# ---- wrr_stream_arbiter ----
### Where the registers sit, wrr_stream_arbiter

Bar = 20 µm.
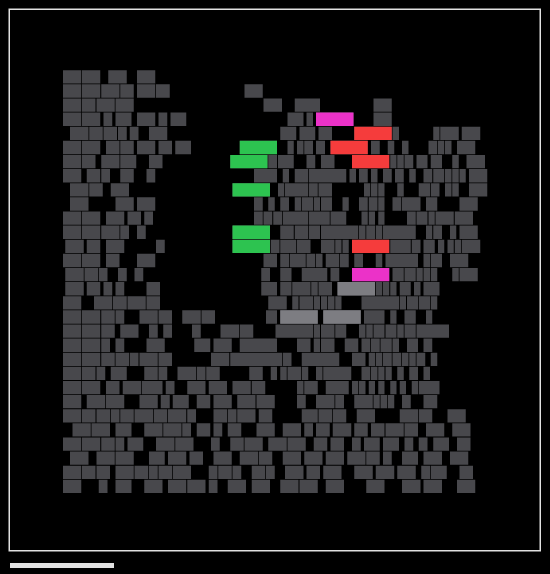

[config.mk]
export PLATFORM = sky130hd
export DESIGN_NAME = wrr_stream_arbiter
export DESIGN_NICKNAME = d
export VERILOG_FILES = /design/src/rtl/wrr_stream_arbiter.sv
export SDC_FILE = /design/constraint.sdc
export NUM_CORES = 1
export LEC_CHECK = 0
export ABC_AREA = 1
export CORE_AREA = 10 10 92 94
export DETAILED_ROUTE_END_ITERATION = 8
export DIE_AREA = 0 0 102 104
export PLACE_DENSITY = 0.89
export SLEW_MARGIN = 20
export SYNTH_ARGS = -nofsm -noshare
export SYNTH_HDL_FRONTEND = slang
export SYNTH_SLANG_ARGS = --single-unit
export TNS_END_PERCENT = 1
[constraint.sdc]
create_clock -name CLK -period 2.85 [get_ports CLK]
set_clock_uncertainty 0.05 [all_clocks]
set_input_delay 0.855 -clock CLK [delete_from_list [all_inputs] [get_ports CLK]]
set_output_delay 0.855 -clock CLK [all_outputs]
set_load 0.005 [all_outputs]
[src/rtl/wrr_stream_arbiter.sv]
// Weighted round-robin word-stream arbiter: N source FIFOs onto one SRAM FIFO write port.
// Optional statistics counters (TRANSFER_CNT, STALL_CNT) are built when ARB_STATS_EN is defined.
module wrr_stream_arbiter #(
    parameter int WIDTH       = 4,
    parameter int DATA_BITS   = 32,
    parameter int WEIGHT_BITS = 4,
    parameter int CH_BITS     = 2
) (
    input  logic                         CLK,
    input  logic                         RST,
    input  logic [WIDTH-1:0]             WRITE_REQ,
    input  logic [WIDTH-1:0]             HOLD_REQ,
    input  logic [WIDTH*DATA_BITS-1:0]   DATA_IN,
    input  logic [WIDTH*WEIGHT_BITS-1:0] WEIGHT,
    input  logic                         READY_OUT,
    output logic [WIDTH-1:0]             READ_GRANT,
    output logic                         WRITE_OUT,
    output logic [DATA_BITS-1:0]         DATA_OUT,
    output logic [CH_BITS-1:0]           GRANT_ID
`ifdef ARB_STATS_EN
    ,
    output logic [WIDTH*32-1:0]          TRANSFER_CNT,
    output logic [31:0]                  STALL_CNT
`endif
);
    // One extra bit lets a held burst count past the largest weight before saturating.
    localparam int CNT_BITS = WEIGHT_BITS + 1;

    typedef enum logic {IDLE, GRANT} state_e;

    state_e                 state_q, state_d;
    logic [CH_BITS-1:0]     cur_q, cur_d;
    logic [CH_BITS-1:0]     last_q, last_d;
    logic [WEIGHT_BITS-1:0] lim_q, lim_d;
    logic [CNT_BITS-1:0]    burst_cnt_q, burst_cnt_d;

    logic [WEIGHT_BITS-1:0] weight_a [WIDTH];
    logic [DATA_BITS-1:0]   data_a [WIDTH];
    logic [CH_BITS-1:0]     pick;
    logic                   found;
    logic [CNT_BITS-1:0]    cnt_inc;
    logic                   transfer;

    always_comb begin
        for (int c = 0; c < WIDTH; c++) begin
            weight_a[c] = WEIGHT[c*WEIGHT_BITS +: WEIGHT_BITS];
            data_a[c]   = DATA_IN[c*DATA_BITS +: DATA_BITS];
        end
    end

    // First requester strictly after the last served channel, wrapping modulo WIDTH.
    always_comb begin
        logic [CH_BITS-1:0] idx;
        pick  = '0;
        found = 1'b0;
        idx   = '0;
        for (int i = 1; i <= WIDTH; i++) begin
            idx = CH_BITS'((int'(last_q) + i) % WIDTH);
            if (!found && WRITE_REQ[idx]) begin
                found = 1'b1;
                pick  = idx;
            end
        end
    end

    // NOTE: every signal written below gets a default first, so no path can infer a latch.
    always_comb begin
        state_d     = state_q;
        cur_d       = cur_q;
        last_d      = last_q;
        lim_d       = lim_q;
        burst_cnt_d = burst_cnt_q;
        READ_GRANT  = '0;
        WRITE_OUT   = 1'b0;
        DATA_OUT    = '0;
        transfer    = 1'b0;
        cnt_inc     = burst_cnt_q + CNT_BITS'(1);

        case (state_q)
            IDLE: begin
                if (found) begin
                    cur_d       = pick;
                    lim_d       = (weight_a[pick] == '0) ? WEIGHT_BITS'(1) : weight_a[pick];
                    burst_cnt_d = '0;
                    state_d     = GRANT;
                end
            end
            GRANT: begin
                WRITE_OUT         = WRITE_REQ[cur_q];
                DATA_OUT          = data_a[cur_q];
                transfer          = WRITE_REQ[cur_q] & READY_OUT;
                READ_GRANT[cur_q] = transfer;
                if (transfer && (burst_cnt_q != '1)) begin
                    burst_cnt_d = cnt_inc;
                end
                if (!HOLD_REQ[cur_q] &&
                    (!WRITE_REQ[cur_q] || (transfer && (cnt_inc == {1'b0, lim_q})))) begin
                    last_d  = cur_q;
                    state_d = IDLE;
                end
            end
            default: state_d = IDLE;
        endcase

        // Pop strobes and write data must drop in the very cycle reset is asserted.
        if (RST) begin
            READ_GRANT = '0;
            WRITE_OUT  = 1'b0;
            DATA_OUT   = '0;
        end
    end

    assign GRANT_ID = RST ? '0 : cur_q;

    // NOTE: state registers use non-blocking assignments only; reset is sampled on the clock edge.
    always_ff @(posedge CLK) begin
        if (RST) begin
            state_q     <= IDLE;
            cur_q       <= '0;
            last_q      <= CH_BITS'(WIDTH - 1);
            lim_q       <= WEIGHT_BITS'(1);
            burst_cnt_q <= '0;
        end else begin
            state_q     <= state_d;
            cur_q       <= cur_d;
            last_q      <= last_d;
            lim_q       <= lim_d;
            burst_cnt_q <= burst_cnt_d;
        end
    end

`ifdef ARB_STATS_EN
    logic [31:0] transfer_cnt_q [WIDTH];
    logic [31:0] transfer_cnt_d [WIDTH];
    logic [31:0] stall_cnt_q, stall_cnt_d;

    always_comb begin
        for (int c = 0; c < WIDTH; c++) begin
            transfer_cnt_d[c] = transfer_cnt_q[c];
            if (READ_GRANT[c] && (transfer_cnt_q[c] != '1)) begin
                transfer_cnt_d[c] = transfer_cnt_q[c] + 32'd1;
            end
            TRANSFER_CNT[c*32 +: 32] = transfer_cnt_q[c];
        end
        stall_cnt_d = stall_cnt_q;
        if (WRITE_OUT && !READY_OUT && (stall_cnt_q != '1)) begin
            stall_cnt_d = stall_cnt_q + 32'd1;
        end
    end

    always_ff @(posedge CLK) begin
        if (RST) begin
            for (int c = 0; c < WIDTH; c++) transfer_cnt_q[c] <= '0;
            stall_cnt_q <= '0;
        end else begin
            for (int c = 0; c < WIDTH; c++) transfer_cnt_q[c] <= transfer_cnt_d[c];
            stall_cnt_q <= stall_cnt_d;
        end
    end

    assign STALL_CNT = stall_cnt_q;
`endif

endmodule

# ---- add_sequencer ----
==> src/rtl/add_sequencer.sv <==
// Multi-word adder controller: streams WIDTH-bit slices of two N-bit operands through one shared adder, LSB slice first.
// Latency WORDS+1 cycles accept-to-done; start ignored while busy. Optional subtract build: ADDSEQ_SUB_EN.
module add_sequencer #(
    parameter int WIDTH = 4,
    parameter int WORDS = 4
) (
    input  logic                   clk,
    input  logic                   rst,
    input  logic                   start,
    input  logic [WIDTH*WORDS-1:0] a_in,
    input  logic [WIDTH*WORDS-1:0] b_in,
    input  logic                   cin,
`ifdef ADDSEQ_SUB_EN
    input  logic                   sub,
`endif
    output logic                   busy,
    output logic                   done,
    output logic [WIDTH*WORDS-1:0] sum_out,
    output logic                   cout,
    output logic [WIDTH-1:0]       add_a,
    output logic [WIDTH-1:0]       add_b,
    output logic                   add_cin,
    input  logic [WIDTH-1:0]       add_sum,
    input  logic                   add_cout
);

    localparam int IDXW = (WORDS > 1) ? $clog2(WORDS) : 1;
    localparam logic [IDXW-1:0] LAST_IDX = IDXW'(WORDS - 1);

    typedef enum logic [1:0] {IDLE, RUN, DONE} state_t;

    state_t                         state_q;
    logic [WORDS-1:0][WIDTH-1:0]    a_q;
    logic [WORDS-1:0][WIDTH-1:0]    b_q;
    logic [WORDS-1:0][WIDTH-1:0]    sum_q;
    logic [IDXW-1:0]                idx_q;
    logic                           carry_q;
    logic                           cout_q;
    logic                           busy_q;
    logic                           done_q;

    always_ff @(posedge clk) begin
        if (rst) begin
            state_q <= IDLE;
            a_q     <= '0;
            b_q     <= '0;
            sum_q   <= '0;
            idx_q   <= '0;
            carry_q <= 1'b0;
            cout_q  <= 1'b0;
            busy_q  <= 1'b0;
            done_q  <= 1'b0;
        end else begin
            case (state_q)
                IDLE: begin
                    if (start) begin
                        a_q     <= a_in;
`ifdef ADDSEQ_SUB_EN
                        // Subtraction is A + ~B + 1; cout then reads as "no borrow".
                        b_q     <= sub ? ~b_in : b_in;
                        carry_q <= sub ? 1'b1 : cin;
`else
                        b_q     <= b_in;
                        carry_q <= cin;
`endif
                        idx_q   <= '0;
                        sum_q   <= '0;
                        cout_q  <= 1'b0;
                        busy_q  <= 1'b1;
                        state_q <= RUN;
                    end
                end
                RUN: begin
                    sum_q[idx_q] <= add_sum;
                    carry_q      <= add_cout;
                    if (idx_q == LAST_IDX) begin
                        cout_q  <= add_cout;
                        done_q  <= 1'b1;
                        state_q <= DONE;
                    end else begin
                        idx_q <= idx_q + 1'b1;
                    end
                end
                DONE: begin
                    done_q  <= 1'b0;
                    busy_q  <= 1'b0;
                    state_q <= IDLE;
                end
                default: state_q <= IDLE;
            endcase
        end
    end

    // Adder is driven only while slicing so the shared instance sees zeros otherwise.
    always_comb begin
        add_a   = '0;
        add_b   = '0;
        add_cin = 1'b0;
        if (state_q == RUN) begin
            add_a   = a_q[idx_q];
            add_b   = b_q[idx_q];
            add_cin = carry_q;
        end
    end

    assign busy    = busy_q;
    assign done    = done_q;
    assign sum_out = sum_q;
    assign cout    = cout_q;

endmodule

==> config.mk <==
export PLATFORM = sky130hd
export DESIGN_NAME = add_sequencer
export DESIGN_NICKNAME = d
export VERILOG_FILES = /design/src/rtl/add_sequencer.sv
export SDC_FILE = /design/constraint.sdc
export NUM_CORES = 1
export LEC_CHECK = 0
export CAP_MARGIN = 20
export CORE_MARGIN = 5
export CORE_UTILIZATION = 51
export CTS_CLUSTER_SIZE = 14
export DETAILED_ROUTE_END_ITERATION = 8
export GPL_TIMING_DRIVEN = 1
export HOLD_SLACK_MARGIN = 0.08
export PLACE_DENSITY = 0.85
export SYNTH_ARGS = -nofsm -noshare
export SYNTH_HDL_FRONTEND = slang
export SYNTH_SLANG_ARGS = --single-unit
==> constraint.sdc <==
create_clock -name clk -period 3.79 [get_ports clk]
set_input_delay 0.5685 -clock clk [delete_from_list [all_inputs] [get_ports clk]]
set_output_delay 0.5685 -clock clk [all_outputs]
set_load 0.01 [all_outputs]
### Cell classes on the final placement, wrr_stream_arbiter

Fill, decap, tap and diode cells in gray.
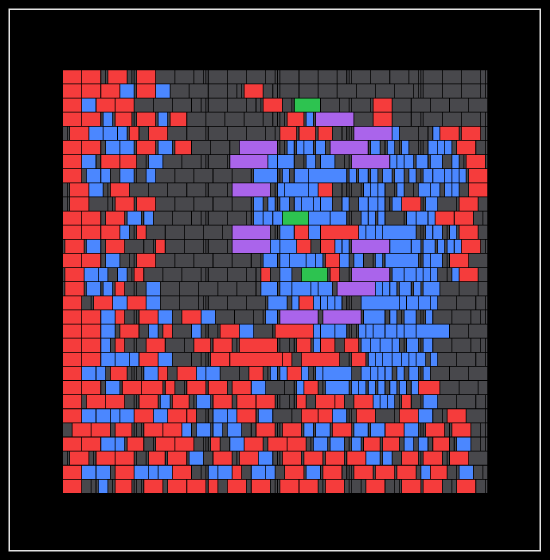
green -> cells driving clock nets  # cells 3
purple -> flip-flops  # cells 14
blue -> all other logic  # cells 284
red -> other buffers and delay cells  # cells 213
final core occ: 61.6%
Seq/total area: 6.81%
FP Rows: 30
post-layout instance area: 0.00412 mm²
placeable core area: 0.00668 mm²

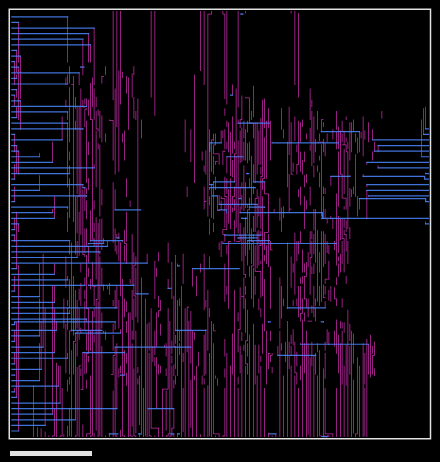
*Routed metal, one color a layer, wrr_stream_arbiter*
Bar = 20 µm. Only two layers are drawn.
magenta -> met2  # wire length 5820 µm
blue -> met3  # wire length 1220 µm

## Picture notes: 'Where the registers sit' of wrr_stream_arbiter
green -> burst_cnt_q  # flops 5
magenta -> cur_q  # flops 2
red -> lim_q  # flops 4

==> out/results.ini, wrr_stream_arbiter <==
[critical_path]
path_buffers=4
cp.arrival_ns=1.89
path_class=input pin to output port
r2r_end=last_q[0]$_SDFFE_PP1P_

[logic_synthesis]
flop_cell=dfxtp_1

[power]
top_power_group=combinational logic
vdd_drop_max_v=0.000306
p_int_mw=1.38

[global_routing]
grt_pass1_wl_um=17500
antenna_found_initial=0
grt_pass1_vias=3299
grt_usage_pct=20.5

[drt]
m1WireLength_um=4000
detail_route.first_pass.iterations=4
wl_um=11400
dr_wl_met3_um=1220

[finish]
nets=673
top_register=burst_cnt_q
lay_top_cells=149 x clkdlybuf4s50_1, 66 x a22oi_1, 48 x nand2_1

[floorplan]
die_y_um=104

[cts]
cts_max_path_buffers=2
cts_resized=122
h-tree-depth=1
path_clk_slew_ns=0.05

[status]
status=complete, no violations

[final_timing]
max_freq_mhz=357

==> wrr_stream_arbiter: synth_stat cells, types with 2 or more instances <==
library cell / instances / area (µm²)
nor3_1: 2 / 10.0
o21ai_0: 3 / 15.0
buf_6: 2 / 22.5
ha_1: 2 / 25.0
nand4_1: 9 / 56.3
o31ai_1: 2 / 15.0
inv_2: 7 / 26.3
a21oi_1: 39 / 195
a21oi_2: 2 / 17.5
clkbuf_1: 15 / 56.3
dfxtp_1: 14 / 280
a211oi_1: 2 / 15.0
o21ai_1: 5 / 25.0
inv_1: 29 / 109
o211ai_1: 2 / 15.0
nand2_1: 50 / 188
xor2_1: 2 / 17.5
nand3_1: 20 / 100
nor2_1: 14 / 52.6
nand3_4: 3 / 52.6
nand2_2: 11 / 68.8
xnor2_1: 2 / 17.5
nand2_4: 2 / 22.5
a22oi_1: 67 / 503
==> wrr_stream_arbiter: metrics by stage <==
step           setup WS [ns]  hold WS (ns)  utilization [%]  cells
3_3_place_gp          -0.832         0.416             61.7    589
3_5_place_dp          -0.843         0.430             61.7    589
4_1_cts              0.00231         0.437             61.7    594
6_report              0.0521         0.439             61.6    594
5_1_grt              -0.0226         0.465             61.6    594
2_1_floorplan          0.184         0.402                -    316
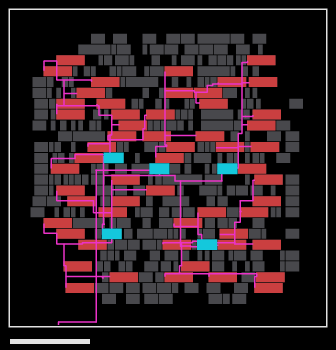
*Clock wires, drivers and flops, add_sequencer*
Bar = 20 µm.
cyan -> cells driving clock nets  # count 5
red -> flip-flops  # count 56
magenta -> clock wires  # length 543 µm
routed clock nets = 6

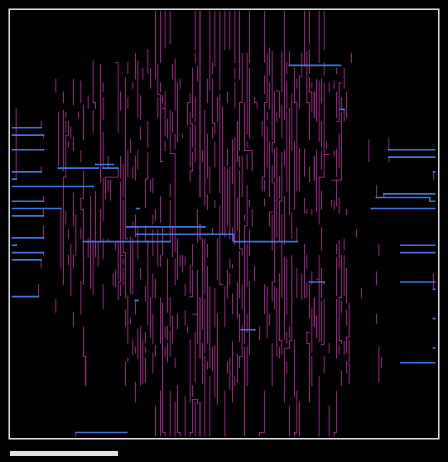
*Routed metal, one color a layer, add_sequencer*
Bar = 20 µm. Only two layers are drawn.
blue -> met3  # wire length 256 µm
magenta -> met2  # wire length 2920 µm
Avg WL per Cell: 14.3 µm
final wirelength: 5510 µm
gr usage total: 18.1%
via count: 2098

==> out/results.ini, add_sequencer <==
[drt]
top_layer_used=met4
m1WireLength_um=2260

[job]
cap_violations=0

[logic_synthesis]
flop_cell=dfxtp_1
syn_inst=273
yosys_cells=273
ys_chip_area_mm2=0.00245

[floorplan]
core_area_mm2=0.00469
chipWidth_um=79.3
rows=25

[critical_path]
startpoint_type=register
cp.required_ns=3.22
path_class=register to output port

[placed_design]
dpl.hpwl_um=3960

[final_timing]
maxSlewHeadroom_pct=34.0
setup_viol=0

[status]
status=complete, no violations

[global_routing]
antenna_found_initial=0

add_sequencer: logic make-up (layout without fill, tap and decap cells):
group           count (synthesis)  after routing  synth area share, %
compound gates                 68             68                 17.0
fa+ha+maj                       5              5                 2.56
buf+inv                        36             94                 7.62
flops                          56             56                 45.8
mux                            10             10                 8.23
simple gates                   98             98                 18.8
add_sequencer: final cells by class:
type                       instances  area, µm²
clock buffer                       6       72.6
clock inverter                     1       5.00
fill                             391       1510
inverter                          17       63.8
multi-input combinational        181       1140
sequential                        56       1120
tap                               54       67.6
timing repair buffer              70        711
add_sequencer: sequential cells by signal (all words and copies together), names as in the netlist:
signal and flops:
a_q 16, b_q 16, cout 1, busy 1, carry_q 1, idx_q 2, state_q 2, sum_out 16
done 1
add_sequencer: power by group:
part	internal [mW]	total [mW]	switching [mW]
combinational	0.0961	0.176	0.0798
clock	0.126	0.299	0.172
sequential	0.616	0.640	0.0236
add_sequencer: through the flow:
step           util [%]  setup WS, ns  cells
2_1_floorplan         -          1.90    273
3_3_place_gp       65.5          1.24    377
3_5_place_dp       65.5          1.18    377
4_1_cts            67.2         0.834    384
5_1_grt            67.8         0.669    385
6_report           67.8         0.832    385

## Gallery

The clock network.
image #1
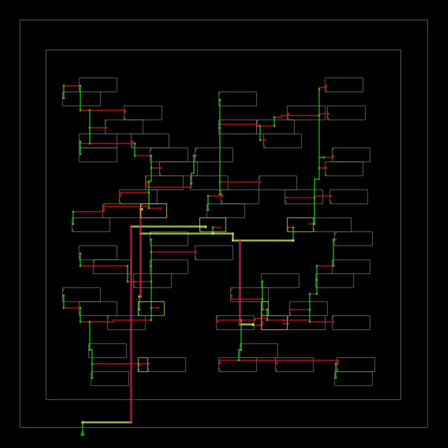
image #2
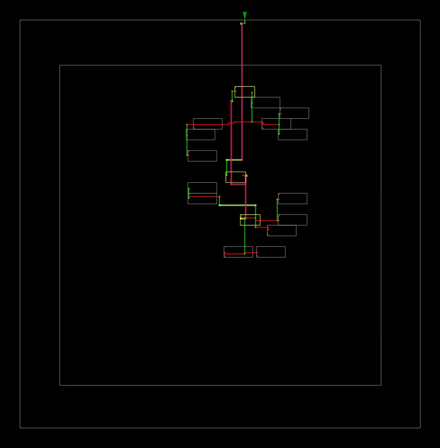
| picture | from |
|---|---|
| image #1 | add_sequencer |
| image #2 | wrr_stream_arbiter |


# ---- cdb_arbiter ----
### Cell classes on the final placement, cdb_arbiter

Fill, decap, tap and diode cells in gray.
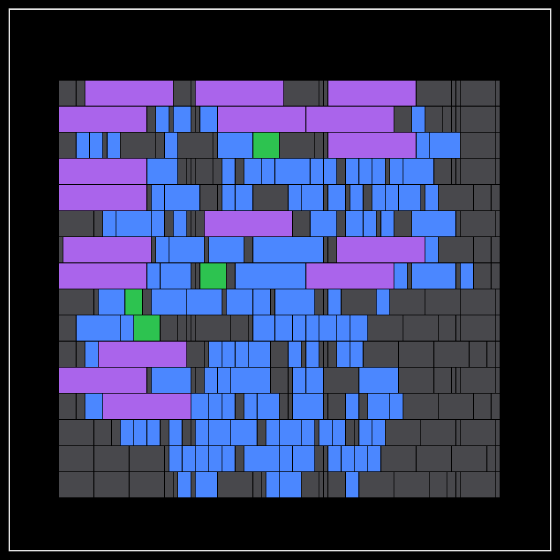

## src/rtl/cdb_pkg.sv

```systemverilog
// Shared definitions for the common-data-bus arbiter and its bus clients:
// FSM state encoding, hold-counter width and the unit source codes driven on CDB_source.
package cdb_pkg;

    typedef enum logic [1:0] {
        ST_IDLE    = 2'b00,
        ST_GRANT   = 2'b01,
        ST_RELEASE = 2'b10
    } cdb_state_e;

    // Wide enough for HOLD_CYCLES-1 with HOLD_CYCLES up to 15
    localparam int CNT_W = 4;

    localparam logic [5:0] NO_UNIT = 6'b000000;
    localparam logic [5:0] ADDER_1 = 6'b000001;
    localparam logic [5:0] ADDER_2 = 6'b000010;
    localparam logic [5:0] ADDER_3 = 6'b000011;
    localparam logic [5:0] MULT_1  = 6'b000100;
    localparam logic [5:0] MULT_2  = 6'b000101;
    localparam logic [5:0] LOAD_1  = 6'b000110;
    localparam logic [5:0] LOAD_2  = 6'b000111;
    localparam logic [5:0] LOAD_3  = 6'b001000;

endpackage

```

## src/rtl/cdb_arbiter_rr_pick.sv

```systemverilog
// Purpose: round-robin picker, first set request at or above ptr, wrapping modulo N.
// Latency: purely combinational.
// Backpressure: none; found=0 when no request is set.
module rr_pick #(
    parameter int N    = 4,
    parameter int ID_W = $clog2(N)
) (
    input  logic [N-1:0]    req,
    input  logic [ID_W-1:0] ptr,
    output logic [ID_W-1:0] winner,
    output logic            found
);

    localparam int W1 = ID_W + 1;

    logic [W1-1:0]   sum;
    logic [ID_W-1:0] idx;

    always_comb begin
        winner = '0;
        found  = 1'b0;
        sum    = '0;
        idx    = '0;
        for (int i = 0; i < N; i++) begin
            // ptr + i stays below 2N, so one conditional subtract is a full modulo
            sum = {1'b0, ptr} + W1'(i);
            if (sum >= W1'(N)) begin
                sum = sum - W1'(N);
            end
            idx = sum[ID_W-1:0];
            if (!found && req[idx]) begin
                found  = 1'b1;
                winner = idx;
            end
        end
    end

endmodule

```

## src/rtl/cdb_arbiter.sv

```systemverilog
// Purpose: round-robin arbiter granting the shared result bus to one functional unit at a time.
// Latency: rts to xmit in one edge; grant held HOLD_CYCLES, then one release bubble and one idle cycle.
// Backpressure: units wait on rts; requests are only sampled in IDLE, never revoked mid-grant.
module cdb_arbiter
    import cdb_pkg::*;
#(
    parameter int N_UNITS     = 4,
    parameter int HOLD_CYCLES = 1,
    parameter int ID_W        = $clog2(N_UNITS)
) (
    input  logic               clock,
    input  logic               reset,
    input  logic [N_UNITS-1:0] rts,
    input  logic               CDB_write,
    output logic [N_UNITS-1:0] xmit,
    output logic               grant_valid,
    output logic [ID_W-1:0]    grant_id,
    output logic               busy,
    output logic               protocol_error
);

    cdb_state_e         state_q, state_d;
    logic [N_UNITS-1:0] xmit_q, xmit_d;
    logic               grant_valid_q, grant_valid_d;
    logic [ID_W-1:0]    grant_id_q, grant_id_d;
    logic [CNT_W-1:0]   cnt_q, cnt_d;
    logic [ID_W-1:0]    ptr_q, ptr_d;
    logic               seen_write_q, seen_write_d;
    logic               perr_q, perr_d;

    logic [ID_W-1:0]    pick_winner;
    logic               pick_found;

    rr_pick #(
        .N    (N_UNITS),
        .ID_W (ID_W)
    ) u_pick (
        .req    (rts),
        .ptr    (ptr_q),
        .winner (pick_winner),
        .found  (pick_found)
    );

    always_comb begin
        state_d       = state_q;
        xmit_d        = xmit_q;
        grant_valid_d = grant_valid_q;
        grant_id_d    = grant_id_q;
        cnt_d         = cnt_q;
        ptr_d         = ptr_q;
        seen_write_d  = seen_write_q;
        perr_d        = 1'b0;

        case (state_q)
            ST_IDLE: begin
                if (pick_found) begin
                    xmit_d        = N_UNITS'(1) << pick_winner;
                    grant_valid_d = 1'b1;
                    grant_id_d    = pick_winner;
                    cnt_d         = CNT_W'(HOLD_CYCLES - 1);
                    seen_write_d  = 1'b0;
                    state_d       = ST_GRANT;
                end
            end
            ST_GRANT: begin
                seen_write_d = seen_write_q | CDB_write;
                if (cnt_q != '0) begin
                    cnt_d = cnt_q - 1'b1;
                end else begin
                    xmit_d        = '0;
                    grant_valid_d = 1'b0;
                    grant_id_d    = '0;
                    ptr_d         = (grant_id_q == ID_W'(N_UNITS - 1)) ? '0 : grant_id_q + 1'b1;
                    // The write on the final grant edge still counts as a valid transfer
                    perr_d        = ~(seen_write_q | CDB_write);
                    state_d       = ST_RELEASE;
                end
            end
            ST_RELEASE: begin
                state_d = ST_IDLE;
            end
            default: begin
                state_d = ST_IDLE;
            end
        endcase
    end

    always_ff @(posedge clock or posedge reset) begin
        if (reset) begin
            state_q       <= ST_IDLE;
            xmit_q        <= '0;
            grant_valid_q <= 1'b0;
            grant_id_q    <= '0;
            cnt_q         <= '0;
            ptr_q         <= '0;
            seen_write_q  <= 1'b0;
            perr_q        <= 1'b0;
        end else begin
            state_q       <= state_d;
            xmit_q        <= xmit_d;
            grant_valid_q <= grant_valid_d;
            grant_id_q    <= grant_id_d;
            cnt_q         <= cnt_d;
            ptr_q         <= ptr_d;
            seen_write_q  <= seen_write_d;
            perr_q        <= perr_d;
        end
    end

    assign xmit           = xmit_q;
    assign grant_valid    = grant_valid_q;
    assign grant_id       = grant_id_q;
    assign busy           = (state_q != ST_IDLE);
    assign protocol_error = perr_q;

endmodule

```

## config.mk

```make
export PLATFORM = sky130hd
export DESIGN_NAME = cdb_arbiter
export DESIGN_NICKNAME = d
export VERILOG_FILES = /design/src/rtl/cdb_pkg.sv /design/src/rtl/cdb_arbiter_rr_pick.sv /design/src/rtl/cdb_arbiter.sv
export SDC_FILE = /design/constraint.sdc
export NUM_CORES = 1
export LEC_CHECK = 0
export ABC_AREA = 1
export CAP_MARGIN = 0
export CORE_MARGIN = 5
export CORE_UTILIZATION = 55
export DETAILED_ROUTE_END_ITERATION = 8
export DONT_BUFFER_PORTS = 1
export PLACE_DENSITY = 0.76
export RECOVER_POWER = 50
export SLEW_MARGIN = 20
export SYNTH_ARGS = -nofsm -noshare
export SYNTH_HDL_FRONTEND = slang
export SYNTH_SLANG_ARGS = --single-unit
```

## constraint.sdc

```tcl
create_clock -name clock -period 3.3 [get_ports clock]
set_input_delay 0.825 -clock clock [delete_from_list [all_inputs] [get_ports clock]]
set_output_delay 0.825 -clock clock [all_outputs]
set_load 0.05 [all_outputs]
```

# ---- ttl_memory_block_flat ----
## config.mk

```make
export PLATFORM = sky130hd
export DESIGN_NAME = ttl_memory_block_flat
export DESIGN_NICKNAME = d
export VERILOG_FILES = /design/src/rtl/ttl_memory_block_if.sv /design/src/rtl/ttl_memory_block.sv /design/src/flat_wrapper.sv
export SDC_FILE = /design/constraint.sdc
export NUM_CORES = 1
export LEC_CHECK = 0
export CAP_MARGIN = 30
export CORE_MARGIN = 1
export CORE_UTILIZATION = 30
export CTS_CLUSTER_SIZE = 40
export DETAILED_ROUTE_END_ITERATION = 10
export HOLD_SLACK_MARGIN = 0.03
export PLACE_DENSITY = 0.45
export SYNTH_ARGS = -nofsm -noshare
export SYNTH_HDL_FRONTEND = slang
export SYNTH_SLANG_ARGS = --single-unit
```

## constraint.sdc

```tcl
create_clock -name clk -period 3.4 [get_ports clk]
set_input_delay 0.85 -clock clk [delete_from_list [all_inputs] [get_ports clk]]
set_output_delay 0.85 -clock clk [all_outputs]
set_load 0.02 [all_outputs]
```

## src/rtl/ttl_memory_block_if.sv

```systemverilog
// ttl_memory_block_if: request/response handshake bundle for the TTL cache storage array
interface ttl_memory_block_if #(
  parameter int NUM_ENTRIES = 4,
  parameter int KEY_WIDTH   = 8,
  parameter int VALUE_WIDTH = 8,
  parameter int TTL_WIDTH   = 8
) ();
  logic                   req_valid;
  logic                   req_ready;
  logic [1:0]             req_op;
  logic [KEY_WIDTH-1:0]   req_key;
  logic [VALUE_WIDTH-1:0] req_value;
  logic [TTL_WIDTH-1:0]   req_ttl;
  logic                   resp_valid;
  logic                   resp_ready;
  logic [1:0]             resp_status;
  logic [VALUE_WIDTH-1:0] resp_value;
  logic [NUM_ENTRIES-1:0] resp_index;
  modport master (
    output req_valid, req_op, req_key, req_value, req_ttl, resp_ready,
    input  req_ready, resp_valid, resp_status, resp_value, resp_index
  );
  modport slave (
    input  req_valid, req_op, req_key, req_value, req_ttl, resp_ready,
    output req_ready, resp_valid, resp_status, resp_value, resp_index
  );
endinterface

```

## src/rtl/ttl_memory_block.sv

```systemverilog
// ttl_memory_block: key/value/TTL slot array with lookup, allocation, delete and tick-driven expiry
module ttl_memory_block #(
  parameter int NUM_ENTRIES = 4,
  parameter int KEY_WIDTH   = 8,
  parameter int VALUE_WIDTH = 8,
  parameter int TTL_WIDTH   = 8
) (
  input  logic                   clk,
  input  logic                   rst_n,
  ttl_memory_block_if.slave      bus,
  input  logic                   tick,
  output logic [NUM_ENTRIES-1:0] used_entries,
  output logic                   full,
  output logic                   expired
);
  localparam logic [1:0] ST_OK = 2'b00, ST_MISS = 2'b01, ST_FULL = 2'b10, ST_BAD = 2'b11;
  localparam logic [1:0] OP_GET = 2'b00, OP_PUT = 2'b01, OP_DEL = 2'b10;
  typedef enum logic {IDLE, RESP} state_t;
  state_t                 state;
  logic [KEY_WIDTH-1:0]   key_q [NUM_ENTRIES];
  logic [VALUE_WIDTH-1:0] val_q [NUM_ENTRIES];
  logic [TTL_WIDTH-1:0]   ttl_q [NUM_ENTRIES];
  logic [NUM_ENTRIES-1:0] used_q, match, free, first_free, put_tgt, put_sel, del_sel, exp_v;
  logic [VALUE_WIDTH-1:0] rd_val, nxt_value;
  logic [NUM_ENTRIES-1:0] nxt_index;
  logic [1:0]             nxt_status;
  logic                   accept, bad, hit, is_get, is_put, is_del;
  assign used_entries = used_q;
  assign full         = &used_q;
  assign free         = ~used_q;
  assign first_free   = free & (~free + NUM_ENTRIES'(1));
  assign accept       = (state == IDLE) && bus.req_valid;
  assign bad          = (bus.req_key == '0) || (bus.req_op == 2'b11);
  assign is_get       = bus.req_op == OP_GET;
  assign is_put       = bus.req_op == OP_PUT;
  assign is_del       = bus.req_op == OP_DEL;
  assign hit          = |match;
  assign put_tgt      = hit ? match : first_free;
  assign put_sel      = (accept && !bad && is_put) ? put_tgt : '0;
  assign del_sel      = (accept && !bad && is_del) ? match : '0;
  assign nxt_status   = bad ? ST_BAD : is_put ? ((hit || !full) ? ST_OK : ST_FULL) : (hit ? ST_OK : ST_MISS);
  assign nxt_value    = (!bad && is_get && hit) ? rd_val : '0;
  assign nxt_index    = bad ? '0 : is_put ? put_tgt : match;
  // Key match, read mux and per-slot expiry detection against pre-edge slot state
  always_comb begin
    match  = '0;
    rd_val = '0;
    exp_v  = '0;
    for (int i = 0; i < NUM_ENTRIES; i++) begin
      match[i] = used_q[i] && (key_q[i] == bus.req_key);
      rd_val   = rd_val | (match[i] ? val_q[i] : '0);
      exp_v[i] = tick && used_q[i] && (ttl_q[i] == TTL_WIDTH'(1)) && !put_sel[i] && !del_sel[i];
    end
  end
  // Slot storage: PUT beats DEL beats expiry beats TTL decrement
  always_ff @(posedge clk or negedge rst_n) begin
    if (!rst_n) begin
      used_q <= '0;
      for (int i = 0; i < NUM_ENTRIES; i++) begin
        key_q[i] <= '0;
        val_q[i] <= '0;
        ttl_q[i] <= '0;
      end
    end else begin
      for (int i = 0; i < NUM_ENTRIES; i++) begin
        if (put_sel[i]) begin
          key_q[i]  <= bus.req_key;
          val_q[i]  <= bus.req_value;
          ttl_q[i]  <= bus.req_ttl;
          used_q[i] <= 1'b1;
        end else if (del_sel[i] || exp_v[i]) begin
          key_q[i]  <= '0;
          val_q[i]  <= '0;
          ttl_q[i]  <= '0;
          used_q[i] <= 1'b0;
        end else if (tick && used_q[i] && (ttl_q[i] > TTL_WIDTH'(1))) begin
          ttl_q[i] <= ttl_q[i] - TTL_WIDTH'(1);
        end
      end
    end
  end
  // Handshake FSM with registered response and expiry pulse
  always_ff @(posedge clk or negedge rst_n) begin
    if (!rst_n) begin
      state           <= IDLE;
      bus.req_ready   <= 1'b1;
      bus.resp_valid  <= 1'b0;
      bus.resp_status <= '0;
      bus.resp_value  <= '0;
      bus.resp_index  <= '0;
      expired         <= 1'b0;
    end else begin
      expired <= |exp_v;
      if (state == IDLE && bus.req_valid) begin
        state           <= RESP;
        bus.req_ready   <= 1'b0;
        bus.resp_valid  <= 1'b1;
        bus.resp_status <= nxt_status;
        bus.resp_value  <= nxt_value;
        bus.resp_index  <= nxt_index;
      end else if (state == RESP && bus.resp_ready) begin
        state           <= IDLE;
        bus.req_ready   <= 1'b1;
        bus.resp_valid  <= 1'b0;
        bus.resp_status <= '0;
        bus.resp_value  <= '0;
        bus.resp_index  <= '0;
      end
    end
  end
endmodule
```

## src/flat_wrapper.sv

```systemverilog
// flat-port wrapper written by rule: the top's interface ports become plain ports
module ttl_memory_block_flat 
#(
  parameter int NUM_ENTRIES = 4,
  parameter int KEY_WIDTH   = 8,
  parameter int VALUE_WIDTH = 8,
  parameter int TTL_WIDTH   = 8
)
  (clk, rst_n, tick, used_entries, full, expired, bus_req_valid, bus_req_op, bus_req_key, bus_req_value, bus_req_ttl, bus_resp_ready, bus_req_ready, bus_resp_valid, bus_resp_status, bus_resp_value, bus_resp_index);
  ttl_memory_block_if #(.NUM_ENTRIES(NUM_ENTRIES), .KEY_WIDTH(KEY_WIDTH), .VALUE_WIDTH(VALUE_WIDTH), .TTL_WIDTH(TTL_WIDTH)) bus_i ();
  input  logic clk;
  input  logic rst_n;
  input  logic tick;
  output logic [NUM_ENTRIES-1:0] used_entries;
  output logic full;
  output logic expired;
  input wire logic [$bits(bus_i.req_valid)-1:0] bus_req_valid;
  input wire logic [$bits(bus_i.req_op)-1:0] bus_req_op;
  input wire logic [$bits(bus_i.req_key)-1:0] bus_req_key;
  input wire logic [$bits(bus_i.req_value)-1:0] bus_req_value;
  input wire logic [$bits(bus_i.req_ttl)-1:0] bus_req_ttl;
  input wire logic [$bits(bus_i.resp_ready)-1:0] bus_resp_ready;
  output wire logic [$bits(bus_i.req_ready)-1:0] bus_req_ready;
  output wire logic [$bits(bus_i.resp_valid)-1:0] bus_resp_valid;
  output wire logic [$bits(bus_i.resp_status)-1:0] bus_resp_status;
  output wire logic [$bits(bus_i.resp_value)-1:0] bus_resp_value;
  output wire logic [$bits(bus_i.resp_index)-1:0] bus_resp_index;
  assign bus_i.req_valid = bus_req_valid;
  assign bus_i.req_op = bus_req_op;
  assign bus_i.req_key = bus_req_key;
  assign bus_i.req_value = bus_req_value;
  assign bus_i.req_ttl = bus_req_ttl;
  assign bus_i.resp_ready = bus_resp_ready;
  assign bus_req_ready = bus_i.req_ready;
  assign bus_resp_valid = bus_i.resp_valid;
  assign bus_resp_status = bus_i.resp_status;
  assign bus_resp_value = bus_i.resp_value;
  assign bus_resp_index = bus_i.resp_index;
  ttl_memory_block #(.NUM_ENTRIES(NUM_ENTRIES), .KEY_WIDTH(KEY_WIDTH), .VALUE_WIDTH(VALUE_WIDTH), .TTL_WIDTH(TTL_WIDTH)) u_core (.clk(clk), .rst_n(rst_n), .bus(bus_i), .tick(tick), .used_entries(used_entries), .full(full), .expired(expired));
endmodule
```

# ---- rst_req ----
`config.mk`:
```
export PLATFORM = sky130hd
export DESIGN_NAME = rst_req
export DESIGN_NICKNAME = d
export VERILOG_FILES = /design/src/rtl/rst_req_pkg.sv /design/src/rtl/rst_req_sync_fall.sv /design/src/rtl/rst_req.sv
export SDC_FILE = /design/constraint.sdc
export NUM_CORES = 1
export LEC_CHECK = 0
export ABC_AREA = 1
export CORE_UTILIZATION = 34
export DETAILED_ROUTE_END_ITERATION = 8
export PLACE_DENSITY = 0.85
export SYNTH_ARGS = -nofsm -noshare
export SYNTH_HDL_FRONTEND = slang
export SYNTH_SLANG_ARGS = --single-unit
export TNS_END_PERCENT = 5
```
`constraint.sdc`:
```
create_clock -name clk -period 1.55 [get_ports clk]
set_clock_uncertainty 0.2 [all_clocks]
set_input_delay 0.465 -clock clk [delete_from_list [all_inputs] [get_ports clk]]
set_output_delay 0.465 -clock clk [all_outputs]
set_load 0.02 [all_outputs]
```
`src/rtl/rst_req_pkg.sv`:
```
// Shared constants for the reset request initiator: cause codes, FSM states
// and register bit positions.
package rst_req_pkg;

  localparam logic [1:0] CAUSE_NONE = 2'd0;
  localparam logic [1:0] CAUSE_EXT  = 2'd1;
  localparam logic [1:0] CAUSE_WD   = 2'd2;
  localparam logic [1:0] CAUSE_SW   = 2'd3;

  typedef enum logic [1:0] {
    ST_IDLE         = 2'd0,
    ST_PULSE        = 2'd1,
    ST_WAIT_ASSERT  = 2'd2,
    ST_WAIT_RELEASE = 2'd3
  } state_t;

  localparam int SW_REQ_BIT = 31;
  localparam int ARMED_BIT  = 24;
  localparam int CAUSE_LSB  = 16;

  // Priority external > watchdog > software when several fire together.
  function automatic logic [1:0] pick_cause(input logic ext_f, input logic wd_f,
                                            input logic sw_f);
    if (ext_f)     return CAUSE_EXT;
    else if (wd_f) return CAUSE_WD;
    else if (sw_f) return CAUSE_SW;
    else           return CAUSE_NONE;
  endfunction

endpackage

```
`src/rtl/rst_req_sync_fall.sv`:
```
// Two-flop synchronizer plus falling-edge detector for active-low buttons.
// All flops reset to 1 so releasing reset never produces a spurious edge.
module sync_fall (
  input  logic i_clk,
  input  logic i_rst_n,
  input  logic i_d,
  output logic o_fall
);

  logic r_s1;
  logic r_s2;
  logic r_s3;

  always_ff @(posedge i_clk or negedge i_rst_n) begin
    if (!i_rst_n) begin
      r_s1 <= 1'b1;
      r_s2 <= 1'b1;
      r_s3 <= 1'b1;
    end else begin
      r_s1 <= i_d;
      r_s2 <= r_s1;
      r_s3 <= r_s2;
    end
  end

  assign o_fall = r_s3 & ~r_s2;

endmodule

```
`src/rtl/rst_req.sv`:
```
// Reset request initiator: button, watchdog and software sources produce one
// fixed-width active-low pulse. Watchdog present only with RST_REQ_WATCHDOG_EN.
module rst_req
  import rst_req_pkg::*;
#(
  parameter int PULSE_CYCLES = 16,
  parameter int WD_WIDTH     = 16
) (
  input  logic        clk,
  input  logic        rst_n,
  input  logic        sys_rst,
  input  logic        ext_req_n,
  input  logic        tick,
  input  logic        wr,
  input  logic        rd,
  input  logic [31:0] wdata,
  output logic [31:0] rdata,
  output logic        ack,
  output logic        rst_req_n,
  output logic [1:0]  cause
);

  localparam logic [7:0] PULSE_LAST = 8'(PULSE_CYCLES - 1);

  state_t      r_state;
  state_t      w_state_n;
  logic [7:0]  r_pulse_cnt;
  logic [7:0]  w_pulse_cnt_n;
  logic [1:0]  r_cause;
  logic [1:0]  w_cause_n;
  logic        r_rst_req_n;

  logic        w_ext_fire;
  logic        w_sw_fire;
  logic        w_wd_fire;
  logic        w_armed;
  logic [15:0] w_wd_cnt16;
  logic        w_unused;

  sync_fall u_sync_ext (
    .i_clk   (clk),
    .i_rst_n (rst_n),
    .i_d     (ext_req_n),
    .o_fall  (w_ext_fire)
  );

  assign w_sw_fire = wr & wdata[SW_REQ_BIT];
  assign w_unused  = ^{tick, wdata};

`ifdef RST_REQ_WATCHDOG_EN
  logic [WD_WIDTH-1:0] r_wd_cnt;
  logic                r_armed;
  logic                w_wd_load;

  // A register write is the kick and takes precedence over a same-cycle tick.
  assign w_wd_load = wr & ~wdata[SW_REQ_BIT];
  assign w_wd_fire = tick & r_armed & ~sys_rst & ~w_wd_load &
                     (r_wd_cnt == WD_WIDTH'(1));

  always_ff @(posedge clk or negedge rst_n) begin
    if (!rst_n) begin
      r_wd_cnt <= '0;
      r_armed  <= 1'b0;
    end else if (sys_rst) begin
      r_wd_cnt <= '0;
      r_armed  <= 1'b0;
    end else if (w_wd_load) begin
      r_wd_cnt <= wdata[WD_WIDTH-1:0];
      r_armed  <= |wdata[WD_WIDTH-1:0];
    end else if (tick && r_armed) begin
      if (r_wd_cnt == WD_WIDTH'(1)) begin
        r_wd_cnt <= '0;
        r_armed  <= 1'b0;
      end else begin
        r_wd_cnt <= r_wd_cnt - WD_WIDTH'(1);
      end
    end
  end

  assign w_armed    = r_armed;
  assign w_wd_cnt16 = 16'(r_wd_cnt);
`else
  assign w_wd_fire  = 1'b0;
  assign w_armed    = 1'b0;
  assign w_wd_cnt16 = 16'd0;
`endif

  always_comb begin
    w_state_n     = r_state;
    w_pulse_cnt_n = r_pulse_cnt;
    w_cause_n     = r_cause;
    unique case (r_state)
      ST_IDLE: begin
        w_pulse_cnt_n = 8'd0;
        if (w_ext_fire || w_wd_fire || w_sw_fire) begin
          w_state_n = ST_PULSE;
          w_cause_n = pick_cause(w_ext_fire, w_wd_fire, w_sw_fire);
        end
      end
      ST_PULSE: begin
        if (r_pulse_cnt == PULSE_LAST) w_state_n = ST_WAIT_ASSERT;
        else                           w_pulse_cnt_n = r_pulse_cnt + 8'd1;
      end
      ST_WAIT_ASSERT: begin
        if (sys_rst) w_state_n = ST_WAIT_RELEASE;
      end
      ST_WAIT_RELEASE: begin
        if (!sys_rst) w_state_n = ST_IDLE;
      end
      default: w_state_n = ST_IDLE;
    endcase
  end

  // rst_req_n is registered from the next state so the pulse is glitch-free.
  always_ff @(posedge clk or negedge rst_n) begin
    if (!rst_n) begin
      r_state     <= ST_IDLE;
      r_pulse_cnt <= 8'd0;
      r_cause     <= CAUSE_NONE;
      r_rst_req_n <= 1'b1;
    end else begin
      r_state     <= w_state_n;
      r_pulse_cnt <= w_pulse_cnt_n;
      r_cause     <= w_cause_n;
      r_rst_req_n <= (w_state_n != ST_PULSE);
    end
  end

  // Bus: wr/rd are single-cycle strobes, acked combinationally in the same
  // cycle (zero wait states); rdata is valid only while rd is high.
  assign ack       = wr | rd;
  assign rdata     = rd ? {7'b0, w_armed, 6'b0, r_cause, w_wd_cnt16} : 32'd0;
  assign rst_req_n = r_rst_req_n;
  assign cause     = r_cause;

endmodule
```
# ---- iterative_adder ----
==> src/rtl/iterative_adder.sv <==
// Multi-cycle adder/subtractor: adds CHUNK bits per clock, LSB slice first,
// carrying between slices through a register. WIDTH must be a multiple of CHUNK.
module iterative_adder #(
    parameter int WIDTH = 32,
    parameter int CHUNK = 8
) (
    input  logic             clk,
    input  logic             rst_n,
    input  logic             start,
    input  logic             sub,
    input  logic [WIDTH-1:0] a,
    input  logic [WIDTH-1:0] b,
    output logic             busy,
    output logic             done,
    output logic [WIDTH-1:0] sum,
    output logic             cout,
    output logic             ovf,
    output logic             zero
);

    localparam int N     = WIDTH / CHUNK;
    localparam int IDX_W = (N > 1) ? $clog2(N) : 1;
    localparam logic [IDX_W-1:0] LAST_IDX = IDX_W'(N - 1);

    typedef enum logic [1:0] {
        IDLE = 2'd0,
        RUN  = 2'd1,
        DONE = 2'd2
    } state_t;

    state_t           state_q;
    logic [WIDTH-1:0] a_q;
    logic [WIDTH-1:0] b_q;
    logic [WIDTH-1:0] sum_q;
    logic [IDX_W-1:0] idx_q;
    logic             carry_q;
    logic             busy_q;
    logic             done_q;
    logic             cout_q;
    logic             ovf_q;
    logic             zero_q;

    logic [31:0]      offset;
    logic [CHUNK:0]   slice_add;
    logic [WIDTH-1:0] sum_d;
    logic             ovf_d;

    assign offset = 32'(idx_q) * CHUNK;

    // b_q already holds ~b for subtraction, so the top-bit carry-in is
    // recovered from the operand bits and the result bit.
    always_comb begin
        // NOTE: every always_comb output gets a default before any partial
        // update; otherwise the untouched bits would infer a latch.
        sum_d     = sum_q;
        slice_add = {1'b0, a_q[offset +: CHUNK]}
                  + {1'b0, b_q[offset +: CHUNK]}
                  + {{CHUNK{1'b0}}, carry_q};
        sum_d[offset +: CHUNK] = slice_add[CHUNK-1:0];
        ovf_d = a_q[WIDTH-1] ^ b_q[WIDTH-1] ^ sum_d[WIDTH-1] ^ slice_add[CHUNK];
    end

    // NOTE: state registers use non-blocking assignments so every register
    // samples the pre-edge values regardless of statement order.
    always_ff @(posedge clk or negedge rst_n) begin
        if (!rst_n) begin
            state_q <= IDLE;
            a_q     <= '0;
            b_q     <= '0;
            sum_q   <= '0;
            idx_q   <= '0;
            carry_q <= 1'b0;
            busy_q  <= 1'b0;
            done_q  <= 1'b0;
            cout_q  <= 1'b0;
            ovf_q   <= 1'b0;
            zero_q  <= 1'b0;
        end else begin
            case (state_q)
                IDLE, DONE: begin
                    done_q <= 1'b0;
                    if (start) begin
                        a_q     <= a;
                        b_q     <= b ^ {WIDTH{sub}};
                        carry_q <= sub;
                        idx_q   <= '0;
                        busy_q  <= 1'b1;
                        state_q <= RUN;
                    end else begin
                        state_q <= IDLE;
                    end
                end
                RUN: begin
                    sum_q   <= sum_d;
                    carry_q <= slice_add[CHUNK];
                    idx_q   <= idx_q + IDX_W'(1);
                    if (idx_q == LAST_IDX) begin
                        busy_q  <= 1'b0;
                        done_q  <= 1'b1;
                        cout_q  <= slice_add[CHUNK];
                        ovf_q   <= ovf_d;
                        zero_q  <= (sum_d == '0);
                        state_q <= DONE;
                    end
                end
                default: begin
                    busy_q  <= 1'b0;
                    done_q  <= 1'b0;
                    state_q <= IDLE;
                end
            endcase
        end
    end

    assign busy = busy_q;
    assign done = done_q;
    assign sum  = sum_q;
    assign cout = cout_q;
    assign ovf  = ovf_q;
    assign zero = zero_q;

endmodule
==> config.mk <==
export PLATFORM = sky130hd
export DESIGN_NAME = iterative_adder
export DESIGN_NICKNAME = d
export VERILOG_FILES = /design/src/rtl/iterative_adder.sv
export SDC_FILE = /design/constraint.sdc
export NUM_CORES = 1
export LEC_CHECK = 0
export ABC_AREA = 1
export CORE_MARGIN = 1.5
export CORE_UTILIZATION = 55
export CTS_BUF_LIST = sky130_fd_sc_hd__clkbuf_2
export CTS_CLUSTER_SIZE = 40
export DETAILED_ROUTE_END_ITERATION = 8
export PLACE_DENSITY = 0.85
export SLEW_MARGIN = 20
export SYNTH_ARGS = -nofsm -noshare
export SYNTH_HDL_FRONTEND = slang
export SYNTH_SLANG_ARGS = --single-unit
export TNS_END_PERCENT = 50
==> constraint.sdc <==
create_clock -name clk -period 4.9 [get_ports clk]
set_clock_uncertainty 0.1 [all_clocks]
set_input_delay 0.98 -clock clk [delete_from_list [all_inputs] [get_ports clk]]
set_output_delay 0.98 -clock clk [all_outputs]
set_load 0.05 [all_outputs]

==> notes/layouts.md <==
Pictures saved along the way, in no particular order.

Clock wires, drivers and flops.
Plate I
Bar = 20 µm.
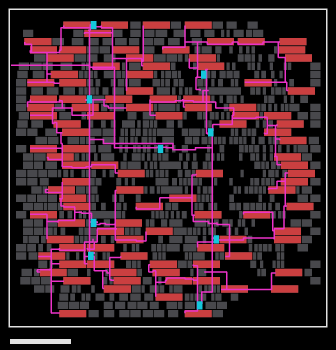
Plate II
Bar = 50 µm.
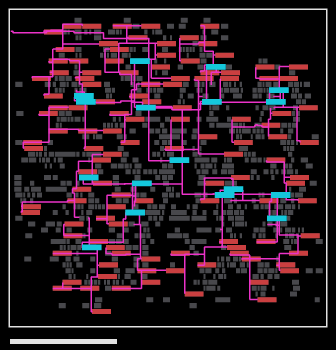
Plate III
Bar = 20 µm.
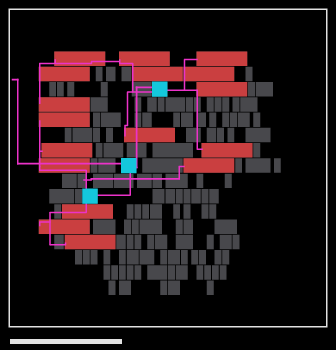
Plate IV
Bar = 20 µm.
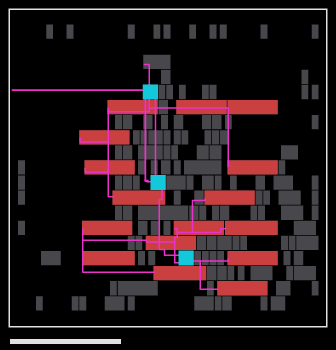
For iterative_adder, see Plate I.
For cdb_arbiter, see Plate III.
For ttl_memory_block_flat, see Plate II.
For rst_req, see Plate IV.
- largest die: Plate II

### Routed metal, one color a layer, rst_req

Bar = 20 µm. Only two layers are drawn.
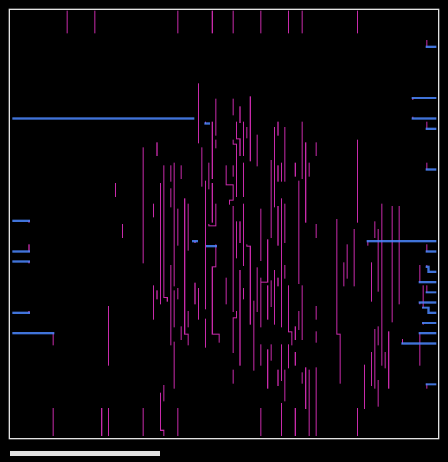
magenta -> met2  # wire length 800 µm
blue -> met3  # wire length 77.3 µm
gr usage total: 11.9%
final wirelength: 1630 µm
via count: 748
Avg WL per Cell: 8.98 µm

==> out/results.ini, rst_req <==
[floorplan]
die_y_um=56.9
die_area_mm2=0.00324
core_area_mm2=0.00281
well_tap_count=31

[finish]
flop-count=16
largest_cell_class=combinational gates
drive_above_1_share_pct=18.0
final_cell_area_mm2=0.00116
layout.cells.non_filler=181
clock_buffers=4
largest_reg_flops=8
lay_top_cells=33 x nand2_1, 30 x conb_1, 16 x nand3_1

[worst_hold_path]
min_path_type=register to register

[logic_synthesis]
flop_cell=dfrtp_1
common_cells=33 x nand2_1, 30 x buf_4, 16 x nand3_1
numSynthFlops=16
simple_gate_area_share_pct=25.5
synth_top_cell_by_area=dfrtp_1
logic_family=buffers and inverters
avgSynthCellArea_um2=7.83

[status]
status=finished, violations left
violations=DRC, setup timing

[global_routing]
grt_pass1_wl_um=2880
gr-total-overflow=0
grt_pass1_vias=684

[final_timing]
finalWorstSetupSlack_ns=-0.0489
holdWs_ns=0.170
maxSlewViolCount=0
setup_viol=4

[cts]
post_cts_buffers=1

[critical_path]
path_buffers=1
r2r_end=r_pulse_cnt[4]$_DFFE_PN0P_
r2r_cells=6
r2r_start=r_pulse_cnt[0]$_DFFE_PN0P_

[drt]
detail_route.first_pass.iterations=6
drc=5

[rst_req: through the flow]
step,setup TNS (ns)
final,-0.144
after global routing,-0.389
after CTS,-0.206
after detailed placement,-3.23
after global placement,-3.19
after floorplan,0
[rst_req: how the worst max path moves through the flow]
stage,slack (ns),start,endpoint,cells past startpoint
after global placement,-0.84,rd,ack,3
after floorplan,0.08,rd,ack,1
after CTS,-0.07,cause[1]$_DFFE_PN0P_,rdata[17],3
after detailed placement,-0.84,rd,ack,3
final,-0.05,rst_req_n$_DFF_PN1_,rst_req_n,1
after global routing,-0.11,cause[1]$_DFFE_PN0P_,rdata[17],3
[rst_req: cell families (layout without fill, tap and decap cells)]
| family | Yosys count | after routing |
|---|---|---|
| adders and majority gates | 1 | 1 |
| buffers and inverters | 44 | 34 |
| AOI/OAI and AO/OA | 8 | 8 |
| other | 1 | 30 |
| xor gates and xnor gates | 1 | 1 |
| DFF | 16 | 16 |
| and+or+nand+nor | 60 | 60 |
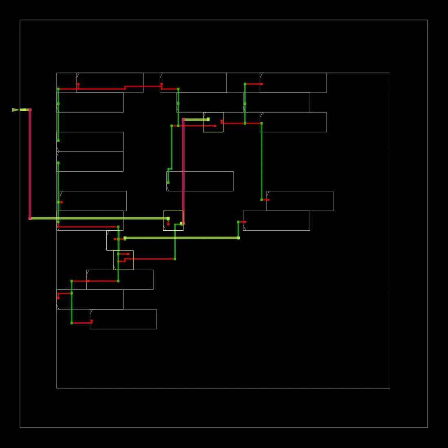
*The clock network, cdb_arbiter*
clk sinks: 17
Clock Latency Late Sink: 0.29 ns
clock skew: 0.000539 ns

About 'Cell classes on the final placement' of cdb_arbiter:
blue -> all other logic  # cells 129
purple -> flip-flops  # cells 17
green -> clock drivers and dummy loads  # cells 4

==> out/results.ini, cdb_arbiter <==
[status]
status=complete, no violations

[finish]
inv_count=19
seq_share_pct=35.5
layout.cells.non_filler=177
flop-count=17
comb_area_share_pct=53.5

[cts]
post_cts_buffers=0
cts_max_path_buffers=2
ctsHoldBuffers=0
cts_tree=built

[global_routing]
grt_max_degree=18
antenna_found_initial=0

[drt]
detail_route.first_pass.iterations=4
vias=907

[logic_synthesis]
simple_gate_area_share_pct=44.0
synth_dominant_cell_count=nand2_1
adder_share_pct=3.19
yosys_cells=149
synthesis.area_mm2=0.00118
ys_types=27
ys_sh_aoi_pct=5.84

[critical_path]
path_delay_family=flip-flops
crit_cells=2
r2r_end=cnt_q[0]$_DFFE_PP0P_
cp.required_ns=2.47

[floorplan]
well_tap_count=27
die_y_um=56.3
rows=16

[placed_design]
post_dp_cell_area_mm2=0.00117
gp_congestion=0.863

[worst_hold_path]
min_from=seen_write_q$_DFFE_PP0P_
holdPathStages=1

[final_timing]
maxSlewHeadroom_pct=59.1
setup_tns_ns=0
finalCritPeriodShare_pct=62.6

[cdb_arbiter: layout by cell type (no fill, tap or decap)]
master | Yosys | routed
ha_1 | 3 | 3
nand3b_4 | 1 | 1
xor2_1 | 2 | 2
a21boi_0 | 1 | 1
nand2_4 | 4 | 4
nand3_1 | 8 | 8
nand2_1 | 50 | 50
nand3_2 | 9 | 9
a21oi_1 | 1 | 1
o21ai_2 | 3 | 3
nor3_1 | 1 | 1
o211ai_1 | 1 | 1
o31ai_1 | 1 | 1
clkinv_2 | 0 | 1
nor2_2 | 1 | 1
nand3b_1 | 1 | 1
nor2_8 | 1 | 1
nand2_2 | 8 | 8
nand4_1 | 2 | 2
nor2_1 | 9 | 9
inv_2 | 4 | 4
inv_1 | 15 | 15
dfrtp_1 | 17 | 17
clkbuf_4 | 0 | 3
o21ai_1 | 1 | 1
o21ai_0 | 2 | 2
[cdb_arbiter: per-layer routing]
layer,track usage [%],vias to the layer above,part of all wire (%)
li1,-,468,-
met1,19.6,416,46
met2,22.4,19,47
met3,5.73,4,6.3
met4,5.76,0,1.3
met5,0,-,0
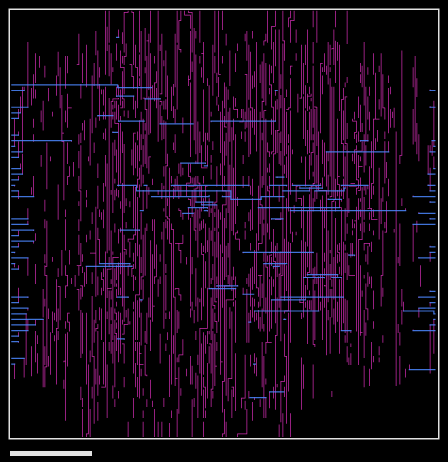
*Routed metal, one color a layer, iterative_adder*
Bar = 20 µm. Only two layers are drawn.
magenta -> met2  # wire length 6880 µm
blue -> met3  # wire length 596 µm

==> out/results.ini, iterative_adder <==
[global_routing]
gr-total-overflow=0
use_met3_pct=2.88
antenna_found_initial=0
grt_pass1_vias=4655

[logic_synthesis]
top_cell_area_share_pct=46.6
synthesis.area_mm2=0.00564
syn-num-nets=746
synth_dominant_cell_count=nand2_1
synth_warnings=0
common_cells=136 x nand2_1, 105 x dfrtp_1, 90 x o21ai_0
edf_count=0
synth_top_cell_by_area=dfrtp_1

[floorplan]
rows=36
core_area_mm2=0.00986

[drt]
wl_um=13600
first_iter_violations=209
via_per_inst=5.48
wl_per_cell_um=15.3

[cts]
clkSinkCount=105
cts_max_path_buffers=2
clkLatencyLatePin_ns=0.62
cts_buffers=9
cts_tree=built
root_buffer=clkbuf_2

[critical_path]
path_class=register to register
cp_max_fo=38
cp.required_ns=5.38
path_delay_family=flip-flops

[finish]
nFillCells=754
register_area_mm2=0.00263
layout.cells.non_filler=887

[status]
status=complete, no violations

[job]
warning_count=33
cap_violations=0

[final_timing]
fin_crit_ns=4.07
setup_tns_ns=0
finalWorstSetupSlack_ns=0.833

[placed_design]
dpl.hpwl_um=9890
gp_congestion=0.941

## iterative_adder: flip-flops by register name (all words and copies together), names as in the netlist
signal,cells
a_q,32
b_q,32
sum,32
idx_q,2
state_q,2
busy,1
carry_q,1
cout,1
ovf,1
zero,1
## iterative_adder: cell families after synthesis
| group | share of synthesized area [%] |
|---|---|
| and+or+nand+nor | 19.2 |
| DFF | 46.6 |
| adders and majority gates | 3.59 |
| muxes | 6.39 |
| buffers and inverters | 5.97 |
| AOI/OAI and AO/OA | 12.8 |
| xor gates and xnor gates | 5.41 |
## iterative_adder: metal layers
metal / vias up / wire [µm]
li1: 2348 / -
met5: - / 0
met1: 2329 / 5820
met2: 163 / 6880
met3: 25 / 596
met4: 0 / 278
## iterative_adder: cell type report
cell class                 count  share of cell area (%)
clock buffer                  10                   0.728
clock inverter                 6                    1.33
inverter                      54                    2.95
multi-input combinational    472                    39.0
sequential                   105                    38.2
tap                          133                    2.42
timing repair buffer         107                    15.4
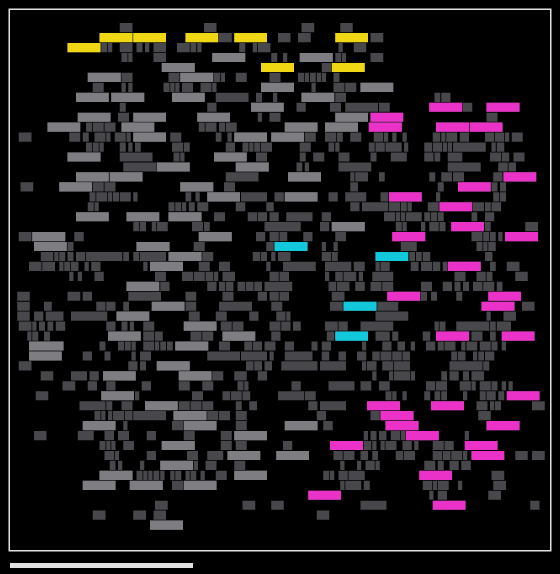
*Where the registers sit, ttl_memory_block_flat*
Bar = 50 µm.
cyan -> u_core.bus.resp_index  # flops 4
magenta -> u_core.ttl_q  # flops 32, where a column on the right
yellow -> u_core.bus.resp_value  # flops 8
final core occ: 40.2%
Seq/total area: 35.6%
Sequential Area: 0.00293 mm²

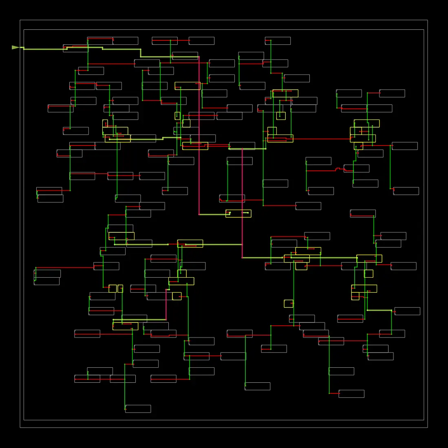
*The clock network, ttl_memory_block_flat*
Clock Latency Late Sink: 0.42 ns
clock buffers: 17
clk sinks: 117

==> out/results.ini, ttl_memory_block_flat <==
[cts]
post_cts_buffers=0
cts_resized=0
path_clk_slew_ns=0.06

[critical_path]
cp.required_ns=3.74
path_cells=clkdlybuf4s50_1 -> buf_4 -> xor2_1 -> nor4_1 -> and3_1 -> nor4_1 -> or4_1 -> o21ai_0
crit_top_cell=nor4_1
r2r_start=u_core.bus.resp_valid$_DFFE_PN0P_
path_buffers=2

[finish]
n_antenna_cell=0
nets=790
mostFrequentLayoutCell=dfrtp_1
buffers=118

[status]
status=complete, no violations

[logic_synthesis]
yosys_cells=660
syn_inst=660
edf_count=0
ys_chip_area_mm2=0.00636
async_flop_share_pct=100
synth_dominant_cell_count=dfrtp_1

[global_routing]
use_met3_pct=4.10
met2_usage_pct=29.5

[floorplan]
initCoreUtil_pct=31.0
core_area_mm2=0.0205

[drt]
wl_per_cell_um=18.7
wl_um=19300

[ttl_memory_block_flat: through the flow]
| stage | setup TNS (ns) | hold WS [ns] | instance area, µm² | cells |
|---|---|---|---|---|
| 2_1_floorplan | 0 | 0.467 | 6360 | 660 |
| 3_3_place_gp | -14.28 | 0.463 | 7670 | 1002 |
| 3_5_place_dp | -16.00 | 0.469 | 7670 | 1002 |
| 4_1_cts | 0 | 0.447 | 8220 | 1034 |
| 5_1_grt | 0 | 0.461 | 8230 | 1034 |
| 6_report | 0 | 0.436 | 8230 | 1034 |
[ttl_memory_block_flat: registers in the layout, indices dropped and copies added, names as in the netlist, 2 cells and up]
register / count
u_core.ttl_q: 32
u_core.val_q: 32
u_core.bus.resp_status: 2
u_core.key_q: 32
u_core.bus.resp_value: 8
u_core.used_entries: 4
u_core.bus.resp_index: 4

# ---- escaner_display_7seg ----
File: config.mk
export PLATFORM = sky130hd
export DESIGN_NAME = escaner_display_7seg
export DESIGN_NICKNAME = d
export VERILOG_FILES = /design/src/rtl/display7seg_pkg.sv /design/src/rtl/contador_escaneo.sv /design/src/rtl/escaner_display_7seg.sv
export SDC_FILE = /design/constraint.sdc
export NUM_CORES = 1
export LEC_CHECK = 0
export CAP_MARGIN = 20
export CORE_UTILIZATION = 55
export DETAILED_ROUTE_END_ITERATION = 7
export PLACE_DENSITY = 0.79
export SYNTH_ARGS = -nofsm -noshare
export SYNTH_HDL_FRONTEND = slang
export SYNTH_SLANG_ARGS = --single-unit
export TNS_END_PERCENT = 5
File: constraint.sdc
create_clock -name clk -period 2.9 [get_ports clk]
set_input_delay 0.58 -clock clk [delete_from_list [all_inputs] [get_ports clk]]
set_output_delay 0.58 -clock clk [all_outputs]
set_load 0.01 [all_outputs]
File: src/rtl/display7seg_pkg.sv
`default_nettype none
// ============================================================================
// display7seg_pkg
// Shared definitions for the multiplexed 7-segment scanner: blank segment
// pattern, hex-to-segment decoder (active-low, A = bit 6 ... G = bit 0) and
// the scan FSM state type.
// Revision: 1.0 - initial release
// ============================================================================
package display7seg_pkg;

  localparam logic [6:0] SEG_APAGADO = 7'b1111111;

  typedef enum logic [0:0] {
    GUARDA = 1'b0,
    ACTIVO = 1'b1
  } estado_t;

  function automatic logic [6:0] hex_a_7seg(input logic [3:0] nib);
    logic [6:0] seg;
    case (nib)
      4'h0:    seg = 7'b0000001;
      4'h1:    seg = 7'b1001111;
      4'h2:    seg = 7'b0010010;
      4'h3:    seg = 7'b0000110;
      4'h4:    seg = 7'b1001100;
      4'h5:    seg = 7'b0100100;
      4'h6:    seg = 7'b0100000;
      4'h7:    seg = 7'b0001101;
      4'h8:    seg = 7'b0000000;
      4'h9:    seg = 7'b0000100;
      4'hA:    seg = 7'b0001000;
      4'hB:    seg = 7'b1100000;
      4'hC:    seg = 7'b0110001;
      4'hD:    seg = 7'b1000010;
      4'hE:    seg = 7'b0110000;
      default: seg = 7'b0111000;
    endcase
    return seg;
  endfunction

endpackage
`default_nettype wire

File: src/rtl/contador_escaneo.sv
`default_nettype none
// ============================================================================
// contador_escaneo
// Slot counter (0 .. CICLOS_SLOT-1) plus digit index (0 .. N_DIGITOS-1).
// Pulses are combinational and flag the last cycle of the guard interval,
// of the slot, and of the whole frame.
// Ports:
//   clk, reset      clock, asynchronous active-high reset
//   indice_o        digit index currently scanned
//   fin_guarda_o    last guard cycle of the slot (never set if no guard)
//   fin_slot_o      last cycle of the slot
//   fin_marco_o     last cycle of the last slot of the frame
// Revision: 1.0 - initial release
// ============================================================================
module contador_escaneo #(
  parameter int N_DIGITOS     = 4,
  parameter int CICLOS_SLOT   = 50000,
  parameter int CICLOS_GUARDA = 500,
  localparam int ANCHO_IDX    = $clog2(N_DIGITOS)
) (
  input  logic                 clk,
  input  logic                 reset,
  output logic [ANCHO_IDX-1:0] indice_o,
  output logic                 fin_guarda_o,
  output logic                 fin_slot_o,
  output logic                 fin_marco_o
);

  localparam int ANCHO_CNT = (CICLOS_SLOT > 1) ? $clog2(CICLOS_SLOT) : 1;

  logic [ANCHO_CNT-1:0] cnt_q;
  logic [ANCHO_IDX-1:0] idx_q;

  always_ff @(posedge clk or posedge reset) begin
    if (reset) begin
      cnt_q <= '0;
      idx_q <= '0;
    end else if (fin_slot_o) begin
      cnt_q <= '0;
      if (idx_q == ANCHO_IDX'(N_DIGITOS - 1)) begin
        idx_q <= '0;
      end else begin
        idx_q <= idx_q + ANCHO_IDX'(1);
      end
    end else begin
      cnt_q <= cnt_q + ANCHO_CNT'(1);
    end
  end

  assign fin_slot_o  = (cnt_q == ANCHO_CNT'(CICLOS_SLOT - 1));
  assign fin_marco_o = fin_slot_o && (idx_q == ANCHO_IDX'(N_DIGITOS - 1));
  assign indice_o    = idx_q;

  generate
    if (CICLOS_GUARDA > 0) begin : g_con_guarda
      assign fin_guarda_o = (cnt_q == ANCHO_CNT'(CICLOS_GUARDA - 1));
    end else begin : g_sin_guarda
      assign fin_guarda_o = 1'b0;
    end
  endgenerate

endmodule
`default_nettype wire

File: src/rtl/escaner_display_7seg.sv
`default_nettype none
// ============================================================================
// escaner_display_7seg
// Multiplexed driver for a bank of common-anode 7-segment displays. One
// active-low segment bus is time-shared across N_DIGITOS digits; each slot
// starts with an all-dark guard interval to avoid ghosting. Values are
// double-buffered (shadow on cargar, visible at frame boundary).
// Ports:
//   clk, reset       clock, asynchronous active-high reset
//   binario          hex nibbles, nibble i drives digit i
//   puntos           decimal point request per digit (1 = lit)
//   cargar           strobe capturing binario/puntos into the shadow
//   habilitar        per-digit enable (0 = dark for its slot)
//   blanquear_ceros  leading-zero suppression enable
//   prenderDisplay   anodes, active-low, registered
//   ledsAhastaG      segments A..G, active-low, registered
//   DP               decimal point, active-low, registered
//   digito_activo    index of the slot being scanned, registered
// Revision: 1.0 - initial release
// ============================================================================
module escaner_display_7seg
  import display7seg_pkg::*;
#(
  parameter int N_DIGITOS     = 4,
  parameter int CICLOS_SLOT   = 50000,
  parameter int CICLOS_GUARDA = 500
) (
  input  logic                         clk,
  input  logic                         reset,
  input  logic [4*N_DIGITOS-1:0]       binario,
  input  logic [N_DIGITOS-1:0]         puntos,
  input  logic                         cargar,
  input  logic [N_DIGITOS-1:0]         habilitar,
  input  logic                         blanquear_ceros,
  output logic [N_DIGITOS-1:0]         prenderDisplay,
  output logic [6:0]                   ledsAhastaG,
  output logic                         DP,
  output logic [$clog2(N_DIGITOS)-1:0] digito_activo
);

  localparam int ANCHO_IDX = $clog2(N_DIGITOS);
  // Without a guard interval every slot is entirely ACTIVO.
  localparam estado_t ESTADO_RESET = (CICLOS_GUARDA == 0) ? ACTIVO : GUARDA;

  logic [ANCHO_IDX-1:0] w_indice;
  logic                 w_fin_guarda;
  logic                 w_fin_slot;
  logic                 w_fin_marco;

  contador_escaneo #(
    .N_DIGITOS     (N_DIGITOS),
    .CICLOS_SLOT   (CICLOS_SLOT),
    .CICLOS_GUARDA (CICLOS_GUARDA)
  ) u_contador (
    .clk          (clk),
    .reset        (reset),
    .indice_o     (w_indice),
    .fin_guarda_o (w_fin_guarda),
    .fin_slot_o   (w_fin_slot),
    .fin_marco_o  (w_fin_marco)
  );

  estado_t                estado_q, estado_d;
  logic [4*N_DIGITOS-1:0] sombra_bin_q, vis_bin_q;
  logic [N_DIGITOS-1:0]   sombra_pts_q, vis_pts_q;
  logic [N_DIGITOS-1:0]   anodos_q, anodos_d;
  logic [6:0]             seg_q, seg_d;
  logic                   dp_q, dp_d;
  logic [ANCHO_IDX-1:0]   digito_q;

  logic [3:0] w_nibble;
  logic       w_ceros_sup;
  logic       w_apagado;

  // --------------------------------------------------------------------------
  // State, buffers and output registers
  // --------------------------------------------------------------------------
  always_ff @(posedge clk or posedge reset) begin
    if (reset) begin
      estado_q     <= ESTADO_RESET;
      sombra_bin_q <= '0;
      sombra_pts_q <= '0;
      vis_bin_q    <= '0;
      vis_pts_q    <= '0;
      anodos_q     <= '1;
      seg_q        <= SEG_APAGADO;
      dp_q         <= 1'b1;
      digito_q     <= '0;
    end else begin
      estado_q <= estado_d;
      if (cargar) begin
        sombra_bin_q <= binario;
        sombra_pts_q <= puntos;
      end
      // Transfer takes the pre-edge shadow, so a coincident cargar lands
      // one frame later.
      if (w_fin_marco) begin
        vis_bin_q <= sombra_bin_q;
        vis_pts_q <= sombra_pts_q;
      end
      anodos_q <= anodos_d;
      seg_q    <= seg_d;
      dp_q     <= dp_d;
      digito_q <= w_indice;
    end
  end

  // --------------------------------------------------------------------------
  // Scan FSM next state
  // --------------------------------------------------------------------------
  always_comb begin
    estado_d = estado_q;
    case (estado_q)
      GUARDA: begin
        if (w_fin_guarda) begin
          estado_d = ACTIVO;
        end
      end
      ACTIVO: begin
        if (w_fin_slot) begin
          estado_d = ESTADO_RESET;
        end
      end
      default: estado_d = ESTADO_RESET;
    endcase
  end

  // --------------------------------------------------------------------------
  // Digit selection and blanking
  // --------------------------------------------------------------------------
  always_comb begin
    w_nibble    = 4'h0;
    w_ceros_sup = 1'b1;
    for (int i = 0; i < N_DIGITOS; i++) begin
      if (w_indice == ANCHO_IDX'(i)) begin
        w_nibble = vis_bin_q[4*i +: 4];
      end
      // Leading-zero test: current digit and every more significant one.
      if ((ANCHO_IDX'(i) >= w_indice) && (vis_bin_q[4*i +: 4] != 4'h0)) begin
        w_ceros_sup = 1'b0;
      end
    end
  end

  assign w_apagado = !habilitar[w_indice] ||
                     (blanquear_ceros && (w_indice != '0) && w_ceros_sup);

  always_comb begin
    anodos_d = '1;
    seg_d    = SEG_APAGADO;
    dp_d     = 1'b1;
    if ((estado_q == ACTIVO) && !w_apagado) begin
      anodos_d[w_indice] = 1'b0;
      seg_d              = hex_a_7seg(w_nibble);
      dp_d               = ~vis_pts_q[w_indice];
    end
  end

  assign prenderDisplay = anodos_q;
  assign ledsAhastaG    = seg_q;
  assign DP             = dp_q;
  assign digito_activo  = digito_q;

endmodule
`default_nettype wire

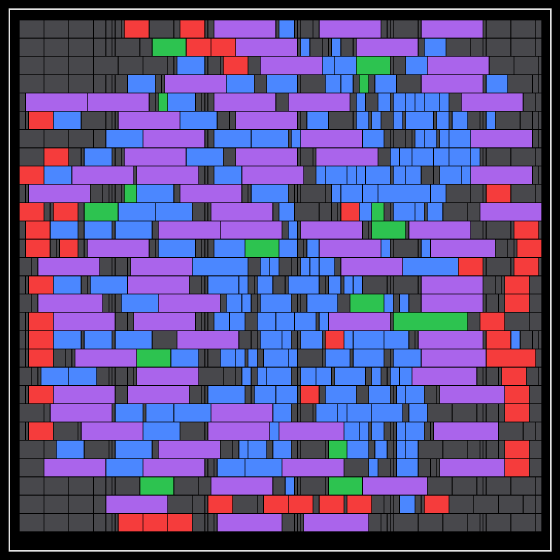
*Cell classes on the final placement, escaner_display_7seg*
Fill, decap, tap and diode cells in gray.
green -> clock drivers and dummy loads  # cells 15
purple -> flip-flops  # cells 73
blue -> all other logic  # cells 183
red -> other buffers and delay cells  # cells 46
final core occ: 68.6%
Seq/total area: 45.4%
FP Rows: 28
placeable core area: 0.00592 mm²
post-layout instance area: 0.00406 mm²

==> out/results.ini <==
[placed_design]
io_buffers=41
post-place-ws_ns=0.357

[worst_hold_path]
holdPathStages=1
min_from=u_contador.cnt_q[0]$_DFF_PP0_

[status]
status=complete, no violations

[floorplan]
die_y_um=80.3
ios=42
die_area_mm2=0.00646
initCoreUtil_pct=57.0

[logic_synthesis]
async_flop_share_pct=100
numSynthFlops=73
synth_warnings=0
top_cells_by_area=dfrtp_1 45%, dfstp_2 9.3%, mux2_4 8.9%

[drt]
first_iter_violations=104

[final_timing]
maxSlewHeadroom_pct=47.9
skew_ns=0.0136

[cts]
cts_tree=built
root_buffer=clkbuf_8

[finish]
drive_above_1_share_pct=24.3
comb_area_mm2=0.00144
lay_top_cells=61 x dfrtp_1, 41 x clkdlybuf4s50_1, 22 x nand2_1
largestRegisters=sombra_bin_q x16, u_contador.cnt_q x16, vis_bin_q x16

[global_routing]
grt_usage_pct=21.3

[critical_path]
cp_slowest_cell=dfrtp_1
slowest_delay_ns=0.54

[power]
power_mw=1.90

## final cells by class
type | instances | area share [%]
Sequential cell | 73 | 45.4
Multi-Input combinational cell | 172 | 35.6
Timing Repair Buffer | 46 | 11.3
Clock buffer | 11 | 3.24
Tap cell | 75 | 2.31
Clock inverter | 4 | 1.17
Inverter | 11 | 1.02
## routing by layer
layer	global-route usage (%)	vias to the layer above
met2	33.2	52
met3	6.59	8
li1	-	1027
met4	8.39	0
met5	0	-
met1	27.7	1059
## logic make-up after synthesis
family | Yosys count | synth area share [%]
AND-OR/OR-AND | 21 | 4.67
multiplexers | 46 | 18.1
adder cells (fa/ha/maj) | 11 | 4.08
XOR/XNOR | 14 | 3.63
AND/OR/NAND/NOR | 80 | 12.3
buffers and inverters | 20 | 2.67
flip-flops | 73 | 54.6
## power groups by stage
stage / Clock [mW] / Sequential, mW / Combinational (mW)
2_1_floorplan: 0 / 1.08 / 0.0502
3_3_place_gp: 0 / 1.08 / 0.0972
5_1_grt: 0.805 / 1.07 / 0.109
3_5_place_dp: 0 / 1.08 / 0.101
4_1_cts: 0.759 / 1.06 / 0.101
6_report: 0.743 / 1.06 / 0.0979


==> screenshots <==
Where the registers sit.
Bar = 20 µm.
shot_01.png
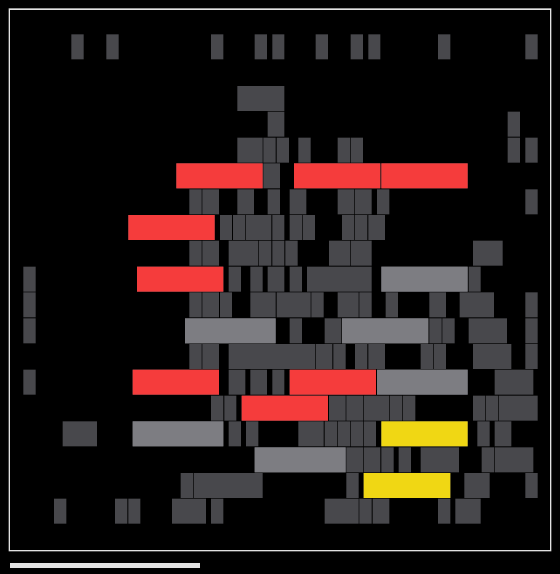
shot_02.png
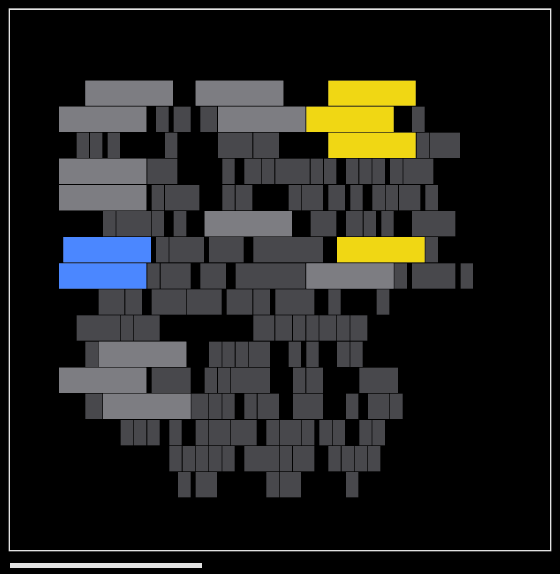
shot_03.png
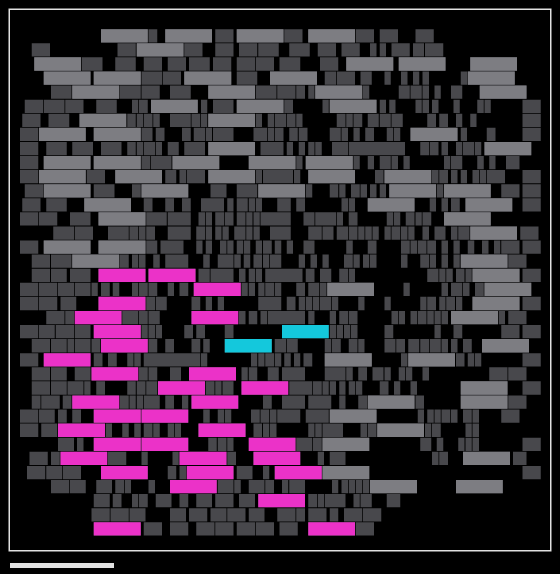
shot_04.png
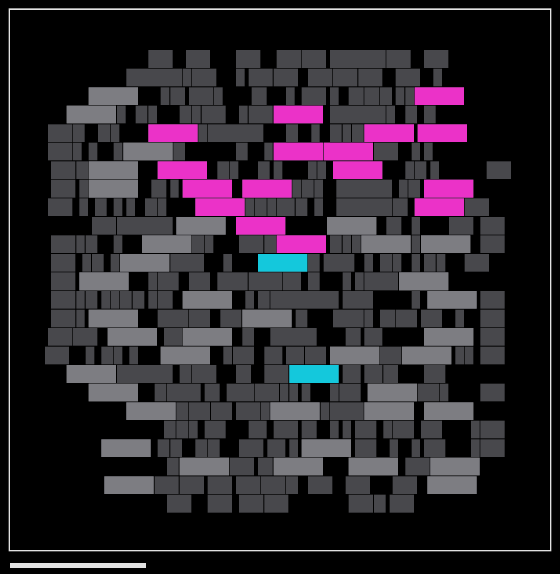
shot_05.png
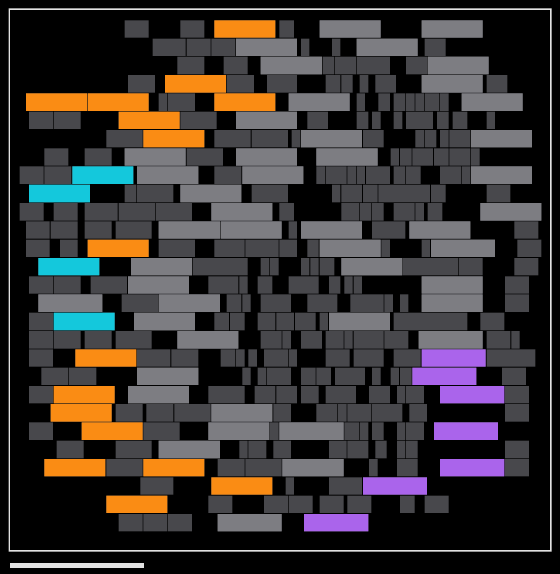
For add_sequencer, see shot_04.png.
For iterative_adder, see shot_03.png.
For escaner_display_7seg, see shot_05.png.
For rst_req, see shot_01.png.
For cdb_arbiter, see shot_02.png.


==> layout pictures side by side <==
Cell classes on the final placement.
Fill, decap, tap and diode cells in gray.
panel A
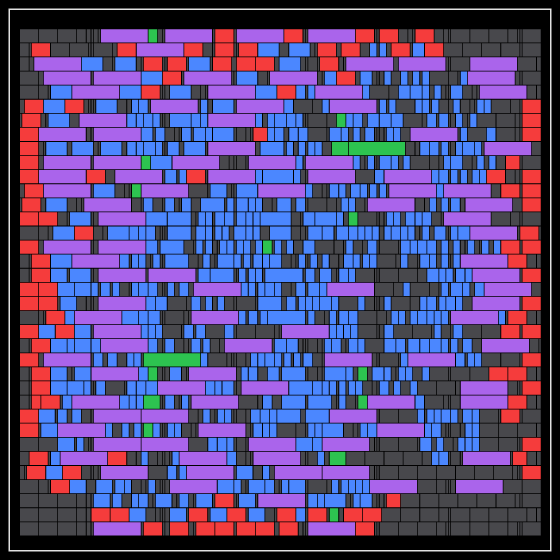
panel B
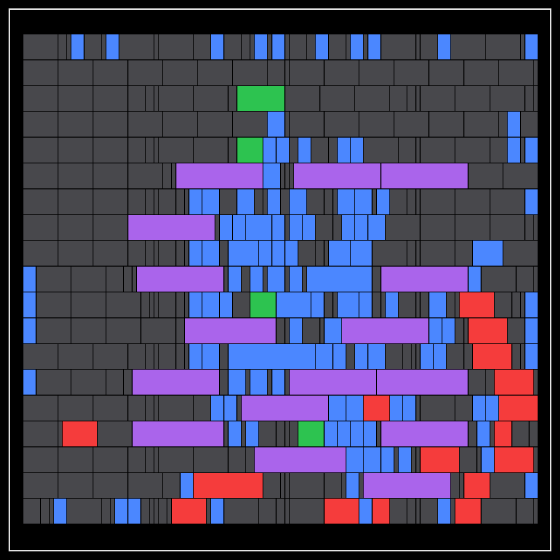
panel C
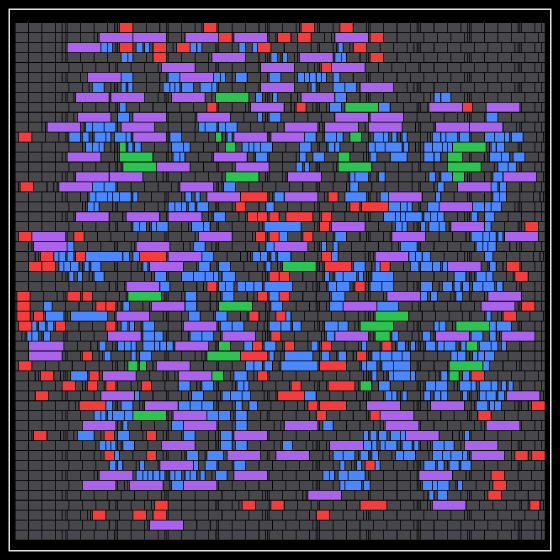
panel D
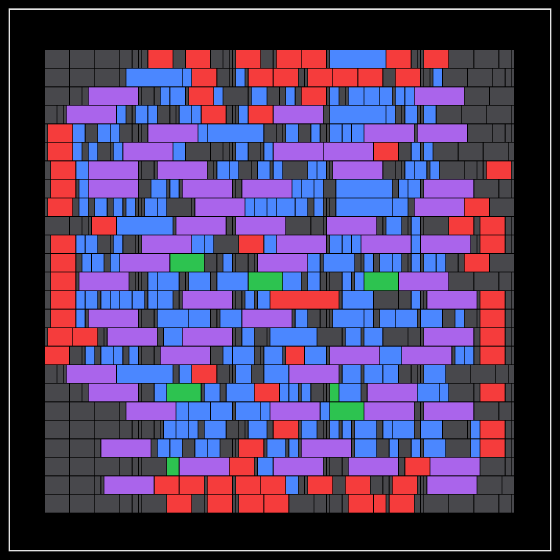
Of these, fewest sequential cells: panel B
Of these, most cells: panel C
rst_req -> panel B
ttl_memory_block_flat -> panel C
iterative_adder -> panel A
add_sequencer -> panel D

Key to panel A:
red -> other buffers and delay cells  # cells 107
purple -> flip-flops  # cells 105
green -> clock drivers and dummy loads  # cells 16
blue -> all other logic  # cells 526

Power and IR drop assume default switching activity.
